# ---- design 1 ----
Design 1, I/O pins on the die edge:
(4 px per um) Pins as bars across the die edge, other pins in grey.
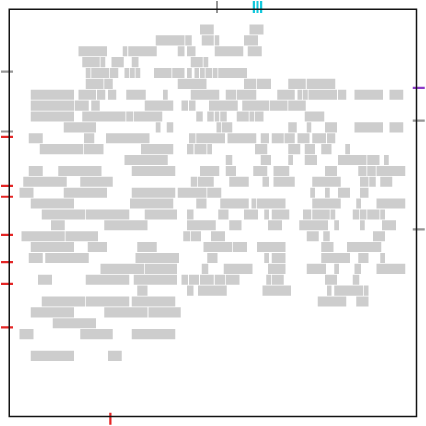

## config.mk

```make
export PLATFORM = sky130hd
export DESIGN_NAME = uart_tx_buffered
export DESIGN_NICKNAME = d
export VERILOG_FILES = /design/src/rtl/uart_tx_buffered.sv
export SDC_FILE = /design/constraint.sdc
export NUM_CORES = 1
export LEC_CHECK = 0
export ABC_AREA = 0
export CAP_MARGIN = 20
export CORE_MARGIN = 2
export CORE_UTILIZATION = 30
export CTS_CLUSTER_DIAMETER = 200
export DETAILED_ROUTE_END_ITERATION = 8
export GPL_TIMING_DRIVEN = 0
export MAX_ROUTING_LAYER = met4
export PLACE_DENSITY_LB_ADDON = 0.2
export SLEW_MARGIN = 20
export SYNTH_ARGS = -nofsm -noshare
export SYNTH_HDL_FRONTEND = slang
export SYNTH_HIERARCHICAL = 1
export SYNTH_SLANG_ARGS = --single-unit
```

## constraint.sdc

```tcl
create_clock -name clk -period 3.4 [get_ports clk]
set_input_delay 0.51 -clock clk [delete_from_list [all_inputs] [get_ports clk]]
set_output_delay 0.51 -clock clk [all_outputs]
set_load 0.05 [all_outputs]
```

## src/rtl/uart_tx_buffered.sv

```systemverilog
// Buffered 8N1 UART transmitter: valid/ready byte input, power-of-2 FIFO, registered txd.
// Define UART_TX_PARITY_EN to add an even-parity bit (8E1 frames).

module uart_tx_buffered_chk #(
    parameter int FIFO_DEPTH = 4
) (
    input logic                          clk,
    input logic                          rst_n,
    input logic                          i_push,
    input logic                          i_pop,
    input logic [$clog2(FIFO_DEPTH):0]   i_count
);
    localparam int AW = $clog2(FIFO_DEPTH);
    localparam logic [AW:0] DEPTH_C = (AW + 1)'(FIFO_DEPTH);

    // FIFO occupancy can never leave 0..FIFO_DEPTH
    always @(posedge clk) begin
        if (rst_n) begin
            assert (!(i_pop && (i_count == {(AW + 1){1'b0}})))
                else $error("uart_tx_buffered: pop from empty FIFO");
            assert (!(i_push && !i_pop && (i_count == DEPTH_C)))
                else $error("uart_tx_buffered: push into full FIFO");
        end
    end
endmodule

module uart_tx_buffered #(
    parameter int CLOCK_FREQUENCY = 100_000_000,
    parameter int BAUD_RATE       = 115200,
    parameter int FIFO_DEPTH      = 4
) (
    input  logic                        clk,
    input  logic                        rst_n,
    input  logic [7:0]                  in_data,
    input  logic                        in_valid,
    output logic                        in_ready,
    output logic                        txd,
    output logic                        busy,
    output logic [$clog2(FIFO_DEPTH):0] fifo_count
);
    localparam int DIV = CLOCK_FREQUENCY / BAUD_RATE;
    localparam int CW  = (DIV >= 2) ? $clog2(DIV) : 1;
    localparam int AW  = $clog2(FIFO_DEPTH);
    localparam logic [CW-1:0] DIV_LAST = CW'(DIV - 1);
    localparam logic [AW:0]   DEPTH_C  = (AW + 1)'(FIFO_DEPTH);

    generate
        if (DIV < 2) begin : g_div_check
            $error("uart_tx_buffered: CLOCK_FREQUENCY / BAUD_RATE must be at least 2");
        end
        if ((FIFO_DEPTH < 2) || ((FIFO_DEPTH & (FIFO_DEPTH - 1)) != 0)) begin : g_depth_check
            $error("uart_tx_buffered: FIFO_DEPTH must be a power of 2 and at least 2");
        end
    endgenerate

`ifdef UART_TX_PARITY_EN
    typedef enum logic [2:0] {
        ST_IDLE   = 3'd0,
        ST_START  = 3'd1,
        ST_DATA   = 3'd2,
        ST_STOP   = 3'd3,
        ST_PARITY = 3'd4
    } state_t;

    function automatic logic even_parity(input logic [7:0] d);
        return ^d;
    endfunction
`else
    typedef enum logic [2:0] {
        ST_IDLE  = 3'd0,
        ST_START = 3'd1,
        ST_DATA  = 3'd2,
        ST_STOP  = 3'd3
    } state_t;
`endif

    state_t          r_state;
    state_t          w_state_next;
    logic [CW-1:0]   r_baud;
    logic [2:0]      r_bit_idx;
    logic [7:0]      r_shift;
    logic            r_txd;
    logic            r_busy;
    logic [7:0]      r_mem [FIFO_DEPTH];
    logic [AW-1:0]   r_wr_ptr;
    logic [AW-1:0]   r_rd_ptr;
    logic [AW:0]     r_count;
`ifdef UART_TX_PARITY_EN
    logic            r_parity;
`endif

    logic            w_tick;
    logic            w_full;
    logic            w_empty;
    logic            w_push;
    logic            w_pop;
    logic            w_txd_next;

    assign w_tick   = (r_baud == DIV_LAST);
    assign w_full   = (r_count == DEPTH_C);
    assign w_empty  = (r_count == {(AW + 1){1'b0}});
    assign w_push   = in_valid && !w_full;

    assign in_ready   = !w_full;
    assign txd        = r_txd;
    assign busy       = r_busy;
    assign fifo_count = r_count;

    // FSM state register
    always_ff @(posedge clk) begin
        if (!rst_n) begin
            r_state <= ST_IDLE;
        end else begin
            r_state <= w_state_next;
        end
    end

    // FSM next state; a pop happens only when a new frame starts
    always_comb begin
        w_state_next = r_state;
        w_pop        = 1'b0;
        case (r_state)
            ST_IDLE: begin
                if (!w_empty) begin
                    w_state_next = ST_START;
                    w_pop        = 1'b1;
                end else begin
                    w_state_next = ST_IDLE;
                end
            end
            ST_START: begin
                if (w_tick) begin
                    w_state_next = ST_DATA;
                end else begin
                    w_state_next = ST_START;
                end
            end
            ST_DATA: begin
                if (w_tick && (r_bit_idx == 3'd7)) begin
`ifdef UART_TX_PARITY_EN
                    w_state_next = ST_PARITY;
`else
                    w_state_next = ST_STOP;
`endif
                end else begin
                    w_state_next = ST_DATA;
                end
            end
`ifdef UART_TX_PARITY_EN
            ST_PARITY: begin
                if (w_tick) begin
                    w_state_next = ST_STOP;
                end else begin
                    w_state_next = ST_PARITY;
                end
            end
`endif
            ST_STOP: begin
                if (w_tick && !w_empty) begin
                    w_state_next = ST_START;
                    w_pop        = 1'b1;
                end else if (w_tick) begin
                    w_state_next = ST_IDLE;
                end else begin
                    w_state_next = ST_STOP;
                end
            end
            default: begin
                w_state_next = ST_IDLE;
            end
        endcase
    end

    // FSM output: line level for the coming cycle, registered below
    always_comb begin
        w_txd_next = 1'b1;
        case (w_state_next)
            ST_IDLE:  w_txd_next = 1'b1;
            ST_START: w_txd_next = 1'b0;
            ST_DATA: begin
                if ((r_state == ST_DATA) && w_tick) begin
                    w_txd_next = r_shift[1];
                end else begin
                    w_txd_next = r_shift[0];
                end
            end
`ifdef UART_TX_PARITY_EN
            ST_PARITY: w_txd_next = r_parity;
`endif
            ST_STOP:  w_txd_next = 1'b1;
            default:  w_txd_next = 1'b1;
        endcase
    end

    // Baud counter, shifter and registered line outputs
    always_ff @(posedge clk) begin
        if (!rst_n) begin
            r_baud    <= {CW{1'b0}};
            r_bit_idx <= 3'd0;
            r_shift   <= 8'h00;
            r_txd     <= 1'b1;
            r_busy    <= 1'b0;
`ifdef UART_TX_PARITY_EN
            r_parity  <= 1'b0;
`endif
        end else begin
            r_txd  <= w_txd_next;
            r_busy <= (w_state_next != ST_IDLE);
            if (w_pop) begin
                r_baud    <= {CW{1'b0}};
                r_bit_idx <= 3'd0;
                r_shift   <= r_mem[r_rd_ptr];
`ifdef UART_TX_PARITY_EN
                r_parity  <= even_parity(r_mem[r_rd_ptr]);
`endif
            end else begin
                if ((r_state == ST_IDLE) || w_tick) begin
                    r_baud <= {CW{1'b0}};
                end else begin
                    r_baud <= r_baud + CW'(1'b1);
                end
                if ((r_state == ST_DATA) && w_tick) begin
                    r_bit_idx <= r_bit_idx + 3'd1;
                    r_shift   <= {1'b0, r_shift[7:1]};
                end
            end
        end
    end

    // FIFO pointers and occupancy; simultaneous push/pop keeps the count
    always_ff @(posedge clk) begin
        if (!rst_n) begin
            r_wr_ptr <= {AW{1'b0}};
            r_rd_ptr <= {AW{1'b0}};
            r_count  <= {(AW + 1){1'b0}};
        end else begin
            if (w_push) begin
                r_wr_ptr <= r_wr_ptr + AW'(1'b1);
            end
            if (w_pop) begin
                r_rd_ptr <= r_rd_ptr + AW'(1'b1);
            end
            case ({w_push, w_pop})
                2'b10:   r_count <= r_count + (AW + 1)'(1'b1);
                2'b01:   r_count <= r_count - (AW + 1)'(1'b1);
                default: r_count <= r_count;
            endcase
        end
    end

    // FIFO storage, written only on an accepted byte
    always_ff @(posedge clk) begin
        if (w_push) begin
            r_mem[r_wr_ptr] <= in_data;
        end
    end

    uart_tx_buffered_chk #(
        .FIFO_DEPTH (FIFO_DEPTH)
    ) u_chk (
        .clk     (clk),
        .rst_n   (rst_n),
        .i_push  (w_push),
        .i_pop   (w_pop),
        .i_count (r_count)
    );
endmodule

```

# ---- design 2 ----
$ cat src/rtl/sap_pkg.sv
// rtl/sap_pkg.sv - shared types and constants for the SAP controller sequencer
// Purpose: opcode constants, T-state enum, control-word layout and helpers.
// Ports: none (package).
package sap_pkg;

   localparam logic [3:0] OP_LDA = 4'h0;
   localparam logic [3:0] OP_ADD = 4'h1;
   localparam logic [3:0] OP_SUB = 4'h2;
   localparam logic [3:0] OP_OUT = 4'hE;
   localparam logic [3:0] OP_HLT = 4'hF;

   localparam int CW_W = 13;

   typedef enum logic [2:0] {
      IDLE = 3'd0,
      T1   = 3'd1,
      T2   = 3'd2,
      T3   = 3'd3,
      T4   = 3'd4,
      T5   = 3'd5,
      T6   = 3'd6,
      HALT = 3'd7
   } t_state_e;

   // Control word, MSB first; 13 bits wide to match CW_W.
   typedef struct packed {
      logic halt;
      logic pc_inc;
      logic pc_out;
      logic mar_load_n;
      logic ram_out;
      logic ir_load_n;
      logic ir_out;
      logic a_load_n;
      logic a_out;
      logic b_load_n;
      logic alu_sub;
      logic alu_out;
      logic out_load_n;
   } cw_t;

   // Strobes high (inactive), enables low.
   localparam cw_t CW_IDLE = '{
      halt: 1'b0, pc_inc: 1'b0, pc_out: 1'b0, mar_load_n: 1'b1,
      ram_out: 1'b0, ir_load_n: 1'b1, ir_out: 1'b0, a_load_n: 1'b1,
      a_out: 1'b0, b_load_n: 1'b1, alu_sub: 1'b0, alu_out: 1'b0,
      out_load_n: 1'b1
   };

   // Opcodes with no execute phase.
   function automatic logic is_nop(input logic [3:0] op);
      return !(op == OP_LDA || op == OP_ADD || op == OP_SUB ||
               op == OP_OUT || op == OP_HLT);
   endfunction

endpackage

$ cat src/rtl/controller_sequencer_if.sv
// rtl/controller_sequencer_if.sv - run/opcode inputs and control-word outputs
// Purpose: bundles the sequencer's handshake and control lines.
// Ports (signals): run, opcode[3:0] into the sequencer; pc_inc, pc_out,
//   mar_load_n, ram_out, ir_load_n, ir_out, a_load_n, a_out, b_load_n,
//   alu_sub, alu_out, out_load_n, halt out of the sequencer.
// master = sequencer side, slave = datapath/driver side.
interface controller_sequencer_if;
   logic       run;
   logic [3:0] opcode;
   logic       pc_inc;
   logic       pc_out;
   logic       mar_load_n;
   logic       ram_out;
   logic       ir_load_n;
   logic       ir_out;
   logic       a_load_n;
   logic       a_out;
   logic       b_load_n;
   logic       alu_sub;
   logic       alu_out;
   logic       out_load_n;
   logic       halt;

   modport master (
      input  run, opcode,
      output pc_inc, pc_out, mar_load_n, ram_out, ir_load_n, ir_out,
             a_load_n, a_out, b_load_n, alu_sub, alu_out, out_load_n, halt
   );

   modport slave (
      output run, opcode,
      input  pc_inc, pc_out, mar_load_n, ram_out, ir_load_n, ir_out,
             a_load_n, a_out, b_load_n, alu_sub, alu_out, out_load_n, halt
   );
endinterface

$ cat src/rtl/controller_sequencer_t_state_counter.sv
// rtl/controller_sequencer_t_state_counter.sv - T-state register and next-state logic
// Purpose: steps IDLE -> T1..T6 -> T1, enters HALT on HLT at T4, freezes when run=0.
// Config: SEQ_EARLY_END_EN shortens instructions to their last active T-state.
// Ports: clk, rst_n (async active-low), run, opcode[3:0] in; state_o out.
module t_state_counter
   import sap_pkg::*;
(
   input  logic       clk,
   input  logic       rst_n,
   input  logic       run,
   input  logic [3:0] opcode,
   output t_state_e   state_o
);

   t_state_e state_q;
   t_state_e state_d;

   always_comb begin
      state_d = state_q;
      if (run) begin
         case (state_q)
            IDLE: state_d = T1;
            T1:   state_d = T2;
            T2:   state_d = T3;
`ifdef SEQ_EARLY_END_EN
            T3:   state_d = is_nop(opcode) ? T1 : T4;
            T4: begin
               if (opcode == OP_HLT)      state_d = HALT;
               else if (opcode == OP_OUT) state_d = T1;
               else                       state_d = T5;
            end
            T5:   state_d = (opcode == OP_LDA) ? T1 : T6;
`else
            T3:   state_d = T4;
            T4:   state_d = (opcode == OP_HLT) ? HALT : T5;
            T5:   state_d = T6;
`endif
            T6:   state_d = T1;
            HALT: state_d = HALT;
            default: state_d = IDLE;
         endcase
      end
   end

   always_ff @(posedge clk or negedge rst_n) begin
      if (!rst_n) begin
         state_q <= IDLE;
      end else begin
         state_q <= state_d;
      end
   end

   assign state_o = state_q;

endmodule

$ cat src/rtl/controller_sequencer.sv
// rtl/controller_sequencer.sv - SAP-style microcode sequencer top
// Purpose: decodes the T-state and opcode into the datapath control word.
// Config: SEQ_EARLY_END_EN (see t_state_counter) ends instructions early.
// Ports: clk, rst_n (async active-low); bus (controller_sequencer_if.master)
//   carrying run/opcode in and the 13 control outputs.
module controller_sequencer
   import sap_pkg::*;
(
   input  logic                         clk,
   input  logic                         rst_n,
   controller_sequencer_if.master       bus
);

   t_state_e        state;
   cw_t             cw;
   cw_t             cw_o;
   logic [CW_W-1:0] cw_word;

   t_state_counter u_t_state_counter (
      .clk     (clk),
      .rst_n   (rst_n),
      .run     (bus.run),
      .opcode  (bus.opcode),
      .state_o (state)
   );

   // Opcode is only consulted in T4-T6, so IR reloads during fetch are invisible.
   always_comb begin
      cw = CW_IDLE;
      case (state)
         T1: begin
            cw.pc_out     = 1'b1;
            cw.mar_load_n = 1'b0;
         end
         T2: cw.pc_inc = 1'b1;
         T3: begin
            cw.ram_out   = 1'b1;
            cw.ir_load_n = 1'b0;
         end
         T4: begin
            case (bus.opcode)
               OP_LDA, OP_ADD, OP_SUB: begin
                  cw.ir_out     = 1'b1;
                  cw.mar_load_n = 1'b0;
               end
               OP_OUT: begin
                  cw.a_out      = 1'b1;
                  cw.out_load_n = 1'b0;
               end
               default: ;
            endcase
         end
         T5: begin
            case (bus.opcode)
               OP_LDA: begin
                  cw.ram_out  = 1'b1;
                  cw.a_load_n = 1'b0;
               end
               OP_ADD, OP_SUB: begin
                  cw.ram_out  = 1'b1;
                  cw.b_load_n = 1'b0;
                  cw.alu_sub  = (bus.opcode == OP_SUB);
               end
               default: ;
            endcase
         end
         T6: begin
            if (bus.opcode == OP_ADD || bus.opcode == OP_SUB) begin
               cw.alu_out  = 1'b1;
               cw.a_load_n = 1'b0;
               cw.alu_sub  = (bus.opcode == OP_SUB);
            end
         end
         HALT: cw.halt = 1'b1;
         default: ;
      endcase
   end

   // run=0 blanks everything, halt included, while the state stays frozen.
   assign cw_word = bus.run ? cw : CW_IDLE;
   assign cw_o    = cw_t'(cw_word);

   assign bus.halt       = cw_o.halt;
   assign bus.pc_inc     = cw_o.pc_inc;
   assign bus.pc_out     = cw_o.pc_out;
   assign bus.mar_load_n = cw_o.mar_load_n;
   assign bus.ram_out    = cw_o.ram_out;
   assign bus.ir_load_n  = cw_o.ir_load_n;
   assign bus.ir_out     = cw_o.ir_out;
   assign bus.a_load_n   = cw_o.a_load_n;
   assign bus.a_out      = cw_o.a_out;
   assign bus.b_load_n   = cw_o.b_load_n;
   assign bus.alu_sub    = cw_o.alu_sub;
   assign bus.alu_out    = cw_o.alu_out;
   assign bus.out_load_n = cw_o.out_load_n;

endmodule

$ cat src/flat_wrapper.sv
// flat-port wrapper written by rule: the top's interface ports become plain ports
module controller_sequencer_flat import sap_pkg::*;
  (clk, rst_n, bus_run, bus_opcode, bus_pc_inc, bus_pc_out, bus_mar_load_n, bus_ram_out, bus_ir_load_n, bus_ir_out, bus_a_load_n, bus_a_out, bus_b_load_n, bus_alu_sub, bus_alu_out, bus_out_load_n, bus_halt);
  controller_sequencer_if bus_i ();
  input  logic clk;
  input  logic rst_n;
  input wire logic [$bits(bus_i.run)-1:0] bus_run;
  input wire logic [$bits(bus_i.opcode)-1:0] bus_opcode;
  output wire logic [$bits(bus_i.pc_inc)-1:0] bus_pc_inc;
  output wire logic [$bits(bus_i.pc_out)-1:0] bus_pc_out;
  output wire logic [$bits(bus_i.mar_load_n)-1:0] bus_mar_load_n;
  output wire logic [$bits(bus_i.ram_out)-1:0] bus_ram_out;
  output wire logic [$bits(bus_i.ir_load_n)-1:0] bus_ir_load_n;
  output wire logic [$bits(bus_i.ir_out)-1:0] bus_ir_out;
  output wire logic [$bits(bus_i.a_load_n)-1:0] bus_a_load_n;
  output wire logic [$bits(bus_i.a_out)-1:0] bus_a_out;
  output wire logic [$bits(bus_i.b_load_n)-1:0] bus_b_load_n;
  output wire logic [$bits(bus_i.alu_sub)-1:0] bus_alu_sub;
  output wire logic [$bits(bus_i.alu_out)-1:0] bus_alu_out;
  output wire logic [$bits(bus_i.out_load_n)-1:0] bus_out_load_n;
  output wire logic [$bits(bus_i.halt)-1:0] bus_halt;
  assign bus_i.run = bus_run;
  assign bus_i.opcode = bus_opcode;
  assign bus_pc_inc = bus_i.pc_inc;
  assign bus_pc_out = bus_i.pc_out;
  assign bus_mar_load_n = bus_i.mar_load_n;
  assign bus_ram_out = bus_i.ram_out;
  assign bus_ir_load_n = bus_i.ir_load_n;
  assign bus_ir_out = bus_i.ir_out;
  assign bus_a_load_n = bus_i.a_load_n;
  assign bus_a_out = bus_i.a_out;
  assign bus_b_load_n = bus_i.b_load_n;
  assign bus_alu_sub = bus_i.alu_sub;
  assign bus_alu_out = bus_i.alu_out;
  assign bus_out_load_n = bus_i.out_load_n;
  assign bus_halt = bus_i.halt;
  controller_sequencer u_core (.clk(clk), .rst_n(rst_n), .bus(bus_i));
endmodule
$ cat config.mk
export PLATFORM = sky130hd
export DESIGN_NAME = controller_sequencer_flat
export DESIGN_NICKNAME = d
export VERILOG_FILES = /design/src/rtl/sap_pkg.sv /design/src/rtl/controller_sequencer_if.sv /design/src/rtl/controller_sequencer_t_state_counter.sv /design/src/rtl/controller_sequencer.sv /design/src/flat_wrapper.sv
export SDC_FILE = /design/constraint.sdc
export NUM_CORES = 1
export LEC_CHECK = 0
export CORE_AREA = 2 2 39 41
export DETAILED_ROUTE_END_ITERATION = 10
export DIE_AREA = 0 0 41 43
export PLACE_DENSITY = 0.66
export SLEW_MARGIN = 15
export SYNTH_ARGS = -nofsm -noshare
export SYNTH_HDL_FRONTEND = slang
export SYNTH_SLANG_ARGS = --single-unit
$ cat constraint.sdc
create_clock -name clk -period 2.4 [get_ports clk]
set_input_delay 0.72 -clock clk [delete_from_list [all_inputs] [get_ports clk]]
set_output_delay 0.72 -clock clk [all_outputs]
set_load 0.02 [all_outputs]
# ---- design 3 ----
File: src/rtl/spram_arb2.sv
// Two-requester round-robin arbiter that drives a single-port synchronous RAM
// and steers the 1-cycle read data back to its owner. Optional lock feature: SPRAM_ARB_LOCK_EN.
module spram_arb2 #(
    parameter int WD       = 8,
    parameter int AD       = 4,
    parameter int LOCK_MAX = 8
) (
    input  logic          clk,
    input  logic          rst_n,
    input  logic          req0,
    input  logic          req1,
    input  logic          we0,
    input  logic          we1,
    input  logic [AD-1:0] addr0,
    input  logic [AD-1:0] addr1,
    input  logic [WD-1:0] wdata0,
    input  logic [WD-1:0] wdata1,
`ifdef SPRAM_ARB_LOCK_EN
    input  logic          lock0,
    input  logic          lock1,
`endif
    output logic          gnt0,
    output logic          gnt1,
    output logic          rvalid0,
    output logic          rvalid1,
    output logic [WD-1:0] rdata0,
    output logic [WD-1:0] rdata1,
    output logic          ram_cs_n,
    output logic          ram_w_r_n,
    output logic [AD-1:0] ram_addr,
    output logic [WD-1:0] ram_din,
    input  logic [WD-1:0] ram_dout
);

    logic last_gnt_q, last_gnt_d;
    logic ownr_valid_q, ownr_valid_d;
    logic ownr_id_q, ownr_id_d;
    logic any_gnt;

`ifdef SPRAM_ARB_LOCK_EN
    logic [7:0] lock_cnt_q, lock_cnt_d;
    logic       hold_owner;
    logic       owner_locked;
    logic       sel_lock;

    // The previous owner keeps the bus while it asserts lock, up to LOCK_MAX grants.
    assign owner_locked = last_gnt_q ? (req1 & lock1) : (req0 & lock0);
    assign hold_owner   = owner_locked && (lock_cnt_q < 8'(LOCK_MAX));
`endif

    always_comb begin
        gnt0 = 1'b0;
        gnt1 = 1'b0;
`ifdef SPRAM_ARB_LOCK_EN
        if (hold_owner) begin
            gnt0 = ~last_gnt_q;
            gnt1 = last_gnt_q;
        end else
`endif
        if (req0 && req1) begin
            gnt0 = last_gnt_q;
            gnt1 = ~last_gnt_q;
        end else begin
            gnt0 = req0;
            gnt1 = req1;
        end
    end

    assign any_gnt = gnt0 | gnt1;

    always_comb begin
        ram_cs_n  = 1'b1;
        ram_w_r_n = 1'b0;
        ram_addr  = '0;
        ram_din   = '0;
        if (gnt0) begin
            ram_cs_n  = 1'b0;
            ram_w_r_n = we0;
            ram_addr  = addr0;
            ram_din   = wdata0;
        end else if (gnt1) begin
            ram_cs_n  = 1'b0;
            ram_w_r_n = we1;
            ram_addr  = addr1;
            ram_din   = wdata1;
        end
    end

    // An accepted read marks its owner so the RAM's registered dout is routed back next cycle.
    always_comb begin
        last_gnt_d   = any_gnt ? gnt1 : last_gnt_q;
        ownr_valid_d = any_gnt && !ram_w_r_n;
        ownr_id_d    = any_gnt ? gnt1 : ownr_id_q;
    end

`ifdef SPRAM_ARB_LOCK_EN
    assign sel_lock = (gnt0 & lock0) | (gnt1 & lock1);

    always_comb begin
        lock_cnt_d = lock_cnt_q;
        if (any_gnt) begin
            if (!sel_lock) begin
                lock_cnt_d = 8'd0;
            end else if (gnt1 != last_gnt_q) begin
                lock_cnt_d = 8'd1;
            end else if (lock_cnt_q != 8'hFF) begin
                lock_cnt_d = lock_cnt_q + 8'd1;
            end
        end else if (!(last_gnt_q ? lock1 : lock0)) begin
            lock_cnt_d = 8'd0;
        end
    end

    always_ff @(posedge clk or negedge rst_n) begin
        if (!rst_n) begin
            lock_cnt_q <= 8'd0;
        end else begin
            lock_cnt_q <= lock_cnt_d;
        end
    end
`endif

    always_ff @(posedge clk or negedge rst_n) begin
        if (!rst_n) begin
            last_gnt_q   <= 1'b1;
            ownr_valid_q <= 1'b0;
            ownr_id_q    <= 1'b0;
        end else begin
            last_gnt_q   <= last_gnt_d;
            ownr_valid_q <= ownr_valid_d;
            ownr_id_q    <= ownr_id_d;
        end
    end

    assign rvalid0 = ownr_valid_q & ~ownr_id_q;
    assign rvalid1 = ownr_valid_q & ownr_id_q;
    assign rdata0  = rvalid0 ? ram_dout : '0;
    assign rdata1  = rvalid1 ? ram_dout : '0;

endmodule

File: config.mk
export PLATFORM = sky130hd
export DESIGN_NAME = spram_arb2
export DESIGN_NICKNAME = d
export VERILOG_FILES = /design/src/rtl/spram_arb2.sv
export SDC_FILE = /design/constraint.sdc
export NUM_CORES = 1
export LEC_CHECK = 0
export CAP_MARGIN = 30
export CORE_MARGIN = 4
export CORE_UTILIZATION = 23
export CTS_BUF_LIST = sky130_fd_sc_hd__clkbuf_4 sky130_fd_sc_hd__clkbuf_8
export DETAILED_ROUTE_END_ITERATION = 10
export PLACE_DENSITY = 0.81
export SETUP_SLACK_MARGIN = 0.4
export SLEW_MARGIN = 20
export SYNTH_ARGS = -nofsm -noshare
export SYNTH_HDL_FRONTEND = slang
export SYNTH_SLANG_ARGS = --single-unit
File: constraint.sdc
create_clock -name clk -period 1.5 [get_ports clk]
set_input_delay 0.225 -clock clk [delete_from_list [all_inputs] [get_ports clk]]
set_output_delay 0.225 -clock clk [all_outputs]
set_load 0.01 [all_outputs]
Design 1, gate families picked out:
(3 px per um)
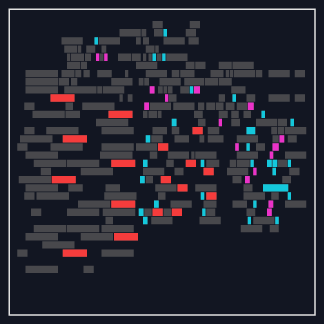
colour	family	cells
magenta	nand cells	16
cyan	nor cells	30
red	mux cells	17

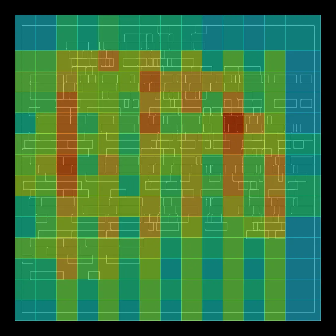
Design 1: routing congestion
global routing met3 resource utilization: 0.04072
fin util: 0.3624
GR peak layer: met2
aggregate global-route resource usage: 0.1113
routed wire length per instance: 13.13 um

Notes on 'I/O pins on the die edge' of design 1 above:
colour	port	pins	direction	edge
cyan	`fifo_count`	3	output	top
red	`in_data`	8	input	7 left, 1 bottom
purple	`busy`	1	output	right
all pins by edge	9 left, 4 top, 3 right, 1 bottom

==> impl_metrics.xml, design 1 <==
<?xml version="1.0" encoding="UTF-8"?>
<metrics>
  <group name="outcome">
    <metric name="run_status" unit="">completed</metric>
  </group>
  <group name="logic_synthesis">
    <metric name="synth.avg_cell_area" unit="um2">13.00</metric>
    <metric name="yosys.area_share.aoi" unit="">0.07469</metric>
    <metric name="synth-simple-area-share" unit="">0.1199</metric>
  </group>
  <group name="placement">
    <metric name="port_buffers" unit="">16</metric>
    <metric name="hpwlAfterDp" unit="um">3425</metric>
  </group>
  <group name="pwr">
    <metric name="power.largest_group" unit="">sequential cells</metric>
  </group>
  <group name="finish">
    <metric name="largest_register_ffs" unit="">32</metric>
    <metric name="fraction_of_layout_instances_using_a_drive_strength_above_1" unit="">0.1514</metric>
    <metric name="synthToLayoutAreaGrowth" unit="%">17.57</metric>
  </group>
  <group name="drt">
    <metric name="via_count" unit="">1727</metric>
    <metric name="route.final.wire_length" unit="um">4991</metric>
  </group>
  <group name="grt">
    <metric name="grt_first_pass_wirelength" unit="um">8328</metric>
  </group>
  <group name="die">
    <metric name="die_width" unit="um">101.4</metric>
    <metric name="ios" unit="">17</metric>
  </group>
  <group name="clocking">
    <metric name="ctsHtreeMaxLevel" unit="">3</metric>
    <metric name="clock.latency.late_pin" unit="ps">350</metric>
  </group>
</metrics>
[design 1: layer usage]
metal,track usage,wire length (um)
met4,0.04678,95
met1,0.1300,2308
met2,0.1732,2374
met5,-,0
met3,0.04072,213
[design 1: cell type report]
cell class | instances | area, um2 | area share
Buffer | 6 | 61.31 | 0.01831
Multi-Input combinational cell | 135 | 1100 | 0.3285
Tap cell | 129 | 161.4 | 0.04821
Clock inverter | 7 | 55.05 | 0.01644
Inverter | 12 | 45.04 | 0.01345
Sequential cell | 66 | 1642 | 0.4903
Clock buffer | 9 | 123.9 | 0.03700
Timing Repair Buffer | 16 | 160.2 | 0.04783
[design 1: worst paths after layout]
kind,from,to,slack (ps),cells past startpoint
max reg2reg,r_baud[0],fifo_count[2],630,11
min,r_baud[0],r_baud[0],470,1
max,r_baud[0],fifo_count[2],630,11
min reg2reg,r_baud[0],r_baud[0],470,1
[design 1: through the flow]
stage,cells,setup slack [ps],utilization
4_1_cts,380,596.4,0.3624
6_report,380,627.8,0.3624
5_1_grt,380,441.8,0.3624
2_1_floorplan,219,507.8,-
3_5_place_dp,364,595.7,0.3430
3_3_place_gp,364,630.2,0.3430
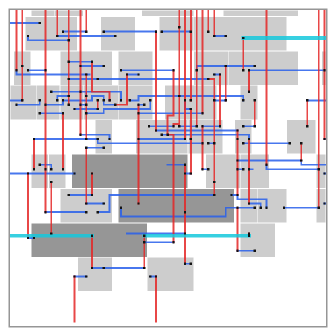
Design 2: close-up of the layout
Window x 8 to 33, y 0 to 25 um. Cells in grey, sequential cells in the stronger grey; small squares are vias.
colour	layer
blue	M1
red	M2
cyan	M3
sequential cells in the window	3
cells with their middle in the window	36
netlist names of flops here include	`u_core.u_t_state_counter.state_o` (2)
most frequent	buf_4 (6), nor2_1 (5)

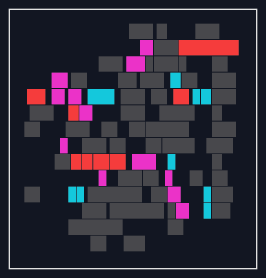
Design 2: gate families picked out
(6 px per um)
colour	family	cells
magenta	nand cells	12
red	aoi and oai cells	8
cyan	nor cells	9

==> impl_metrics.xml, design 2 <==
<?xml version="1.0" encoding="UTF-8"?>
<metrics>
  <group name="outcome">
    <metric name="run_status" unit="">finished with violations</metric>
    <metric name="violations" unit="">negative setup slack</metric>
  </group>
  <group name="pwr">
    <metric name="power" unit="mW">0.5921</metric>
  </group>
  <group name="worst_setup_path">
    <metric name="critical_path.startpoint_type" unit="">primary input</metric>
    <metric name="worst_ep_arrival_time" unit="ps">1790</metric>
    <metric name="critPathLaunch" unit="">bus_opcode[0]</metric>
    <metric name="cp_num_buf_inv" unit="">2</metric>
    <metric name="ff2ff_path_depth" unit="">5</metric>
    <metric name="critPathKind" unit="">in2out</metric>
  </group>
  <group name="logic_synthesis">
    <metric name="post_synth_inst_count" unit="">47</metric>
    <metric name="synth.most_common_cell" unit="">sky130_fd_sc_hd__nor2_1</metric>
    <metric name="yosys.area_share.aoi" unit="">0.1893</metric>
    <metric name="ys_warn_count" unit="">0</metric>
    <metric name="post_synth_xor_area_fraction" unit="">0.02500</metric>
  </group>
  <group name="final_timing">
    <metric name="postLayoutSetupSlackWorst" unit="ps">-107.9</metric>
    <metric name="setup_viol" unit="">5</metric>
  </group>
  <group name="drt">
    <metric name="final_antenna_net_count" unit="">0</metric>
    <metric name="via_count" unit="">454</metric>
  </group>
  <group name="die">
    <metric name="ios" unit="">20</metric>
    <metric name="fp.dieArea" unit="um2">1763</metric>
  </group>
</metrics>
-- design 2: layer usage --
metal  up-vias  wire [um]  global-route usage
li1        231          -                   -
met2        17        578              0.2469
met5         -          0                   0
met3         0         96             0.06806
met4         0          0             0.02000
met1       206        427              0.1650
-- design 2: layout make-up --
cell class                      instances  share of cell area
Sequential cell                         3              0.1036
Inverter                                2             0.01036
Tap cell                               16             0.02763
Timing Repair Buffer                   31              0.4059
Multi-Input combinational cell         39              0.4162
Clock buffer                            4             0.03627
-- design 2: cells in the final DEF, fill, tap and decap left out, types with 2 or more instances in the layout --
cell type and count:
sky130_fd_sc_hd__clkdlybuf4s15_2 2, sky130_fd_sc_hd__nand2_1 3, sky130_fd_sc_hd__buf_6 8, sky130_fd_sc_hd__buf_2 3, sky130_fd_sc_hd__nor3_1 2, sky130_fd_sc_hd__nand2b_1 5
sky130_fd_sc_hd__o21ai_0 2, sky130_fd_sc_hd__dfrtp_1 3, sky130_fd_sc_hd__clkbuf_4 3, sky130_fd_sc_hd__or3_4 2, sky130_fd_sc_hd__mux2_2 2, sky130_fd_sc_hd__nor2_1 6
sky130_fd_sc_hd__buf_4 12
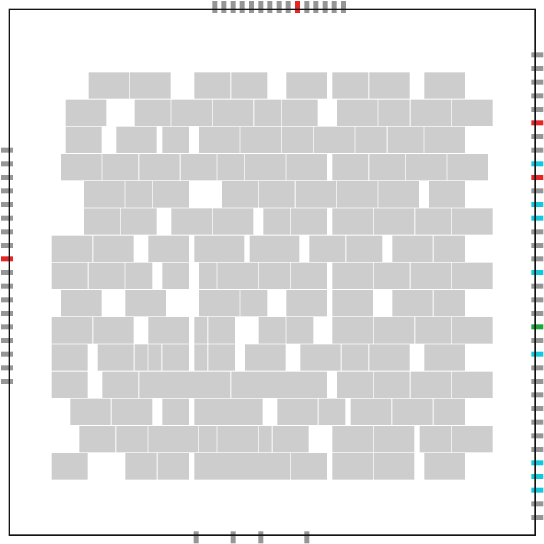
Design 3: I/O pins on the die edge
(10 px per um) Pins as bars across the die edge, other pins in grey.
colour	port	pins	direction	edge
green	`rvalid1`	1	output	right
cyan	`rdata1`	8	output	right
red	`ram_addr`	4	output	2 right, 1 top, 1 left
all pins by edge	35 right, 18 left, 15 top, 4 bottom

==> impl_metrics.xml, design 3 <==
<?xml version="1.0" encoding="UTF-8"?>
<metrics>
  <group name="drt">
    <metric name="route.final.wire_length" unit="um">3462</metric>
    <metric name="first_iter_violations" unit="">27</metric>
  </group>
  <group name="logic_synthesis">
    <metric name="synth.avg_cell_area" unit="um2">8.906</metric>
    <metric name="synth.cell_area" unit="um2">454.2</metric>
    <metric name="synth-cells-yosys" unit="">51</metric>
    <metric name="ys_ff" unit="">3</metric>
    <metric name="synth.lib_cells_used.distinct" unit="">16</metric>
  </group>
  <group name="die">
    <metric name="num_rows" unit="">15</metric>
    <metric name="floorplan.die.height" unit="um">52.44</metric>
  </group>
  <group name="pwr">
    <metric name="flop_pwr_share" unit="">0.125</metric>
    <metric name="leakage_component_of_the_power" unit="nW">0.7753</metric>
  </group>
  <group name="worst_setup_path">
    <metric name="top_delay_family_on_crit_path" unit="">flip-flops</metric>
  </group>
  <group name="finish">
    <metric name="diodes" unit="">0</metric>
  </group>
  <group name="outcome">
    <metric name="violations" unit="">negative setup slack</metric>
    <metric name="run_status" unit="">finished with violations</metric>
  </group>
  <group name="final_timing">
    <metric name="postLayoutSetupSlackWorst" unit="ps">-134.7</metric>
    <metric name="setup_viol" unit="">14</metric>
  </group>
  <group name="job">
    <metric name="log.warning_count" unit="">29</metric>
  </group>
</metrics>
design 3: synth_stat cells, drive strengths merged:
cell    count
dfstp       1
inv         3
dfrtp       2
nor2        2
a21o        1
buf         5
a21boi      1
and2       10
nand2b      1
nor2b       1
clkbuf      1
a32o       14
a21oi       1
and3        8
design 3: layer usage:
layer,vias up,share of wire
met1,436,0.39
li1,393,-
met4,0,0.017
met2,72,0.48
met5,-,0
met3,6,0.11
design 3: through the flow:
stage	setup slack [ps]	std cells	setup TNS, ps
floorplan	259.5	51	0
global placement	-509.8	151	-8844
detailed placement	-581.1	151	-9633
CTS	-97.78	167	-1123
global route	-186.1	171	-2272
finish	-134.7	171	-1456
design 3: area by class of cell:
cell class	count	area, um2
multi-input cells	40	415.4
flip-flops and latches	3	77.57
inverters	3	11.26
well taps	25	31.28
repair buffers	96	985.9
fillers	90	250.2
clock buffers	4	30.03
design 3: sequential cells by signal, summed over array words and instances, names as in the netlist:
name          count
ownr_id_q         1
last_gnt_q        1
ownr_valid_q      1
design 3: cell families after synthesis:
kind of cell / synth area share
buffers and inverters: 0.1074
and+or+nand+nor: 0.3086
AOI/OAI and AO/OA: 0.4160
DFF: 0.1681

# ---- design 4 ----
Design 4, gate families picked out:
(4 px per um)
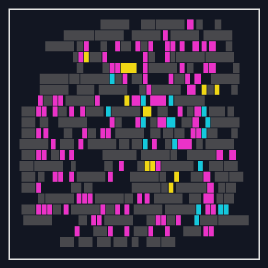

[config.mk]
export PLATFORM = sky130hd
export DESIGN_NAME = alu_serial_secuencial
export DESIGN_NICKNAME = d
export VERILOG_FILES = /design/src/rtl/alu_serial_pkg.sv /design/src/rtl/celda_alu_bit.sv /design/src/rtl/alu_serial_secuencial.sv
export SDC_FILE = /design/constraint.sdc
export NUM_CORES = 1
export LEC_CHECK = 0
export ABC_AREA = 1
export CAP_MARGIN = 10
export CORE_MARGIN = 2
export CORE_UTILIZATION = 50
export CTS_CLUSTER_DIAMETER = 80
export DETAILED_ROUTE_END_ITERATION = 8
export MAX_ROUTING_LAYER = met4
export PLACE_DENSITY = 0.78
export SETUP_SLACK_MARGIN = 0.2
export SYNTH_ARGS = -nofsm -noshare
export SYNTH_HDL_FRONTEND = slang
export SYNTH_SLANG_ARGS = --single-unit
[constraint.sdc]
create_clock -name Reloj -period 1.6 [get_ports Reloj]
set_clock_uncertainty 0.05 [all_clocks]
set_input_delay 0.32 -clock Reloj [delete_from_list [all_inputs] [get_ports Reloj]]
set_output_delay 0.32 -clock Reloj [all_outputs]
set_load 0.02 [all_outputs]
[src/rtl/alu_serial_pkg.sv]
// Shared types and constants for the bit-serial ALU: FSM states, mode/selector encodings
// and the counter-width helper.
package alu_serial_pkg;

   typedef enum logic [1:0] {
      REPOSO  = 2'd0,
      CALCULO = 2'd1,
      FIN     = 2'd2
   } estado_t;

   localparam logic MODO_LOGICO     = 1'b0;
   localparam logic MODO_ARITMETICO = 1'b1;

   // Arithmetic: 00 A-1+Cin, 01 A+B+Cin, 10 A+~B+Cin, 11 A+Cin
   // Logic:      00 AND,     01 OR,      10 XOR,      11 NOT A
   localparam logic [1:0] SEL_00 = 2'b00;
   localparam logic [1:0] SEL_01 = 2'b01;
   localparam logic [1:0] SEL_10 = 2'b10;
   localparam logic [1:0] SEL_11 = 2'b11;

   localparam logic [1:0] OP_AND   = SEL_00;
   localparam logic [1:0] OP_OR    = SEL_01;
   localparam logic [1:0] OP_XOR   = SEL_10;
   localparam logic [1:0] OP_NOT_A = SEL_11;

   function automatic int clog2(input int valor);
      int r;
      r = 0;
      while ((1 << r) < valor) r++;
      return r;
   endfunction

endpackage

[src/rtl/celda_alu_bit.sv]
// One bit slice of the serial ALU: extended-B generation, full adder and logic mux.
module celda_alu_bit
   import alu_serial_pkg::*;
(
   input  logic       bitA,
   input  logic       bitB,
   input  logic       acarreoEnt,
   input  logic       modo,
   input  logic [1:0] selector,
   output logic       bitR,
   output logic       acarreoSal
);

   logic bitY;

   always_comb begin
      bitY       = (~bitB & modo & ~selector[0]) | (bitB & modo & ~selector[1]);
      bitR       = 1'b0;
      acarreoSal = 1'b0;
      if (modo == MODO_LOGICO) begin
         case (selector)
            OP_AND:  bitR = bitA & bitB;
            OP_OR:   bitR = bitA | bitB;
            OP_XOR:  bitR = bitA ^ bitB;
            OP_NOT_A: bitR = ~bitA;
            default: bitR = 1'b0;
         endcase
      end else begin
         bitR       = bitA ^ bitY ^ acarreoEnt;
         acarreoSal = (bitA & bitY) | (bitA & acarreoEnt) | (bitY & acarreoEnt);
      end
   end

endmodule

[src/rtl/alu_serial_secuencial.sv]
// Bit-serial ALU, LSB first, one bit per clock. Optional BANDERAS_EN adds the
// registered Cero/Desborde flags alongside Resultado.
module alu_serial_secuencial
   import alu_serial_pkg::*;
#(
   parameter int ANCHO = 8
) (
   input  logic             Reloj,
   input  logic             ResetN,
   input  logic             Inicio,
   input  logic [ANCHO-1:0] OperandoA,
   input  logic [ANCHO-1:0] OperandoB,
   input  logic             ControlModo,
   input  logic [1:0]       SelectorOperacion,
   input  logic             AcarreoEntrada,
   output logic             Listo,
   output logic             Valido,
   output logic [ANCHO-1:0] Resultado,
   output logic             AcarreoSalida
`ifdef BANDERAS_EN
   ,
   output logic             Cero,
   output logic             Desborde
`endif
);

   localparam int ANCHO_CONT = clog2(ANCHO);
   localparam logic [ANCHO_CONT-1:0] ULTIMO_BIT = ANCHO_CONT'(ANCHO - 1);

   estado_t                estado, estadoSig;
   logic [ANCHO-1:0]       despA, despB, despRes, resultadoFinal;
   logic                   modo, acarreo, bitRes, acarreoSig, acepta;
   logic [1:0]             selector;
   logic [ANCHO_CONT-1:0]  contador;

   celda_alu_bit uCelda (
      .bitA       (despA[0]),
      .bitB       (despB[0]),
      .acarreoEnt (acarreo),
      .modo       (modo),
      .selector   (selector),
      .bitR       (bitRes),
      .acarreoSal (acarreoSig)
   );

   // Bits enter at the MSB so the first (LSB) bit lands at position 0 after ANCHO shifts.
   assign resultadoFinal = {bitRes, despRes[ANCHO-1:1]};

   always_ff @(posedge Reloj) begin
      if (!ResetN) estado <= REPOSO;
      else         estado <= estadoSig;
   end

   always_comb begin
      estadoSig = estado;
      Listo     = 1'b0;
      Valido    = 1'b0;
      acepta    = 1'b0;
      case (estado)
         REPOSO: begin
            Listo = 1'b1;
            if (Inicio) begin
               acepta    = 1'b1;
               estadoSig = CALCULO;
            end
         end
         CALCULO: if (contador == ULTIMO_BIT) estadoSig = FIN;
         FIN: begin
            Valido    = 1'b1;
            estadoSig = REPOSO;
         end
         default: estadoSig = REPOSO;
      endcase
   end

   always_ff @(posedge Reloj) begin
      if (!ResetN) begin
         despA         <= '0;
         despB         <= '0;
         despRes       <= '0;
         modo          <= 1'b0;
         selector      <= 2'b00;
         acarreo       <= 1'b0;
         contador      <= '0;
         Resultado     <= '0;
         AcarreoSalida <= 1'b0;
`ifdef BANDERAS_EN
         Cero          <= 1'b0;
         Desborde      <= 1'b0;
`endif
      end else if (acepta) begin
         despA    <= OperandoA;
         despB    <= OperandoB;
         despRes  <= '0;
         modo     <= ControlModo;
         selector <= SelectorOperacion;
         acarreo  <= (ControlModo == MODO_ARITMETICO) & AcarreoEntrada;
         contador <= '0;
      end else if (estado == CALCULO) begin
         despA    <= despA >> 1;
         despB    <= despB >> 1;
         despRes  <= resultadoFinal;
         acarreo  <= acarreoSig;
         contador <= contador + 1'b1;
         if (contador == ULTIMO_BIT) begin
            Resultado     <= resultadoFinal;
            AcarreoSalida <= acarreoSig;
`ifdef BANDERAS_EN
            Cero          <= (resultadoFinal == '0);
            // acarreo holds the carry into the MSB while the MSB is processed
            Desborde      <= (modo == MODO_ARITMETICO) & (acarreo ^ acarreoSig);
`endif
         end
      end
   end

endmodule

# ---- design 5 ----
<file path="src/rtl/dl_arb_mux.sv">
// dl_arb_mux: N-to-1 arbitrating multiplexer with a valid/ready handshake.
// A round-robin or fixed-priority arbiter picks one valid input. The chosen
// beat goes into a single output register, which can refill in the same
// cycle that it drains.
module dl_arb_mux #(
  parameter int NUM_BITS = 32,
  parameter int NUM_IN   = 3,
  parameter int ARB_MODE = 0,
  parameter int IDX_W    = $clog2(NUM_IN)
) (
  input  logic                       clk,
  input  logic                       rst_n,
  input  logic [NUM_IN*NUM_BITS-1:0] in_data,
  input  logic [NUM_IN-1:0]          in_val,
  output logic [NUM_IN-1:0]          in_rdy,
  output logic [NUM_BITS-1:0]        out_data,
  output logic                       out_val,
  input  logic                       out_rdy,
  output logic [IDX_W-1:0]           out_idx
);

  logic [NUM_BITS-1:0] in_word [NUM_IN];
  logic [NUM_BITS-1:0] out_data_reg;
  logic                out_val_reg;
  logic [IDX_W-1:0]    out_idx_reg;
  logic [IDX_W-1:0]    ptr_reg;
  logic [IDX_W-1:0]    ptr_next;
  logic [IDX_W-1:0]    grant_idx;
  logic                grant_any;
  logic                load;
  logic                xfer;

  // The stage accepts a beat when it is empty or is draining in this cycle.
  // The load is held off while reset is asserted, so no handshake completes
  // while reset is active.
  assign load = rst_n & (~out_val_reg | out_rdy);
  assign xfer = load & grant_any;

  // Split the packed input bus into words. Each input drives only its own
  // in_rdy bit.
  generate
    for (genvar gi = 0; gi < NUM_IN; gi++) begin : g_in
      assign in_word[gi] = in_data[gi*NUM_BITS +: NUM_BITS];
      assign in_rdy[gi]  = xfer & (grant_idx == IDX_W'(gi));
    end
  endgenerate

  // Arbiter: scan NUM_IN slots, starting at ptr (round-robin) or at 0 (fixed),
  // and take the first valid input found.
  always_comb begin
    int start;
    int j;
    grant_any = 1'b0;
    grant_idx = '0;
    start     = (ARB_MODE == 1) ? 0 : int'(ptr_reg);
    j         = 0;
    for (int k = 0; k < NUM_IN; k++) begin
      j = start + k;
      if (j >= NUM_IN) j = j - NUM_IN;
      if (!grant_any && in_val[j]) begin
        grant_any = 1'b1;
        grant_idx = IDX_W'(j);
      end
    end
  end

  // Round-robin pointer: move to the slot after the winner, and wrap at NUM_IN-1.
  always_comb begin
    ptr_next = ptr_reg;
    if (ARB_MODE == 0 && xfer) begin
      ptr_next = (grant_idx == IDX_W'(NUM_IN - 1)) ? '0 : grant_idx + 1'b1;
    end
  end

  // Output stage: load the granted beat, or go empty on a drain with no
  // new beat. Otherwise hold the contents.
  always_ff @(posedge clk or negedge rst_n) begin
    if (!rst_n) begin
      out_data_reg <= '0;
      out_val_reg  <= 1'b0;
      out_idx_reg  <= '0;
    end else if (xfer) begin
      out_data_reg <= in_word[grant_idx];
      out_val_reg  <= 1'b1;
      out_idx_reg  <= grant_idx;
    end else if (load) begin
      out_val_reg  <= 1'b0;
    end
  end

  // Arbitration pointer register.
  always_ff @(posedge clk or negedge rst_n) begin
    if (!rst_n) ptr_reg <= '0;
    else        ptr_reg <= ptr_next;
  end

  assign out_data = out_data_reg;
  assign out_val  = out_val_reg;
  assign out_idx  = out_idx_reg;

endmodule
</file>
<file path="config.mk">
export PLATFORM = sky130hd
export DESIGN_NAME = dl_arb_mux
export DESIGN_NICKNAME = d
export VERILOG_FILES = /design/src/rtl/dl_arb_mux.sv
export SDC_FILE = /design/constraint.sdc
export NUM_CORES = 1
export LEC_CHECK = 0
export CAP_MARGIN = 10
export CORE_MARGIN = 1.5
export CORE_UTILIZATION = 40
export CTS_CLUSTER_DIAMETER = 100
export DETAILED_ROUTE_END_ITERATION = 8
export GPL_TIMING_DRIVEN = 0
export PLACE_DENSITY = 0.95
export SYNTH_ARGS = -nofsm -noshare
export SYNTH_HDL_FRONTEND = slang
export SYNTH_SLANG_ARGS = --single-unit
</file>
<file path="constraint.sdc">
create_clock -name clk -period 5 [get_ports clk]
set_input_delay 1.25 -clock clk [delete_from_list [all_inputs] [get_ports clk]]
set_output_delay 1.25 -clock clk [all_outputs]
set_load 0.03 [all_outputs]
</file>
# ---- design 6 ----
### config.mk
export PLATFORM = sky130hd
export DESIGN_NAME = pipelined_cla_adder
export DESIGN_NICKNAME = d
export VERILOG_FILES = /design/src/rtl/pipelined_cla_adder.sv
export SDC_FILE = /design/constraint.sdc
export NUM_CORES = 1
export LEC_CHECK = 0
export ABC_AREA = 1
export CAP_MARGIN = 20
export CELL_PAD_IN_SITES_DETAIL_PLACEMENT = 1
export CELL_PAD_IN_SITES_GLOBAL_PLACEMENT = 1
export CORE_MARGIN = 3
export CORE_UTILIZATION = 41
export DETAILED_ROUTE_END_ITERATION = 16
export PLACE_DENSITY = 0.92
export SETUP_SLACK_MARGIN = 0.2
export SYNTH_ARGS = -nofsm -noshare
export SYNTH_HDL_FRONTEND = slang
export SYNTH_SLANG_ARGS = --single-unit
### constraint.sdc
create_clock -name clk -period 4.7 [get_ports clk]
set_clock_uncertainty 0.05 [all_clocks]
set_input_delay 0.47 -clock clk [delete_from_list [all_inputs] [get_ports clk]]
set_output_delay 0.47 -clock clk [all_outputs]
set_load 0.01 [all_outputs]
### src/rtl/pipelined_cla_adder.sv
// Pipelined carry-look-ahead adder/subtractor with a valid/ready stream handshake.
// Each stage resolves WIDTH/BLOCK/STAGES look-ahead groups and forwards the running carry.
module pipelined_cla_adder #(
  parameter int unsigned WIDTH  = 16,
  parameter int unsigned BLOCK  = 4,
  parameter int unsigned STAGES = 2
) (
  input  logic             clk,
  input  logic             rst,
  input  logic             in_valid,
  output logic             in_ready,
  input  logic [WIDTH-1:0] a,
  input  logic [WIDTH-1:0] b,
  input  logic             cin,
  input  logic             sub,
  output logic             out_valid,
  input  logic             out_ready,
  output logic [WIDTH-1:0] sum,
  output logic             cout,
  output logic             ovf
);
  localparam int unsigned NGRP = WIDTH / BLOCK;
  localparam int unsigned GPS  = NGRP / STAGES;
  localparam int unsigned BPS  = GPS * BLOCK;

  // Returns {carry into slice MSB, carry out of slice, slice sum bits}.
  // Carries inside a group are the flattened look-ahead products; groups chain.
  function automatic logic [BPS+1:0] cla_slice(input logic [BPS-1:0] fa,
                                              input logic [BPS-1:0] fb,
                                              input logic           fc);
    logic [BPS-1:0] p;
    logic [BPS-1:0] g;
    logic [BPS:0]   c;
    logic           ci;
    logic           pp;
    p    = fa ^ fb;
    g    = fa & fb;
    c    = '0;
    c[0] = fc;
    for (int k = 0; k < int'(GPS); k++) begin
      for (int i = 1; i <= int'(BLOCK); i++) begin
        ci = 1'b0;
        pp = 1'b1;
        for (int j = i - 1; j >= 0; j--) begin
          ci = ci | (g[k*int'(BLOCK) + j] & pp);
          pp = pp & p[k*int'(BLOCK) + j];
        end
        c[k*int'(BLOCK) + i] = ci | (pp & c[k*int'(BLOCK)]);
      end
    end
    return {c[BPS-1], c[BPS], p ^ c[BPS-1:0]};
  endfunction

  logic [WIDTH-1:0]  r_a     [STAGES];
  logic [WIDTH-1:0]  r_b     [STAGES];
  logic [WIDTH-1:0]  r_sum   [STAGES];
  logic [STAGES-1:0] r_c;
  logic [STAGES-1:0] r_valid;
  logic              r_ovf;

  logic [WIDTH-1:0]  w_a     [STAGES];
  logic [WIDTH-1:0]  w_b     [STAGES];
  logic [WIDTH-1:0]  w_sum   [STAGES];
  logic [BPS+1:0]    w_slice [STAGES];
  logic [STAGES-1:0] w_c;
  logic [STAGES-1:0] w_v;
  logic              w_adv;

  // Global stall: the whole pipe advances only when the output slot frees up.
  assign out_valid = r_valid[STAGES-1];
  assign in_ready  = ~out_valid | out_ready;
  assign w_adv     = in_ready;
  assign sum       = r_sum[STAGES-1];
  assign cout      = r_c[STAGES-1];
  assign ovf       = r_ovf;

  for (genvar s = 0; s < int'(STAGES); s++) begin : g_stage
    localparam int unsigned      LO   = s * BPS;
    localparam logic [WIDTH-1:0] MASK = WIDTH'({BPS{1'b1}}) << LO;

    if (s == 0) begin : g_src
      assign w_v[s]   = in_valid;
      assign w_a[s]   = a;
      assign w_b[s]   = b ^ {WIDTH{sub}};
      assign w_sum[s] = '0;
      assign w_c[s]   = sub | cin;
    end else begin : g_src
      assign w_v[s]   = r_valid[s-1];
      assign w_a[s]   = r_a[s-1];
      assign w_b[s]   = r_b[s-1];
      assign w_sum[s] = r_sum[s-1];
      assign w_c[s]   = r_c[s-1];
    end

    assign w_slice[s] = cla_slice(w_a[s][LO +: BPS], w_b[s][LO +: BPS], w_c[s]);

    // Data only loads for real beats so the output holds the last result across bubbles.
    always_ff @(posedge clk or posedge rst) begin
      if (rst) begin
        r_valid[s] <= 1'b0;
        r_a[s]     <= '0;
        r_b[s]     <= '0;
        r_sum[s]   <= '0;
        r_c[s]     <= 1'b0;
      end else if (w_adv) begin
        r_valid[s] <= w_v[s];
        if (w_v[s]) begin
          r_a[s]   <= w_a[s];
          r_b[s]   <= w_b[s];
          r_sum[s] <= (w_sum[s] & ~MASK) | (WIDTH'(w_slice[s][BPS-1:0]) << LO);
          r_c[s]   <= w_slice[s][BPS];
        end
      end
    end

    if (s == int'(STAGES) - 1) begin : g_ovf
      always_ff @(posedge clk or posedge rst) begin
        if (rst) begin
          r_ovf <= 1'b0;
        end else if (w_adv && w_v[s]) begin
          r_ovf <= w_slice[s][BPS+1] ^ w_slice[s][BPS];
        end
      end
    end
  end

endmodule

Design 5, close-up of the layout:
Window x 27 to 52, y 11 to 36 um. Cells in grey, sequential cells in the stronger grey; small squares are vias.
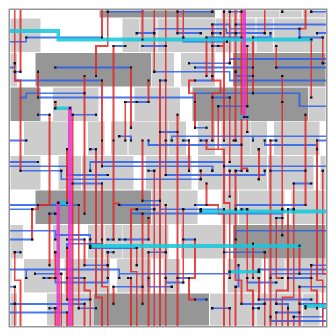
colour	layer
red	M2
magenta	M4
cyan	M3
blue	M1
netlist names of flops here include	`out_data` (5), `ptr_reg` (1)
sequential cells in the window	6
most frequent	clkdlybuf4s50_1 (15), nand2_1 (8), dfrtp_1 (6)
cells with their middle in the window	53

==> impl_metrics.xml, design 5 <==
<?xml version="1.0" encoding="UTF-8"?>
<metrics>
  <group name="outcome">
    <metric name="run_status" unit="">completed</metric>
  </group>
  <group name="drt">
    <metric name="total_drc_errors_in_the_routed_layout" unit="">0</metric>
  </group>
  <group name="worst_setup_path">
    <metric name="top_delay_family_on_crit_path" unit="">buffers and inverters</metric>
    <metric name="reg2reg_from" unit="">ptr_reg[0]</metric>
    <metric name="worst_setup_path_end_kind" unit="">output port</metric>
    <metric name="cp_data_required_time" unit="ps">3750</metric>
    <metric name="cp_num_buf_inv" unit="">3</metric>
  </group>
  <group name="finish">
    <metric name="final_util" unit="">0.6998</metric>
    <metric name="layout.clock.cell_area_share" unit="">0.02240</metric>
    <metric name="final_design_area_no_fill" unit="um2">3854</metric>
    <metric name="nonClkBufAreaFrac" unit="">0.3906</metric>
  </group>
  <group name="logic_synthesis">
    <metric name="yosys_area" unit="um2">2286</metric>
    <metric name="synth.top_cell.area_share" unit="">0.4050</metric>
    <metric name="ys_warn_count" unit="">0</metric>
    <metric name="synth-cells-yosys" unit="">263</metric>
  </group>
  <group name="final_timing">
    <metric name="period_used_share" unit="">0.9576</metric>
    <metric name="finalHoldViolations" unit="">0</metric>
  </group>
  <group name="pwr">
    <metric name="seq_cell_power" unit="mW">0.532</metric>
  </group>
  <group name="placement">
    <metric name="port_buffers" unit="">139</metric>
  </group>
  <group name="clocking">
    <metric name="clock_sink_count" unit="">37</metric>
  </group>
  <group name="grt">
    <metric name="grt_usage" unit="">0.2611</metric>
  </group>
</metrics>
-- design 5: cells by family (layout without fill, tap and decap cells) --
logic type / after synthesis / after routing / share of synthesized area
mux: 6 / 6 / 0.02627
fa+ha+maj: 4 / 4 / 0.02189
compound gates: 95 / 95 / 0.3038
buf+inv: 30 / 175 / 0.05966
flops: 37 / 37 / 0.4050
simple gates: 91 / 91 / 0.1834
-- design 5: through the flow --
step	instances	worst slack, ps	power [mW]	setup TNS, ps
floorplan	263	920.3	1.606	0
global placement	474	-1091	2.169	-2791
detailed placement	474	-173.2	2.217	-176.3
CTS	480	0.6093	2.437	0
global route	480	48.14	2.592	0
finish	480	211.8	2.447	0
-- design 5: routing by layer --
layer | wire length [um] | vias to the layer above
met1 | 3294 | 1287
met3 | 408 | 14
met2 | 4229 | 96
met5 | 0 | -
li1 | - | 1263
met4 | 157 | 0
-- design 5: repair_timing --
item	CTS	global route
setup endpoints to repair	2	2
gates resized	4	2
gates cloned	0	0
pin swaps	0	0
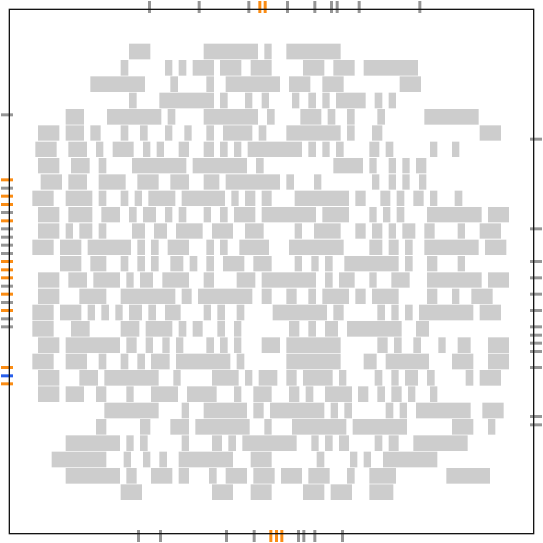
Design 6: I/O pins on the die edge
(6 px per um) Pins as bars across the die edge, other pins in grey.
colour	port	pins	direction	edge
blue	`sub`	1	input	left
orange	`b`	16	input	11 left, 3 bottom, 2 top

==> impl_metrics.xml, design 6 <==
<?xml version="1.0" encoding="UTF-8"?>
<metrics>
  <group name="outcome">
    <metric name="run_status" unit="">completed</metric>
  </group>
  <group name="die">
    <metric name="fp.dieArea" unit="um2">7595</metric>
  </group>
  <group name="final_timing">
    <metric name="maxSlewHeadroom" unit="">0.5854</metric>
  </group>
  <group name="logic_synthesis">
    <metric name="synth.avg_cell_area" unit="um2">8.359</metric>
    <metric name="top_logic_kind" unit="">simple AND/OR/NAND/NOR gates</metric>
    <metric name="post_synth_inst_count" unit="">323</metric>
    <metric name="yosys.area_share.aoi" unit="">0.06905</metric>
    <metric name="synth.top_cell.area_share" unit="">0.4171</metric>
  </group>
  <group name="finish">
    <metric name="dominant_cells" unit="">combinational gates</metric>
    <metric name="num-clock-buffers" unit="">7</metric>
  </group>
  <group name="worst_setup_path">
    <metric name="worst_setup_path_end_kind" unit="">flip-flop</metric>
  </group>
  <group name="pwr">
    <metric name="clockPowerShare" unit="">0.178</metric>
    <metric name="power.combinational.fraction" unit="">0.415</metric>
  </group>
  <group name="clocking">
    <metric name="clock_tree.root_cell" unit="">sky130_fd_sc_hd__clkbuf_8</metric>
  </group>
  <group name="placement">
    <metric name="globalplace.congestion" unit="">0.8523</metric>
    <metric name="hpwlAfterDp" unit="um">4758</metric>
  </group>
  <group name="drt">
    <metric name="top_routing_layer_in_use" unit="">met4</metric>
  </group>
</metrics>
-- design 6: registers in the layout (all words and copies together), names as in the netlist --
register   cells
r_a            8
out_valid      1
sum           16
ovf            1
r_b            8
cout           1
r_sum          8
r_c            1
r_valid        1
-- design 6: worst max-delay path: stages --
cell                              delay [ps]
sky130_fd_sc_hd__clkdlybuf4s50_1         860
sky130_fd_sc_hd__buf_4                   290
sky130_fd_sc_hd__xnor2_1                 190
sky130_fd_sc_hd__inv_1                    80
sky130_fd_sc_hd__ha_1                    300
sky130_fd_sc_hd__nand3_2                  90
sky130_fd_sc_hd__nand2_2                  90
sky130_fd_sc_hd__nand2_2                  60
sky130_fd_sc_hd__nand2_2                  70
sky130_fd_sc_hd__inv_1                    50
sky130_fd_sc_hd__fa_1                    390
sky130_fd_sc_hd__xor2_1                  150
sky130_fd_sc_hd__o21ai_0                 160
-- design 6: how the worst max path moves through the flow --
stage | startpoint | end | slack [ps] | cells past startpoint
final | sub | r_sum[21] | 1590 | 13
after global routing | sub | r_sum[21] | 1390 | 13
after CTS | sub | r_sum[21] | 1580 | 13
after detailed placement | sub | r_sum[21] | 1280 | 13
after global placement | sub | r_sum[21] | 1380 | 13
after floorplan | sub | r_sum[21] | 2280 | 14
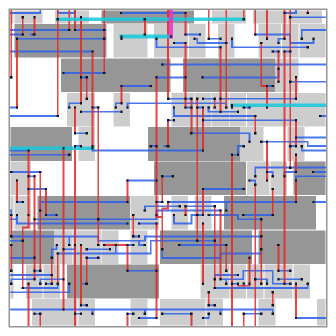
Design 4: close-up of the layout
Window x 19 to 44, y 6 to 31 um. Cells in grey, sequential cells in the stronger grey; small squares are vias.
colour	layer
blue	M1
red	M2
magenta	M4
cyan	M3
cells with their middle in the window	53
sequential cells in the window	11
most frequent	nand2_1 (19), dfxtp_1 (9), a31oi_1 (6)
netlist names of flops here include	`despA` (5), `despB` (3)

## Picture notes: 'gate families picked out' of design 4
colour	family	cells
magenta	nand cells	99
yellow	nor cells	10
cyan	inv cells	16

==> impl_metrics.xml, design 4 <==
<?xml version="1.0" encoding="UTF-8"?>
<metrics>
  <group name="die">
    <metric name="fp.dieArea" unit="um2">3856</metric>
    <metric name="fp_util" unit="">0.5139</metric>
  </group>
  <group name="outcome">
    <metric name="run_status" unit="">completed</metric>
  </group>
  <group name="hold_path">
    <metric name="min-delay-path-class" unit="">reg2reg</metric>
  </group>
  <group name="drt">
    <metric name="total_drc_errors_in_the_routed_layout" unit="">0</metric>
    <metric name="route.final.wire_length" unit="um">3427</metric>
    <metric name="top_routing_layer_in_use" unit="">met4</metric>
    <metric name="first_iter_violations" unit="">81</metric>
  </group>
  <group name="pwr">
    <metric name="ir_drop" unit="uV">634.3</metric>
  </group>
  <group name="finish">
    <metric name="diodes" unit="">0</metric>
  </group>
  <group name="grt">
    <metric name="globalRouteMet1Util" unit="">0.2471</metric>
    <metric name="grt_usage" unit="">0.2041</metric>
    <metric name="grt_pass1_vias" unit="">1395</metric>
    <metric name="grtUsageMet3" unit="">0.07065</metric>
  </group>
  <group name="worst_setup_path">
    <metric name="path_cells" unit="">o21ai_2, a21oi_2, fa_2, nand2_2, nand3_1, nand2_1, inv_1</metric>
  </group>
  <group name="clocking">
    <metric name="ctsHtreeMaxLevel" unit="">2</metric>
  </group>
  <group name="logic_synthesis">
    <metric name="synth.most_common_cell" unit="">sky130_fd_sc_hd__nand2_1</metric>
    <metric name="synth.area.top_cells" unit="">sky130_fd_sc_hd__dfxtp_1 (49%), sky130_fd_sc_hd__nand2_1 (18%), sky130_fd_sc_hd__a31oi_1 (5.2%)</metric>
  </group>
  <group name="final_timing">
    <metric name="max_transition_viols_final" unit="">0</metric>
  </group>
  <group name="placement">
    <metric name="placedInstanceArea" unit="um2">2092</metric>
  </group>
</metrics>
-- design 4: sequential cells by signal (all words and copies together), names as in the netlist --
signal,cells
selector,2
despRes,7
AcarreoSalida,1
despB,8
estado,2
Resultado,8
contador,3
modo,1
despA,8
acarreo,1
-- design 4: worst reg2reg max path, stage by stage (launching register included) --
cell	delay (ps)
sky130_fd_sc_hd__dfxtp_2	400
sky130_fd_sc_hd__o21ai_2	70
sky130_fd_sc_hd__a21oi_2	120
sky130_fd_sc_hd__fa_2	460
sky130_fd_sc_hd__nand2_2	100
sky130_fd_sc_hd__nand3_1	70
sky130_fd_sc_hd__nand2_1	70
sky130_fd_sc_hd__inv_1	30
-- design 4: what timing repair did --
item,CTS,global route
gates resized,27,26
setup buffers,3,0
setup endpoints to repair,14,34
hold endpoints to repair,0,0
gates cloned,0,0
pin swaps,8,7
-- design 4: cell type report --
| cell class | count | area (um2) | area share |
|---|---|---|---|
| clock buffers | 8 | 48.80 | 0.02274 |
| flip-flops and latches | 41 | 830.8 | 0.3872 |
| well taps | 46 | 57.56 | 0.02682 |
| multi-input cells | 154 | 762.0 | 0.3551 |
| repair buffers | 43 | 384.1 | 0.1790 |
| inverters | 16 | 62.56 | 0.02915 |

# ---- design 7 ----
Design 7, gate families picked out:
(2 px per um)
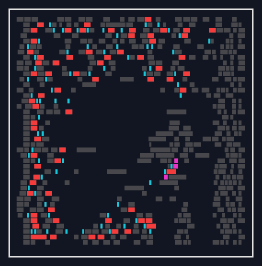

`src/rtl/merge_arb_pkg.sv`:
```
// Shared types, widths and constants for the merge_arb native-bus merge.
// Response layout is {rdata[31:0], ready}; request layout is {valid, addr[, wdata, wstrb]}.
package merge_arb_pkg;

    typedef enum logic {
        BUS_I = 1'b0,
        BUS_D = 1'b1
    } bus_type_e;

    typedef enum logic {
        MERGE_IDLE = 1'b0,
        MERGE_BUSY = 1'b1
    } merge_state_e;

    localparam int unsigned DATA_W = 32;
    localparam int unsigned STRB_W = 4;
    localparam int unsigned RESP_W = DATA_W + 1;

    localparam logic [DATA_W-1:0] MERGE_TO_DATA = 32'hDEADBEEF;

    function automatic int unsigned bus_req_w(bus_type_e t, int unsigned addr_w);
        return (t == BUS_D) ? addr_w + DATA_W + STRB_W + 1 : addr_w + 1;
    endfunction

endpackage

```
`src/rtl/merge_arb_if.sv`:
```
// Bus bundle around merge_arb: N packed master request/response slices plus
// the single merged slave port.
interface merge_arb_if
    import merge_arb_pkg::*;
#(
    parameter int unsigned N_MASTERS = 2,
    parameter bus_type_e   TYPE      = BUS_D,
    parameter int unsigned ADDR_W    = 32
);
    localparam int unsigned REQ_W = bus_req_w(TYPE, ADDR_W);

    logic [N_MASTERS*REQ_W-1:0]  m_req;
    logic [N_MASTERS*RESP_W-1:0] m_resp;
    logic [REQ_W-1:0]            s_req;
    logic [RESP_W-1:0]           s_resp;

    modport slave (
        input  m_req,
        input  s_resp,
        output m_resp,
        output s_req
    );

    modport master (
        output m_req,
        output s_resp,
        input  m_resp,
        input  s_req
    );
endinterface

```
`src/rtl/merge_arb_rr_pick.sv`:
```
// Combinational round-robin picker: first set req bit searching last+1, last+2, ...
// with wrap, built as rotate / find-first / un-rotate.
module rr_pick #(
    parameter  int unsigned N  = 2,
    localparam int unsigned IW = $clog2(N)
) (
    input  logic [N-1:0]  req,
    input  logic [IW-1:0] last,
    output logic [IW-1:0] idx,
    output logic          any
);
    logic [2*N-1:0] shifted;
    logic [N-1:0]   rot;
    int unsigned    first;
    int unsigned    src;

    always_comb begin
        shifted = {req, req} >> (32'(last) + 32'd1);
        rot     = shifted[N-1:0];
        first   = 0;
        for (int unsigned i = N; i > 0; i--) begin
            if (rot[i-1]) first = i - 1;
        end
        src = 32'(last) + 32'd1 + first;
        if (src >= N) src = src - N;
        idx = IW'(src);
        any = |req;
    end
endmodule

```
`src/rtl/merge_arb.sv`:
```
// N-to-1 native-bus merge with registered round-robin arbiter, one transaction in flight.
// Optional MERGE_ARB_TIMEOUT_EN adds a BUSY watchdog and the timeout port.
module merge_arb
    import merge_arb_pkg::*;
#(
    parameter int unsigned N_MASTERS = 2,
    parameter bus_type_e   TYPE      = BUS_D,
    parameter int unsigned ADDR_W    = 32
`ifdef MERGE_ARB_TIMEOUT_EN
  , parameter int unsigned TIMEOUT_W = 8
`endif
) (
    input  logic        clk,
    input  logic        rst_n,
    merge_arb_if.slave  bus
`ifdef MERGE_ARB_TIMEOUT_EN
  , output logic        timeout
`endif
);
    localparam int unsigned REQ_W = bus_req_w(TYPE, ADDR_W);
    localparam int unsigned IW    = $clog2(N_MASTERS);

    merge_state_e state_q, state_d;
    logic [IW-1:0] grant_q, grant_d;
    logic [IW-1:0] last_q, last_d;

    logic [N_MASTERS-1:0]        m_valid;
    logic [REQ_W-1:0]            g_req;
    logic                        g_valid;
    logic [IW-1:0]               pick_idx;
    logic                        pick_any;
    logic                        fwd;
    logic [RESP_W-1:0]           resp_val;
    logic [REQ_W-1:0]            s_req_c;
    logic [N_MASTERS*RESP_W-1:0] m_resp_c;
`ifdef MERGE_ARB_TIMEOUT_EN
    logic [TIMEOUT_W-1:0] cnt_q, cnt_d;
    logic                 timeout_c;
`endif

    always_comb begin
        g_req = '0;
        for (int unsigned i = 0; i < N_MASTERS; i++) begin
            m_valid[i] = bus.m_req[i*REQ_W + REQ_W - 1];
            if (grant_q == IW'(i)) g_req = bus.m_req[i*REQ_W +: REQ_W];
        end
        g_valid = g_req[REQ_W-1];
    end

    rr_pick #(.N(N_MASTERS)) u_pick (
        .req  (m_valid),
        .last (last_q),
        .idx  (pick_idx),
        .any  (pick_any)
    );

    always_comb begin
        state_d  = state_q;
        grant_d  = grant_q;
        last_d   = last_q;
        s_req_c  = '0;
        fwd      = 1'b0;
        resp_val = bus.s_resp;
`ifdef MERGE_ARB_TIMEOUT_EN
        cnt_d     = cnt_q;
        timeout_c = 1'b0;
`endif
        case (state_q)
            MERGE_IDLE: begin
                if (pick_any) begin
                    grant_d = pick_idx;
                    state_d = MERGE_BUSY;
`ifdef MERGE_ARB_TIMEOUT_EN
                    cnt_d   = '0;
`endif
                end
            end
            MERGE_BUSY: begin
                s_req_c = g_req;
`ifdef MERGE_ARB_TIMEOUT_EN
                cnt_d   = cnt_q + TIMEOUT_W'(1);
`endif
                // A master that drops valid abandons the transaction: no response, pointer kept.
                if (!g_valid) begin
                    state_d = MERGE_IDLE;
                end else begin
                    fwd = 1'b1;
                    if (bus.s_resp[0]) begin
                        last_d  = grant_q;
                        state_d = MERGE_IDLE;
                    end
`ifdef MERGE_ARB_TIMEOUT_EN
                    else if (cnt_q == '1) begin
                        resp_val  = {MERGE_TO_DATA, 1'b1};
                        s_req_c   = '0;
                        timeout_c = 1'b1;
                        last_d    = grant_q;
                        state_d   = MERGE_IDLE;
                    end
`endif
                end
            end
        endcase

        m_resp_c = '0;
        for (int unsigned i = 0; i < N_MASTERS; i++) begin
            if (fwd && grant_q == IW'(i)) m_resp_c[i*RESP_W +: RESP_W] = resp_val;
        end
    end

    always_ff @(posedge clk or negedge rst_n) begin
        if (!rst_n) begin
            state_q <= MERGE_IDLE;
            grant_q <= '0;
            last_q  <= IW'(N_MASTERS - 1);
`ifdef MERGE_ARB_TIMEOUT_EN
            cnt_q   <= '0;
`endif
        end else begin
            state_q <= state_d;
            grant_q <= grant_d;
            last_q  <= last_d;
`ifdef MERGE_ARB_TIMEOUT_EN
            cnt_q   <= cnt_d;
`endif
        end
    end

    assign bus.s_req  = s_req_c;
    assign bus.m_resp = m_resp_c;
`ifdef MERGE_ARB_TIMEOUT_EN
    assign timeout = timeout_c;
`endif
endmodule

```
`src/flat_wrapper.sv`:
```
// flat-port wrapper written by rule: the top's interface ports become plain ports
module merge_arb_flat import merge_arb_pkg::*;
#(
    parameter int unsigned N_MASTERS = 2,
    parameter bus_type_e   TYPE      = BUS_D,
    parameter int unsigned ADDR_W    = 32

)
  (clk, rst_n, bus_m_req, bus_s_resp, bus_m_resp, bus_s_req);
  merge_arb_if #(.N_MASTERS(N_MASTERS), .TYPE(TYPE), .ADDR_W(ADDR_W)) bus_i ();
  input  logic clk;
  input  logic rst_n;
  input wire logic [$bits(bus_i.m_req)-1:0] bus_m_req;
  input wire logic [$bits(bus_i.s_resp)-1:0] bus_s_resp;
  output wire logic [$bits(bus_i.m_resp)-1:0] bus_m_resp;
  output wire logic [$bits(bus_i.s_req)-1:0] bus_s_req;
  assign bus_i.m_req = bus_m_req;
  assign bus_i.s_resp = bus_s_resp;
  assign bus_m_resp = bus_i.m_resp;
  assign bus_s_req = bus_i.s_req;
  merge_arb #(.N_MASTERS(N_MASTERS), .TYPE(TYPE), .ADDR_W(ADDR_W)) u_core (.clk(clk), .rst_n(rst_n), .bus(bus_i));
endmodule
```
`config.mk`:
```
export PLATFORM = sky130hd
export DESIGN_NAME = merge_arb_flat
export DESIGN_NICKNAME = d
export VERILOG_FILES = /design/src/rtl/merge_arb_pkg.sv /design/src/rtl/merge_arb_if.sv /design/src/rtl/merge_arb_rr_pick.sv /design/src/rtl/merge_arb.sv /design/src/flat_wrapper.sv
export SDC_FILE = /design/constraint.sdc
export NUM_CORES = 1
export LEC_CHECK = 0
export ABC_AREA = 0
export ABC_CLOCK_PERIOD_IN_PS = 1600
export CAP_MARGIN = 20
export CORE_AREA = 3 3 118 120
export CTS_CLUSTER_DIAMETER = 40
export DETAILED_ROUTE_END_ITERATION = 7
export DIE_AREA = 0 0 121 123
export PLACE_DENSITY_LB_ADDON = 0.2
export SLEW_MARGIN = 5
export SYNTH_ARGS = -nofsm -noshare
export SYNTH_HDL_FRONTEND = slang
export SYNTH_SLANG_ARGS = --single-unit
```
`constraint.sdc`:
```
create_clock -name clk -period 1.6 [get_ports clk]
set_clock_uncertainty 0.1 [all_clocks]
set_input_delay 0.24 -clock clk [delete_from_list [all_inputs] [get_ports clk]]
set_output_delay 0.24 -clock clk [all_outputs]
set_load 0.02 [all_outputs]
```
# ---- design 8 ----
[config.mk]
export PLATFORM = sky130hd
export DESIGN_NAME = i2c_slave_rsp
export DESIGN_NICKNAME = d
export VERILOG_FILES = /design/src/rtl/i2c_slave_rsp.sv
export SDC_FILE = /design/constraint.sdc
export NUM_CORES = 1
export LEC_CHECK = 0
export CORE_MARGIN = 2
export CORE_UTILIZATION = 60
export CTS_CLUSTER_SIZE = 14
export DETAILED_ROUTE_END_ITERATION = 8
export PLACE_DENSITY = 0.8
export SLEW_MARGIN = 20
export SYNTH_ARGS = -nofsm -noshare
export SYNTH_HDL_FRONTEND = slang
export SYNTH_SLANG_ARGS = --single-unit
[constraint.sdc]
create_clock -name Clk -period 3.1 [get_ports Clk]
set_clock_uncertainty 0.15 [all_clocks]
set_input_delay 0.775 -clock Clk [delete_from_list [all_inputs] [get_ports Clk]]
set_output_delay 0.775 -clock Clk [all_outputs]
set_load 0.02 [all_outputs]
[src/rtl/i2c_slave_rsp.sv]
// I2C register-file responder: 7-bit address, pointer byte, N_REGS x 8-bit registers.
// Bus inputs are synchronized to Clk; SDA is driven open-drain through SDA_oe.
module i2c_slave_rsp #(
    parameter logic [6:0] SLAVE_ADR = 7'b1001101,
    parameter int         N_REGS    = 4
) (
    input  logic       Clk,
    input  logic       Rst,
    input  logic       SCL,
    input  logic       SDA_in,
    output logic       SDA_oe,
    output logic       Busy,
    output logic       Error,
    output logic       Wr_strobe,
    output logic [3:0] Wr_idx,
    output logic [7:0] Wr_data
);
    localparam int PW = (N_REGS > 1) ? $clog2(N_REGS) : 1;
    localparam logic [7:0] N_REGS_B = 8'(N_REGS);

    typedef enum logic [3:0] {
        IDLE, ADDR, ACK_ADR, PTR, ACK_PTR, WR_DATA, ACK_WR, RD_DATA, RD_ACK, NACK_WAIT
    } state_t;

    logic scl_s1, scl_s2, scl_h;
    logic sda_s1, sda_s2, sda_h;
    logic scl_rise, scl_fall, start_det, stop_det;

    state_t        state, state_n;
    logic [3:0]    bit_cnt, cnt_n;
    logic [7:0]    shreg, sh_n;
    logic [PW-1:0] ptr, ptr_n;
    logic          ptr_valid, pv_n;
    logic          rw, rw_n;
    logic          oe_n, busy_n, err_n, stb_n;
    logic [3:0]    idx_n;
    logic [7:0]    wdat_n;

    logic [7:0]    regs [N_REGS];
    logic          reg_we;
    logic [PW-1:0] reg_wa;
    logic [7:0]    reg_wd;
    logic [7:0]    byte_in, rd_byte;

    always_ff @(posedge Clk) begin
        if (Rst) begin
            {scl_s1, scl_s2, scl_h} <= '1;
            {sda_s1, sda_s2, sda_h} <= '1;
        end else begin
            scl_s1 <= SCL;
            scl_s2 <= scl_s1;
            scl_h  <= scl_s2;
            sda_s1 <= SDA_in;
            sda_s2 <= sda_s1;
            sda_h  <= sda_s2;
        end
    end

    assign scl_rise  = scl_s2 & ~scl_h;
    assign scl_fall  = ~scl_s2 & scl_h;
    assign start_det = scl_s2 & scl_h & sda_h & ~sda_s2;
    assign stop_det  = scl_s2 & scl_h & ~sda_h & sda_s2;
    assign byte_in   = {shreg[6:0], sda_s2};
    assign rd_byte   = regs[ptr];

    always_ff @(posedge Clk) begin
        if (Rst) begin
            state     <= IDLE;
            bit_cnt   <= '0;
            shreg     <= '0;
            ptr       <= '0;
            ptr_valid <= 1'b0;
            rw        <= 1'b0;
            SDA_oe    <= 1'b0;
            Busy      <= 1'b0;
            Error     <= 1'b0;
            Wr_strobe <= 1'b0;
            Wr_idx    <= '0;
            Wr_data   <= '0;
        end else begin
            state     <= state_n;
            bit_cnt   <= cnt_n;
            shreg     <= sh_n;
            ptr       <= ptr_n;
            ptr_valid <= pv_n;
            rw        <= rw_n;
            SDA_oe    <= oe_n;
            Busy      <= busy_n;
            Error     <= err_n;
            Wr_strobe <= stb_n;
            Wr_idx    <= idx_n;
            Wr_data   <= wdat_n;
        end
    end

    always_ff @(posedge Clk) begin
        if (Rst) begin
            for (int unsigned i = 0; i < N_REGS; i++) regs[i] <= '0;
        end else if (reg_we) begin
            regs[reg_wa] <= reg_wd;
        end
    end

    always_comb begin
        state_n = state;
        cnt_n   = bit_cnt;
        sh_n    = shreg;
        ptr_n   = ptr;
        pv_n    = ptr_valid;
        rw_n    = rw;
        oe_n    = SDA_oe;
        busy_n  = Busy;
        err_n   = Error;
        stb_n   = 1'b0;
        idx_n   = Wr_idx;
        wdat_n  = Wr_data;
        reg_we  = 1'b0;
        reg_wa  = ptr;
        reg_wd  = byte_in;

        if (start_det) begin
            state_n = ADDR;
            cnt_n   = '0;
            oe_n    = 1'b0;
            err_n   = 1'b0;
        end else if (stop_det) begin
            state_n = IDLE;
            oe_n    = 1'b0;
            busy_n  = 1'b0;
            pv_n    = 1'b0;
        end else begin
            case (state)
                IDLE: ;
                ADDR: begin
                    if (scl_rise) begin
                        sh_n  = byte_in;
                        cnt_n = bit_cnt + 4'd1;
                        if (bit_cnt == 4'd7) begin
                            if (byte_in[7:1] == SLAVE_ADR) begin
                                state_n = ACK_ADR;
                                busy_n  = 1'b1;
                                rw_n    = byte_in[0];
                            end else begin
                                state_n = IDLE;
                                busy_n  = 1'b0;
                                pv_n    = 1'b0;
                            end
                        end
                    end
                end
                // ACK states: first SCL fall asserts the ACK, second fall ends the ACK bit.
                ACK_ADR, ACK_PTR, ACK_WR: begin
                    if (scl_fall) begin
                        if (!SDA_oe) begin
                            oe_n = 1'b1;
                        end else begin
                            oe_n  = 1'b0;
                            cnt_n = '0;
                            if (state != ACK_ADR) begin
                                state_n = WR_DATA;
                            end else if (rw) begin
                                state_n = RD_DATA;
                                sh_n    = rd_byte;
                                oe_n    = ~rd_byte[7];
                            end else if (ptr_valid) begin
                                state_n = WR_DATA;
                            end else begin
                                state_n = PTR;
                            end
                        end
                    end
                end
                PTR: begin
                    if (scl_rise) begin
                        sh_n  = byte_in;
                        cnt_n = bit_cnt + 4'd1;
                        if (bit_cnt == 4'd7) begin
                            if (byte_in < N_REGS_B) begin
                                ptr_n   = byte_in[PW-1:0];
                                pv_n    = 1'b1;
                                state_n = ACK_PTR;
                            end else begin
                                err_n   = 1'b1;
                                state_n = NACK_WAIT;
                            end
                        end
                    end
                end
                WR_DATA: begin
                    if (scl_rise) begin
                        sh_n  = byte_in;
                        cnt_n = bit_cnt + 4'd1;
                        if (bit_cnt == 4'd7) begin
                            reg_we  = 1'b1;
                            stb_n   = 1'b1;
                            idx_n   = 4'(ptr);
                            wdat_n  = byte_in;
                            ptr_n   = ptr + PW'(1);
                            state_n = ACK_WR;
                        end
                    end
                end
                RD_DATA: begin
                    if (scl_rise) begin
                        cnt_n = bit_cnt + 4'd1;
                    end else if (scl_fall) begin
                        if (bit_cnt == 4'd8) begin
                            oe_n    = 1'b0;
                            cnt_n   = '0;
                            state_n = RD_ACK;
                        end else begin
                            sh_n = {shreg[6:0], 1'b0};
                            oe_n = ~shreg[6];
                        end
                    end
                end
                // bit_cnt==1 marks a master ACK seen; pointer already advanced at that rise.
                RD_ACK: begin
                    if (scl_rise) begin
                        if (!sda_s2) begin
                            ptr_n = ptr + PW'(1);
                            cnt_n = 4'd1;
                        end else begin
                            state_n = NACK_WAIT;
                        end
                    end else if (scl_fall && bit_cnt == 4'd1) begin
                        state_n = RD_DATA;
                        sh_n    = rd_byte;
                        oe_n    = ~rd_byte[7];
                        cnt_n   = '0;
                    end
                end
                NACK_WAIT: ;
                default: state_n = IDLE;
            endcase
        end
    end
endmodule

# ---- design 9 ----
==> src/rtl/booth_seq.sv <==
// Sequential radix-2 Booth multiplier: one Booth step per cycle, registered product on out.
// Latency is width cycles from an accepted start; start/in1/in2 are ignored while busy.
module booth_seq #(
  parameter int width = 6
) (
  input  logic                 clk,
  input  logic                 rst,
  input  logic                 start,
  input  logic [width-1:0]     in1,
  input  logic [width-1:0]     in2,
  output logic                 busy,
  output logic                 done,
  output logic [2*width-1:0]   out
);

  localparam int CW = $clog2(width);
  localparam logic [CW-1:0] LAST_STEP = CW'(width - 1);

  typedef enum logic {IDLE, CALC} state_t;

  state_t              state_q, state_d;
  logic [width:0]      a_q, a_d;
  logic [width:0]      m_q, m_d;
  logic [width-1:0]    q_q, q_d;
  logic                qm1_q, qm1_d;
  logic [CW-1:0]       cnt_q, cnt_d;
  logic [2*width-1:0]  out_q, out_d;
  logic                done_q, done_d;
  logic                busy_q, busy_d;

  logic [width:0]      sum_a;
  logic [width:0]      sh_a;
  logic [width-1:0]    sh_q;

  always_comb begin
    // A is one bit wider than the operands so -2^(width-1) never overflows.
    unique case ({q_q[0], qm1_q})
      2'b01:   sum_a = a_q + m_q;
      2'b10:   sum_a = a_q - m_q;
      default: sum_a = a_q;
    endcase
    sh_a = {sum_a[width], sum_a[width:1]};
    sh_q = {sum_a[0], q_q[width-1:1]};
  end

  always_comb begin
    state_d = state_q;
    a_d     = a_q;
    m_d     = m_q;
    q_d     = q_q;
    qm1_d   = qm1_q;
    cnt_d   = cnt_q;
    out_d   = out_q;
    done_d  = 1'b0;
    busy_d  = busy_q;
    case (state_q)
      IDLE: begin
        if (start) begin
          m_d     = {in1[width-1], in1};
          a_d     = '0;
          q_d     = in2;
          qm1_d   = 1'b0;
          cnt_d   = '0;
          state_d = CALC;
          busy_d  = 1'b1;
        end
      end
      CALC: begin
        a_d   = sh_a;
        q_d   = sh_q;
        qm1_d = q_q[0];
        cnt_d = cnt_q + 1'b1;
        if (cnt_q == LAST_STEP) begin
          out_d   = {sh_a[width-1:0], sh_q};
          done_d  = 1'b1;
          busy_d  = 1'b0;
          state_d = IDLE;
        end
      end
    endcase
  end

  always_ff @(posedge clk) begin
    if (rst) begin
      state_q <= IDLE;
      a_q     <= '0;
      m_q     <= '0;
      q_q     <= '0;
      qm1_q   <= 1'b0;
      cnt_q   <= '0;
      out_q   <= '0;
      done_q  <= 1'b0;
      busy_q  <= 1'b0;
    end else begin
      state_q <= state_d;
      a_q     <= a_d;
      m_q     <= m_d;
      q_q     <= q_d;
      qm1_q   <= qm1_d;
      cnt_q   <= cnt_d;
      out_q   <= out_d;
      done_q  <= done_d;
      busy_q  <= busy_d;
    end
  end

  assign busy = busy_q;
  assign done = done_q;
  assign out  = out_q;

endmodule

==> config.mk <==
export PLATFORM = sky130hd
export DESIGN_NAME = booth_seq
export DESIGN_NICKNAME = d
export VERILOG_FILES = /design/src/rtl/booth_seq.sv
export SDC_FILE = /design/constraint.sdc
export NUM_CORES = 1
export LEC_CHECK = 0
export ABC_AREA = 1
export CAP_MARGIN = 20
export CORE_MARGIN = 1.5
export CORE_UTILIZATION = 30
export CTS_BUF_LIST = sky130_fd_sc_hd__clkbuf_8
export CTS_CLUSTER_SIZE = 12
export DETAILED_ROUTE_END_ITERATION = 8
export PLACE_DENSITY = 0.55
export SYNTH_ARGS = -nofsm -noshare
export SYNTH_HDL_FRONTEND = slang
export SYNTH_SLANG_ARGS = --single-unit
==> constraint.sdc <==
create_clock -name clk -period 3.7 [get_ports clk]
set_input_delay 0.74 -clock clk [delete_from_list [all_inputs] [get_ports clk]]
set_output_delay 0.74 -clock clk [all_outputs]
set_load 0.03 [all_outputs]
# ---- design 10 ----
File: src/rtl/fp_comp_responder.sv
`timescale 1ns/1ps
// -----------------------------------------------------------------------------
// fp_comp_responder
//
// Single-precision compare unit serving the FPU dispatcher's comp channel
// (FEQ.S / FLT.S / FLE.S). Three AXI-stream inputs (a, b, op) are joined in
// one-entry holding registers. The IEEE-754 compare is evaluated on the held
// operands and enters a LATENCY-deep stall-able pipeline. The 0/1 result
// leaves on the r channel.
//
// Handshake semantics (all channels): a beat transfers on a rising CLK edge
// where tvalid & tready are both 1. The producer keeps tdata stable while
// tvalid is high and not yet accepted. comp_r_tvalid / comp_r_tdata are held
// stable until accepted.
//
// Parameters
//   LATENCY         pipeline stages from operand join to r_tvalid (1..8)
//
// Ports
//   CLK             clock
//   RST_N           synchronous reset, active-low
//   comp_a_tdata    operand A, binary32
//   comp_a_tvalid   A valid
//   comp_a_tready   A ready
//   comp_b_tdata    operand B, binary32
//   comp_b_tvalid   B valid
//   comp_b_tready   B ready
//   comp_op_tdata   op code: 0x14 EQ, 0x0C LT, 0x1C LE (bits [7:6] ignored)
//   comp_op_tvalid  op valid
//   comp_op_tready  op ready
//   comp_r_tdata    {31'b0, result}
//   comp_r_tvalid   result valid
//   comp_r_tready   result consumer ready
// -----------------------------------------------------------------------------
module fp_comp_responder #(
    parameter int LATENCY = 2
) (
    input  logic        CLK,
    input  logic        RST_N,
    input  logic [31:0] comp_a_tdata,
    input  logic        comp_a_tvalid,
    output logic        comp_a_tready,
    input  logic [31:0] comp_b_tdata,
    input  logic        comp_b_tvalid,
    output logic        comp_b_tready,
    input  logic [7:0]  comp_op_tdata,
    input  logic        comp_op_tvalid,
    output logic        comp_op_tready,
    output logic [31:0] comp_r_tdata,
    output logic        comp_r_tvalid,
    input  logic        comp_r_tready
);

    localparam logic [5:0] OP_EQ = 6'h14;
    localparam logic [5:0] OP_LT = 6'h0C;
    localparam logic [5:0] OP_LE = 6'h1C;

    // ---------------------------------------------------------------------
    // Input holding registers
    // ---------------------------------------------------------------------
    logic        a_full;
    logic        b_full;
    logic        op_full;
    logic [31:0] a_hold;
    logic [31:0] b_hold;
    logic [5:0]  op_hold;

    logic        adv;
    logic        fire;

    // Pipeline state: one valid bit and one result bit per stage.
    logic [LATENCY-1:0] stage_valid;
    logic [LATENCY-1:0] stage_res;

    // The whole pipe freezes only when the last stage holds an unaccepted
    // result; bubbles elsewhere are squeezed out naturally as data advances.
    assign adv  = !(stage_valid[LATENCY-1] && !comp_r_tready);
    assign fire = a_full && b_full && op_full && adv;

    // A slot emptied by fire can take a new beat in the same cycle, which
    // gives one operation per cycle on back-to-back traffic.
    assign comp_a_tready  = !a_full  || fire;
    assign comp_b_tready  = !b_full  || fire;
    assign comp_op_tready = !op_full || fire;

    // The two top op-code bits carry no meaning for this unit.
    logic unused_op_bits;
    assign unused_op_bits = &{1'b0, comp_op_tdata[7:6]};

    always_ff @(posedge CLK) begin
        if (!RST_N) begin
            a_full <= 1'b0;
            a_hold <= '0;
        end else if (comp_a_tvalid && comp_a_tready) begin
            a_full <= 1'b1;
            a_hold <= comp_a_tdata;
        end else if (fire) begin
            a_full <= 1'b0;
        end
    end

    always_ff @(posedge CLK) begin
        if (!RST_N) begin
            b_full <= 1'b0;
            b_hold <= '0;
        end else if (comp_b_tvalid && comp_b_tready) begin
            b_full <= 1'b1;
            b_hold <= comp_b_tdata;
        end else if (fire) begin
            b_full <= 1'b0;
        end
    end

    always_ff @(posedge CLK) begin
        if (!RST_N) begin
            op_full <= 1'b0;
            op_hold <= '0;
        end else if (comp_op_tvalid && comp_op_tready) begin
            op_full <= 1'b1;
            op_hold <= comp_op_tdata[5:0];
        end else if (fire) begin
            op_full <= 1'b0;
        end
    end

    // ---------------------------------------------------------------------
    // IEEE-754 compare on the held operands
    // ---------------------------------------------------------------------
    function automatic logic is_nan(input logic [31:0] x);
        return (x[30:23] == 8'hFF) && (x[22:0] != 23'd0);
    endfunction

    // Maps a binary32 onto an unsigned key whose ordering matches the
    // numeric ordering of non-NaN values (negatives inverted so that larger
    // magnitudes sort lower, positives lifted above all negatives).
    function automatic logic [31:0] order_key(input logic [31:0] x);
        return x[31] ? ~x : (x | 32'h8000_0000);
    endfunction

    logic [31:0] key_a;
    logic [31:0] key_b;
    logic        unordered;
    logic        both_zero;
    logic        cmp_equal;
    logic        cmp_less;
    logic        cmp_result;

    always_comb begin
        key_a     = order_key(a_hold);
        key_b     = order_key(b_hold);
        unordered = is_nan(a_hold) || is_nan(b_hold);
        // +0 and -0 get different keys but must compare equal.
        both_zero = (a_hold[30:0] == 31'd0) && (b_hold[30:0] == 31'd0);
        cmp_equal = both_zero || (key_a == key_b);
        cmp_less  = !both_zero && (key_a < key_b);

        cmp_result = 1'b0;
        if (!unordered) begin
            case (op_hold)
                OP_EQ:   cmp_result = cmp_equal;
                OP_LT:   cmp_result = cmp_less;
                OP_LE:   cmp_result = cmp_less || cmp_equal;
                default: cmp_result = 1'b0;  // undefined op: answer 0
            endcase
        end
    end

    // ---------------------------------------------------------------------
    // Result pipeline
    // ---------------------------------------------------------------------
    always_ff @(posedge CLK) begin
        if (!RST_N) begin
            stage_valid <= '0;
            stage_res   <= '0;
        end else if (adv) begin
            stage_valid[0] <= fire;
            stage_res[0]   <= fire ? cmp_result : 1'b0;
            for (int k = 1; k < LATENCY; k++) begin
                stage_valid[k] <= stage_valid[k-1];
                stage_res[k]   <= stage_res[k-1];
            end
        end
    end

    assign comp_r_tvalid = stage_valid[LATENCY-1];
    assign comp_r_tdata  = {31'd0, stage_res[LATENCY-1]};

endmodule

File: config.mk
export PLATFORM = sky130hd
export DESIGN_NAME = fp_comp_responder
export DESIGN_NICKNAME = d
export VERILOG_FILES = /design/src/rtl/fp_comp_responder.sv
export SDC_FILE = /design/constraint.sdc
export NUM_CORES = 1
export LEC_CHECK = 0
export CAP_MARGIN = 25
export CORE_ASPECT_RATIO = 1.75
export CORE_UTILIZATION = 47
export CTS_BUF_LIST = sky130_fd_sc_hd__clkbuf_8 sky130_fd_sc_hd__clkbuf_16
export DETAILED_ROUTE_END_ITERATION = 8
export PLACE_DENSITY = 0.78
export SLEW_MARGIN = 15
export SYNTH_ARGS = -nofsm -noshare
export SYNTH_HDL_FRONTEND = slang
export SYNTH_SLANG_ARGS = --single-unit
File: constraint.sdc
create_clock -name CLK -period 2.9 [get_ports CLK]
set_input_delay 0.29 -clock CLK [delete_from_list [all_inputs] [get_ports CLK]]
set_output_delay 0.29 -clock CLK [all_outputs]
set_load 0.02 [all_outputs]
Design 9, close-up of the layout:
Window x 29 to 54, y 13 to 38 um. Cells in grey, sequential cells in the stronger grey; small squares are vias.
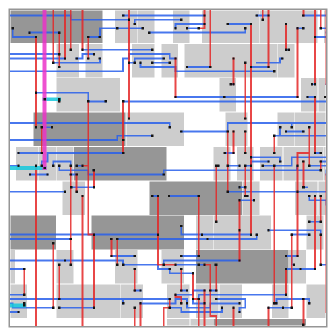
colour	layer
cyan	M3
red	M2
blue	M1
magenta	M4
most frequent	inv_1 (9), nand2_1 (7), dfxtp_1 (6)
cells with their middle in the window	48
netlist names of flops here include	`m_q` (5), `a_q` (1)
sequential cells in the window	6

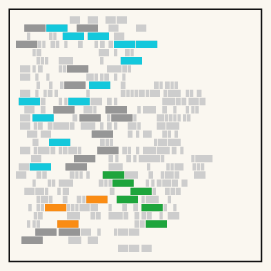
Design 9: register map, names as in the netlist
(3 px per um) Other sequential cells in the stronger grey, the rest of the logic in the fainter grey.
colour	netlist name	flops
green	`m_q`	6
orange	`cnt_q`	3
cyan	`out`	12
not coloured	16

==> impl_metrics.xml, design 9 <==
<?xml version="1.0" encoding="UTF-8"?>
<metrics>
  <group name="logic_synthesis">
    <metric name="top_logic_kind" unit="">simple AND/OR/NAND/NOR gates</metric>
    <metric name="ys_ff" unit="">37</metric>
    <metric name="synth-cells-yosys" unit="">264</metric>
    <metric name="synth.area.top_cells" unit="">sky130_fd_sc_hd__dfxtp_1 (38%), sky130_fd_sc_hd__nand2_1 (14%), sky130_fd_sc_hd__nand3_1 (6.9%)</metric>
  </group>
  <group name="hold_path">
    <metric name="timing.hold.worst.start" unit="">qm1_q</metric>
  </group>
  <group name="finish">
    <metric name="nNetsFinal" unit="">317</metric>
    <metric name="ff_latch_area" unit="um2">740.7</metric>
  </group>
  <group name="outcome">
    <metric name="run_status" unit="">completed</metric>
  </group>
  <group name="grt">
    <metric name="grt_max_degree" unit="">24</metric>
  </group>
  <group name="final_timing">
    <metric name="postLayoutSetupSlackWorst" unit="ps">1310</metric>
    <metric name="fmaxAchievable" unit="GHz">0.4185</metric>
  </group>
  <group name="worst_setup_path">
    <metric name="cp_data_required_time" unit="ps">3910</metric>
  </group>
  <group name="clocking">
    <metric name="cts_tree" unit="">done</metric>
    <metric name="postCtsSetupBuffers" unit="">0</metric>
    <metric name="clk_pin_slew" unit="ps">70</metric>
  </group>
</metrics>
design 9: routing by layer:
| layer | vias to the layer above | track usage | part of all wire |
|---|---|---|---|
| li1 | 897 | - | - |
| met1 | 760 | 0.1636 | 0.47 |
| met2 | 31 | 0.2210 | 0.48 |
| met3 | 6 | 0.02374 | 0.032 |
| met4 | 0 | 0.04024 | 0.014 |
| met5 | - | 0 | 0 |
design 9: worst min-delay path, delay by kind of cell, from the launching register on:
kind,cells,cell delay [ps]
flops,1,310
simple gates,1,60
compound gates,1,50
design 9: registers in the layout (all words and copies together) (netlist names):
| signal | flops |
|---|---|
| m_q | 6 |
| done | 1 |
| qm1_q | 1 |
| busy | 1 |
| cnt_q | 3 |
| out | 12 |
| q_q | 6 |
| state_q | 1 |
| a_q | 6 |
design 9: area by class of cell:
type,count,share of cell area
clock buffer,6,0.03492
tap,77,0.04074
clock inverter,1,0.001587
multi-input combinational,181,0.4291
timing repair buffer,29,0.1217
sequential,37,0.3132
inverter,37,0.05873
design 9: report_power, final:
group	switching (mW)	internal, mW	leakage (nW)	total, mW
sequential	0.0129	0.412	0.301	0.425
clock	0.133	0.145	0.0485	0.278
combinational	0.115	0.0803	0.673	0.196
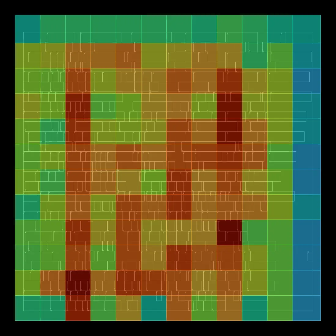
Design 8: routing congestion
GR peak layer: met2
aggregate global-route resource usage: 0.2732
GR Util met1: 0.3920
routed wire length per instance: 19.65 um
global routing met3 resource utilization: 0.05638

==> impl_metrics.xml, design 8 <==
<?xml version="1.0" encoding="UTF-8"?>
<metrics>
  <group name="clocking">
    <metric name="cts_tree" unit="">done</metric>
    <metric name="clock.latency.late_pin" unit="ps">360</metric>
    <metric name="numCtsBuffers" unit="">9</metric>
  </group>
  <group name="logic_synthesis">
    <metric name="synth.top_cell.area_share" unit="">0.2530</metric>
    <metric name="synth_top_flop_cell" unit="">sky130_fd_sc_hd__dfxtp_1</metric>
    <metric name="synth.cell_area" unit="um2">3797</metric>
  </group>
  <group name="worst_setup_path">
    <metric name="top_delay_family_on_crit_path" unit="">simple AND/OR/NAND/NOR gates</metric>
    <metric name="ff2ff_path_depth" unit="">6</metric>
    <metric name="cp_data_required_time" unit="ps">2980</metric>
  </group>
  <group name="finish">
    <metric name="final_util" unit="">0.7000</metric>
    <metric name="flops" unit="">73</metric>
    <metric name="comb_area_frac" unit="">0.4393</metric>
    <metric name="top_regs" unit="">regs (32), Wr_data (8), shreg (7)</metric>
  </group>
  <group name="placement">
    <metric name="detailedPlace.worstSlack" unit="ps">489.4</metric>
  </group>
  <group name="outcome">
    <metric name="run_status" unit="">completed</metric>
  </group>
  <group name="die">
    <metric name="fp_util" unit="">0.6302</metric>
  </group>
  <group name="pwr">
    <metric name="power" unit="mW">3.049</metric>
    <metric name="power.combinational.fraction" unit="">0.288</metric>
  </group>
  <group name="job">
    <metric name="drv_cap" unit="">0</metric>
    <metric name="log.warning_count" unit="">30</metric>
  </group>
  <group name="final_timing">
    <metric name="finalHoldViolations" unit="">0</metric>
    <metric name="fin_setup_tns" unit="ps">0</metric>
  </group>
  <group name="drt">
    <metric name="wl_met3" unit="um">776</metric>
  </group>
</metrics>
[design 8: cell families (layout without fill, tap and decap cells)]
group | count (synthesis) | count (layout) | synth area share
other | 1 | 2 | 0.0009875
buffers and inverters | 41 | 51 | 0.04514
adders and majority gates | 6 | 6 | 0.01977
AOI/OAI and AO/OA | 98 | 98 | 0.1769
DFF | 73 | 73 | 0.4692
muxes | 18 | 18 | 0.07414
and+or+nand+nor | 142 | 142 | 0.2092
xor gates and xnor gates | 2 | 2 | 0.004614
[design 8: worst register-to-register path: cells and delay by family (launching register included)]
family / cells / cell delay (ps)
simple gates: 5 / 1350
fa+ha+maj: 1 / 450
flops: 1 / 370
[design 8: worst min path at each step]
stage                start  slack, ps      to  cells past startpoint
floorplan           scl_s1        240  scl_s2                      1
global placement    sda_s1        240  sda_s2                      1
detailed placement  sda_s1        250  sda_s2                      1
CTS                 sda_s1        270  sda_s2                      1
global route        sda_s1        290  sda_s2                      1
finish              sda_s1        270  sda_s2                      1
[design 8: power by group through the flow]
stage	logic [mW]	registers, mW	clock network (mW)
floorplan	0.735	1.18	0
global placement	0.818	1.32	0
detailed placement	0.845	1.33	0
CTS	0.850	1.30	0.852
global route	0.956	1.33	0.906
finish	0.877	1.32	0.853
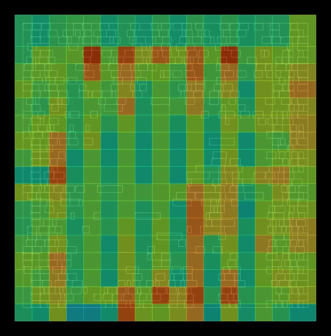
Design 7: routing congestion
GR Util met1: 0.1372
fin util: 0.3890

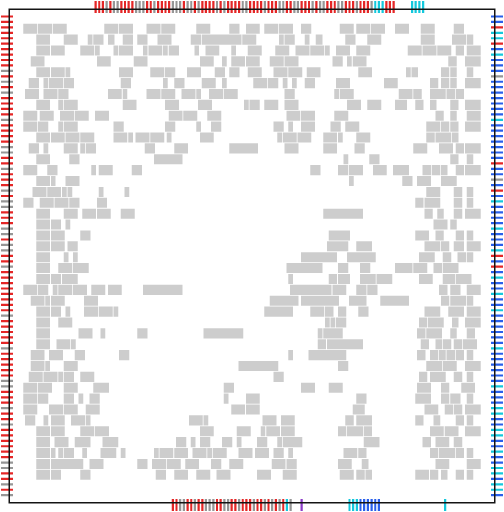
Design 7: I/O pins on the die edge
(4 px per um) Pins as bars across the die edge, other pins in grey.
colour	port	pins	direction	edge
red	`bus_m_req`	138	input	64 left, 50 top, 18 bottom, 6 right
blue	`bus_m_resp`	66	output	60 right, 6 bottom
purple	`rst_n`	1	input	bottom
cyan	`bus_s_resp`	33	input	21 right, 7 top, 5 bottom
all pins by edge	89 left, 89 right, 86 top, 44 bottom

Notes on 'gate families picked out' of design 7 above:
colour	family	cells
cyan	nor cells	71
magenta	aoi and oai cells	3
red	mux cells	69

==> impl_metrics.xml, design 7 <==
<?xml version="1.0" encoding="UTF-8"?>
<metrics>
  <group name="final_timing">
    <metric name="period_used_share" unit="">1.164</metric>
    <metric name="setup_viol" unit="">135</metric>
    <metric name="postLayoutSetupSlackWorst" unit="ps">-261.8</metric>
  </group>
  <group name="pwr">
    <metric name="power" unit="mW">5.547</metric>
    <metric name="flop_pwr_share" unit="">0.033</metric>
    <metric name="power.density_cell_area" unit="nW/um2">1090</metric>
  </group>
  <group name="clocking">
    <metric name="clock_tree.root_cell" unit="">sky130_fd_sc_hd__clkbuf_16</metric>
  </group>
  <group name="drt">
    <metric name="wl_met3" unit="um">1340</metric>
    <metric name="final_antenna_net_count" unit="">0</metric>
    <metric name="route.final.wire_length" unit="um">11270</metric>
  </group>
  <group name="outcome">
    <metric name="run_status" unit="">finished with violations</metric>
    <metric name="violations" unit="">negative setup slack</metric>
  </group>
  <group name="logic_synthesis">
    <metric name="synth_nets" unit="">412</metric>
    <metric name="synth.avg_cell_area" unit="um2">7.397</metric>
  </group>
  <group name="worst_setup_path">
    <metric name="crit_fanout" unit="">29</metric>
  </group>
</metrics>
==> design 7: area by class of cell <==
cell class                 instances  area [um2]  area share
timing repair buffer             336        3202      0.6291
multi-input combinational        217        1501      0.2950
tap                              176       220.2     0.04326
sequential                         3       81.33     0.01598
clock buffer                       4       78.83     0.01549
inverter                           1       6.256    0.001229
==> design 7: stage by stage <==
| stage | setup WS [ps] | cells | setup TNS [ps] |
|---|---|---|---|
| floorplan | 172.6 | 239 | 0 |
| global route | -303.1 | 737 | -29430 |
| detailed placement | -658.8 | 717 | -63240 |
| finish | -261.8 | 737 | -23450 |
| global placement | -592.6 | 717 | -60770 |
| CTS | -267.0 | 737 | -24560 |
==> design 7: cell usage after synthesis, drive strengths merged <==
library cell,instances
o22ai,1
buf,15
a31oi,1
dfstp,1
dfrtp,2
nand2b,1
and4b,1
mux2i,69
nand2,1
and3b,1
a32o,1
a211oi,1
clkbuf,6
inv,1
and3,1
nor2,71
and4,1
and2,64
==> design 7: cell usage in the layout (no fill, tap or decap), drive strengths merged, types with 2 or more instances in the layout <==
master,Yosys,routed
and2,64,64
and3,1,4
buf,15,164
clkbuf,6,4
clkdlybuf4s50,0,171
dfrtp,2,2
mux2i,69,69
nor2,71,71
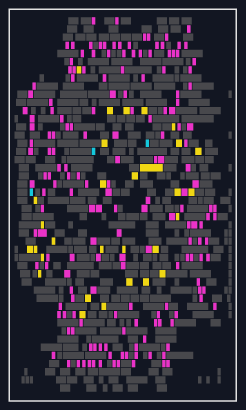
Design 10: gate families picked out
(3 px per um)
colour	family	cells
yellow	nor cells	30
cyan	inv cells	3
magenta	nand cells	176

==> impl_metrics.xml, design 10 <==
<?xml version="1.0" encoding="UTF-8"?>
<metrics>
  <group name="outcome">
    <metric name="run_status" unit="">completed</metric>
  </group>
  <group name="clocking">
    <metric name="postCtsHoldBufs" unit="">0</metric>
  </group>
  <group name="logic_synthesis">
    <metric name="post_synth_xor_area_fraction" unit="">0.1232</metric>
    <metric name="yosys.area_share.aoi" unit="">0.1340</metric>
    <metric name="synth.cell_area" unit="um2">4407</metric>
    <metric name="synth_top_flop_cell" unit="">sky130_fd_sc_hd__dfxtp_1</metric>
    <metric name="synth.lib_cells_used.distinct" unit="">38</metric>
    <metric name="post_synth_mux_area_share" unit="">0.002271</metric>
  </group>
  <group name="finish">
    <metric name="synthToLayoutAreaGrowth" unit="%">24.82</metric>
    <metric name="nNetsFinal" unit="">730</metric>
    <metric name="filler_cell_count_in_the_final_layout" unit="">832</metric>
  </group>
  <group name="die">
    <metric name="num_rows" unit="">46</metric>
  </group>
  <group name="worst_setup_path">
    <metric name="reg2reg_from" unit="">a_hold[31]</metric>
    <metric name="top_delay_family_on_crit_path" unit="">buffers and inverters</metric>
  </group>
  <group name="grt">
    <metric name="grt_pass1_vias" unit="">3898</metric>
  </group>
  <group name="job">
    <metric name="drv_cap" unit="">0</metric>
  </group>
  <group name="hold_path">
    <metric name="min-delay-path-class" unit="">reg2reg</metric>
  </group>
</metrics>
design 10: per-stage QoR:
step	util	std cells
6_report	0.6048	743
5_1_grt	0.6048	743
3_3_place_gp	0.5709	727
3_5_place_dp	0.5709	727
2_1_floorplan	-	584
4_1_cts	0.6015	741
design 10: flip-flops by register name, indices dropped and copies added (netlist names):
| signal | count |
|---|---|
| op_full | 1 |
| b_full | 1 |
| stage_res | 2 |
| stage_valid | 2 |
| a_hold | 32 |
| op_hold | 6 |
| a_full | 1 |
| b_hold | 32 |
design 10: area by class of cell:
cell class | count | share of cell area
Clock buffer | 9 | 0.04095
Inverter | 3 | 0.002047
Clock inverter | 5 | 0.009782
Sequential cell | 77 | 0.2803
Multi-Input combinational cell | 441 | 0.4736
Tap cell | 120 | 0.02730
Timing Repair Buffer | 88 | 0.1661
design 10: where the power goes:
| group | total, mW | switching [mW] | leakage (nW) | internal [mW] |
|---|---|---|---|---|
| Clock | 1.08 | 0.427 | 0.141 | 0.652 |
| Sequential | 1.18 | 0.0608 | 0.632 | 1.12 |
| Combinational | 0.662 | 0.357 | 1.44 | 0.305 |
| Total | 2.92 | 0.845 | 2.21 | 2.08 |


==> gallery <==
Cells coloured by class.
Plate I
(8 px per um)
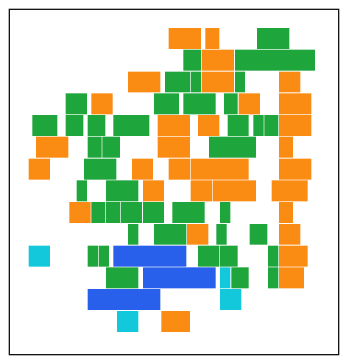
Plate II
(3 px per um)
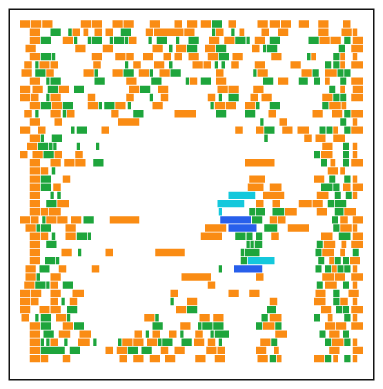
Plate III
(8 px per um)
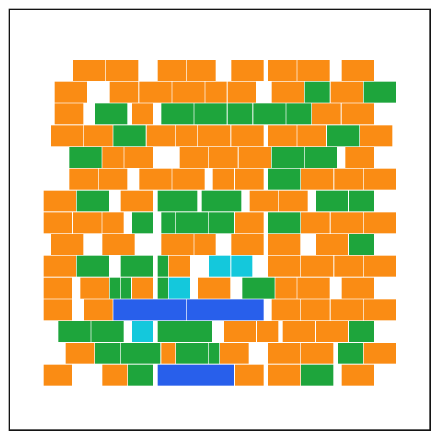
Of these, smallest die: Plate I
Plate III is design 3.
Plate I is design 2.
Plate II is design 7.

Key to Plate II:
colour	class	cells	share of their area
blue	registers	3	1.7%
green	remaining logic cells	218	31%
cyan	clock drivers and dummy loads	4	1.6%
orange	remaining buffers and delay cells	336	66%


==> screenshots <==
Routing congestion.
(a)
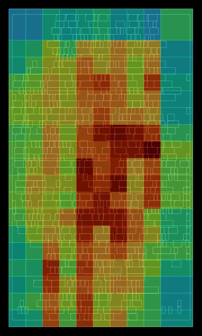
(b)
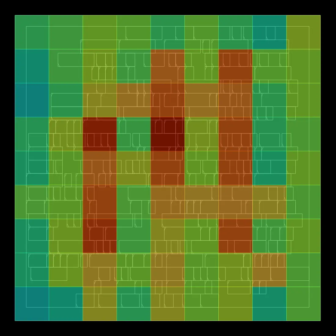
(c)
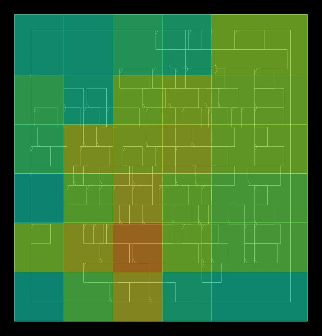
(d)
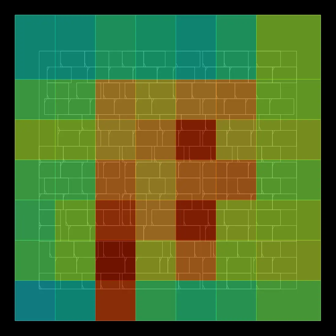
(e)
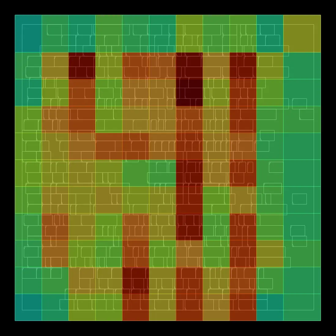
(f)
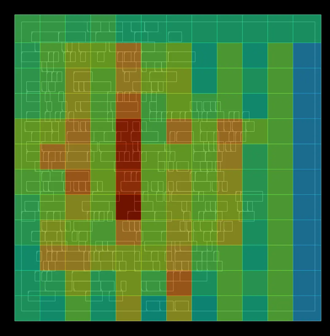
(c) -> design 2
(b) -> design 4
(d) -> design 3
(a) -> design 10
(f) -> design 9
(e) -> design 5

Power is estimated from default activity; no workload was simulated.
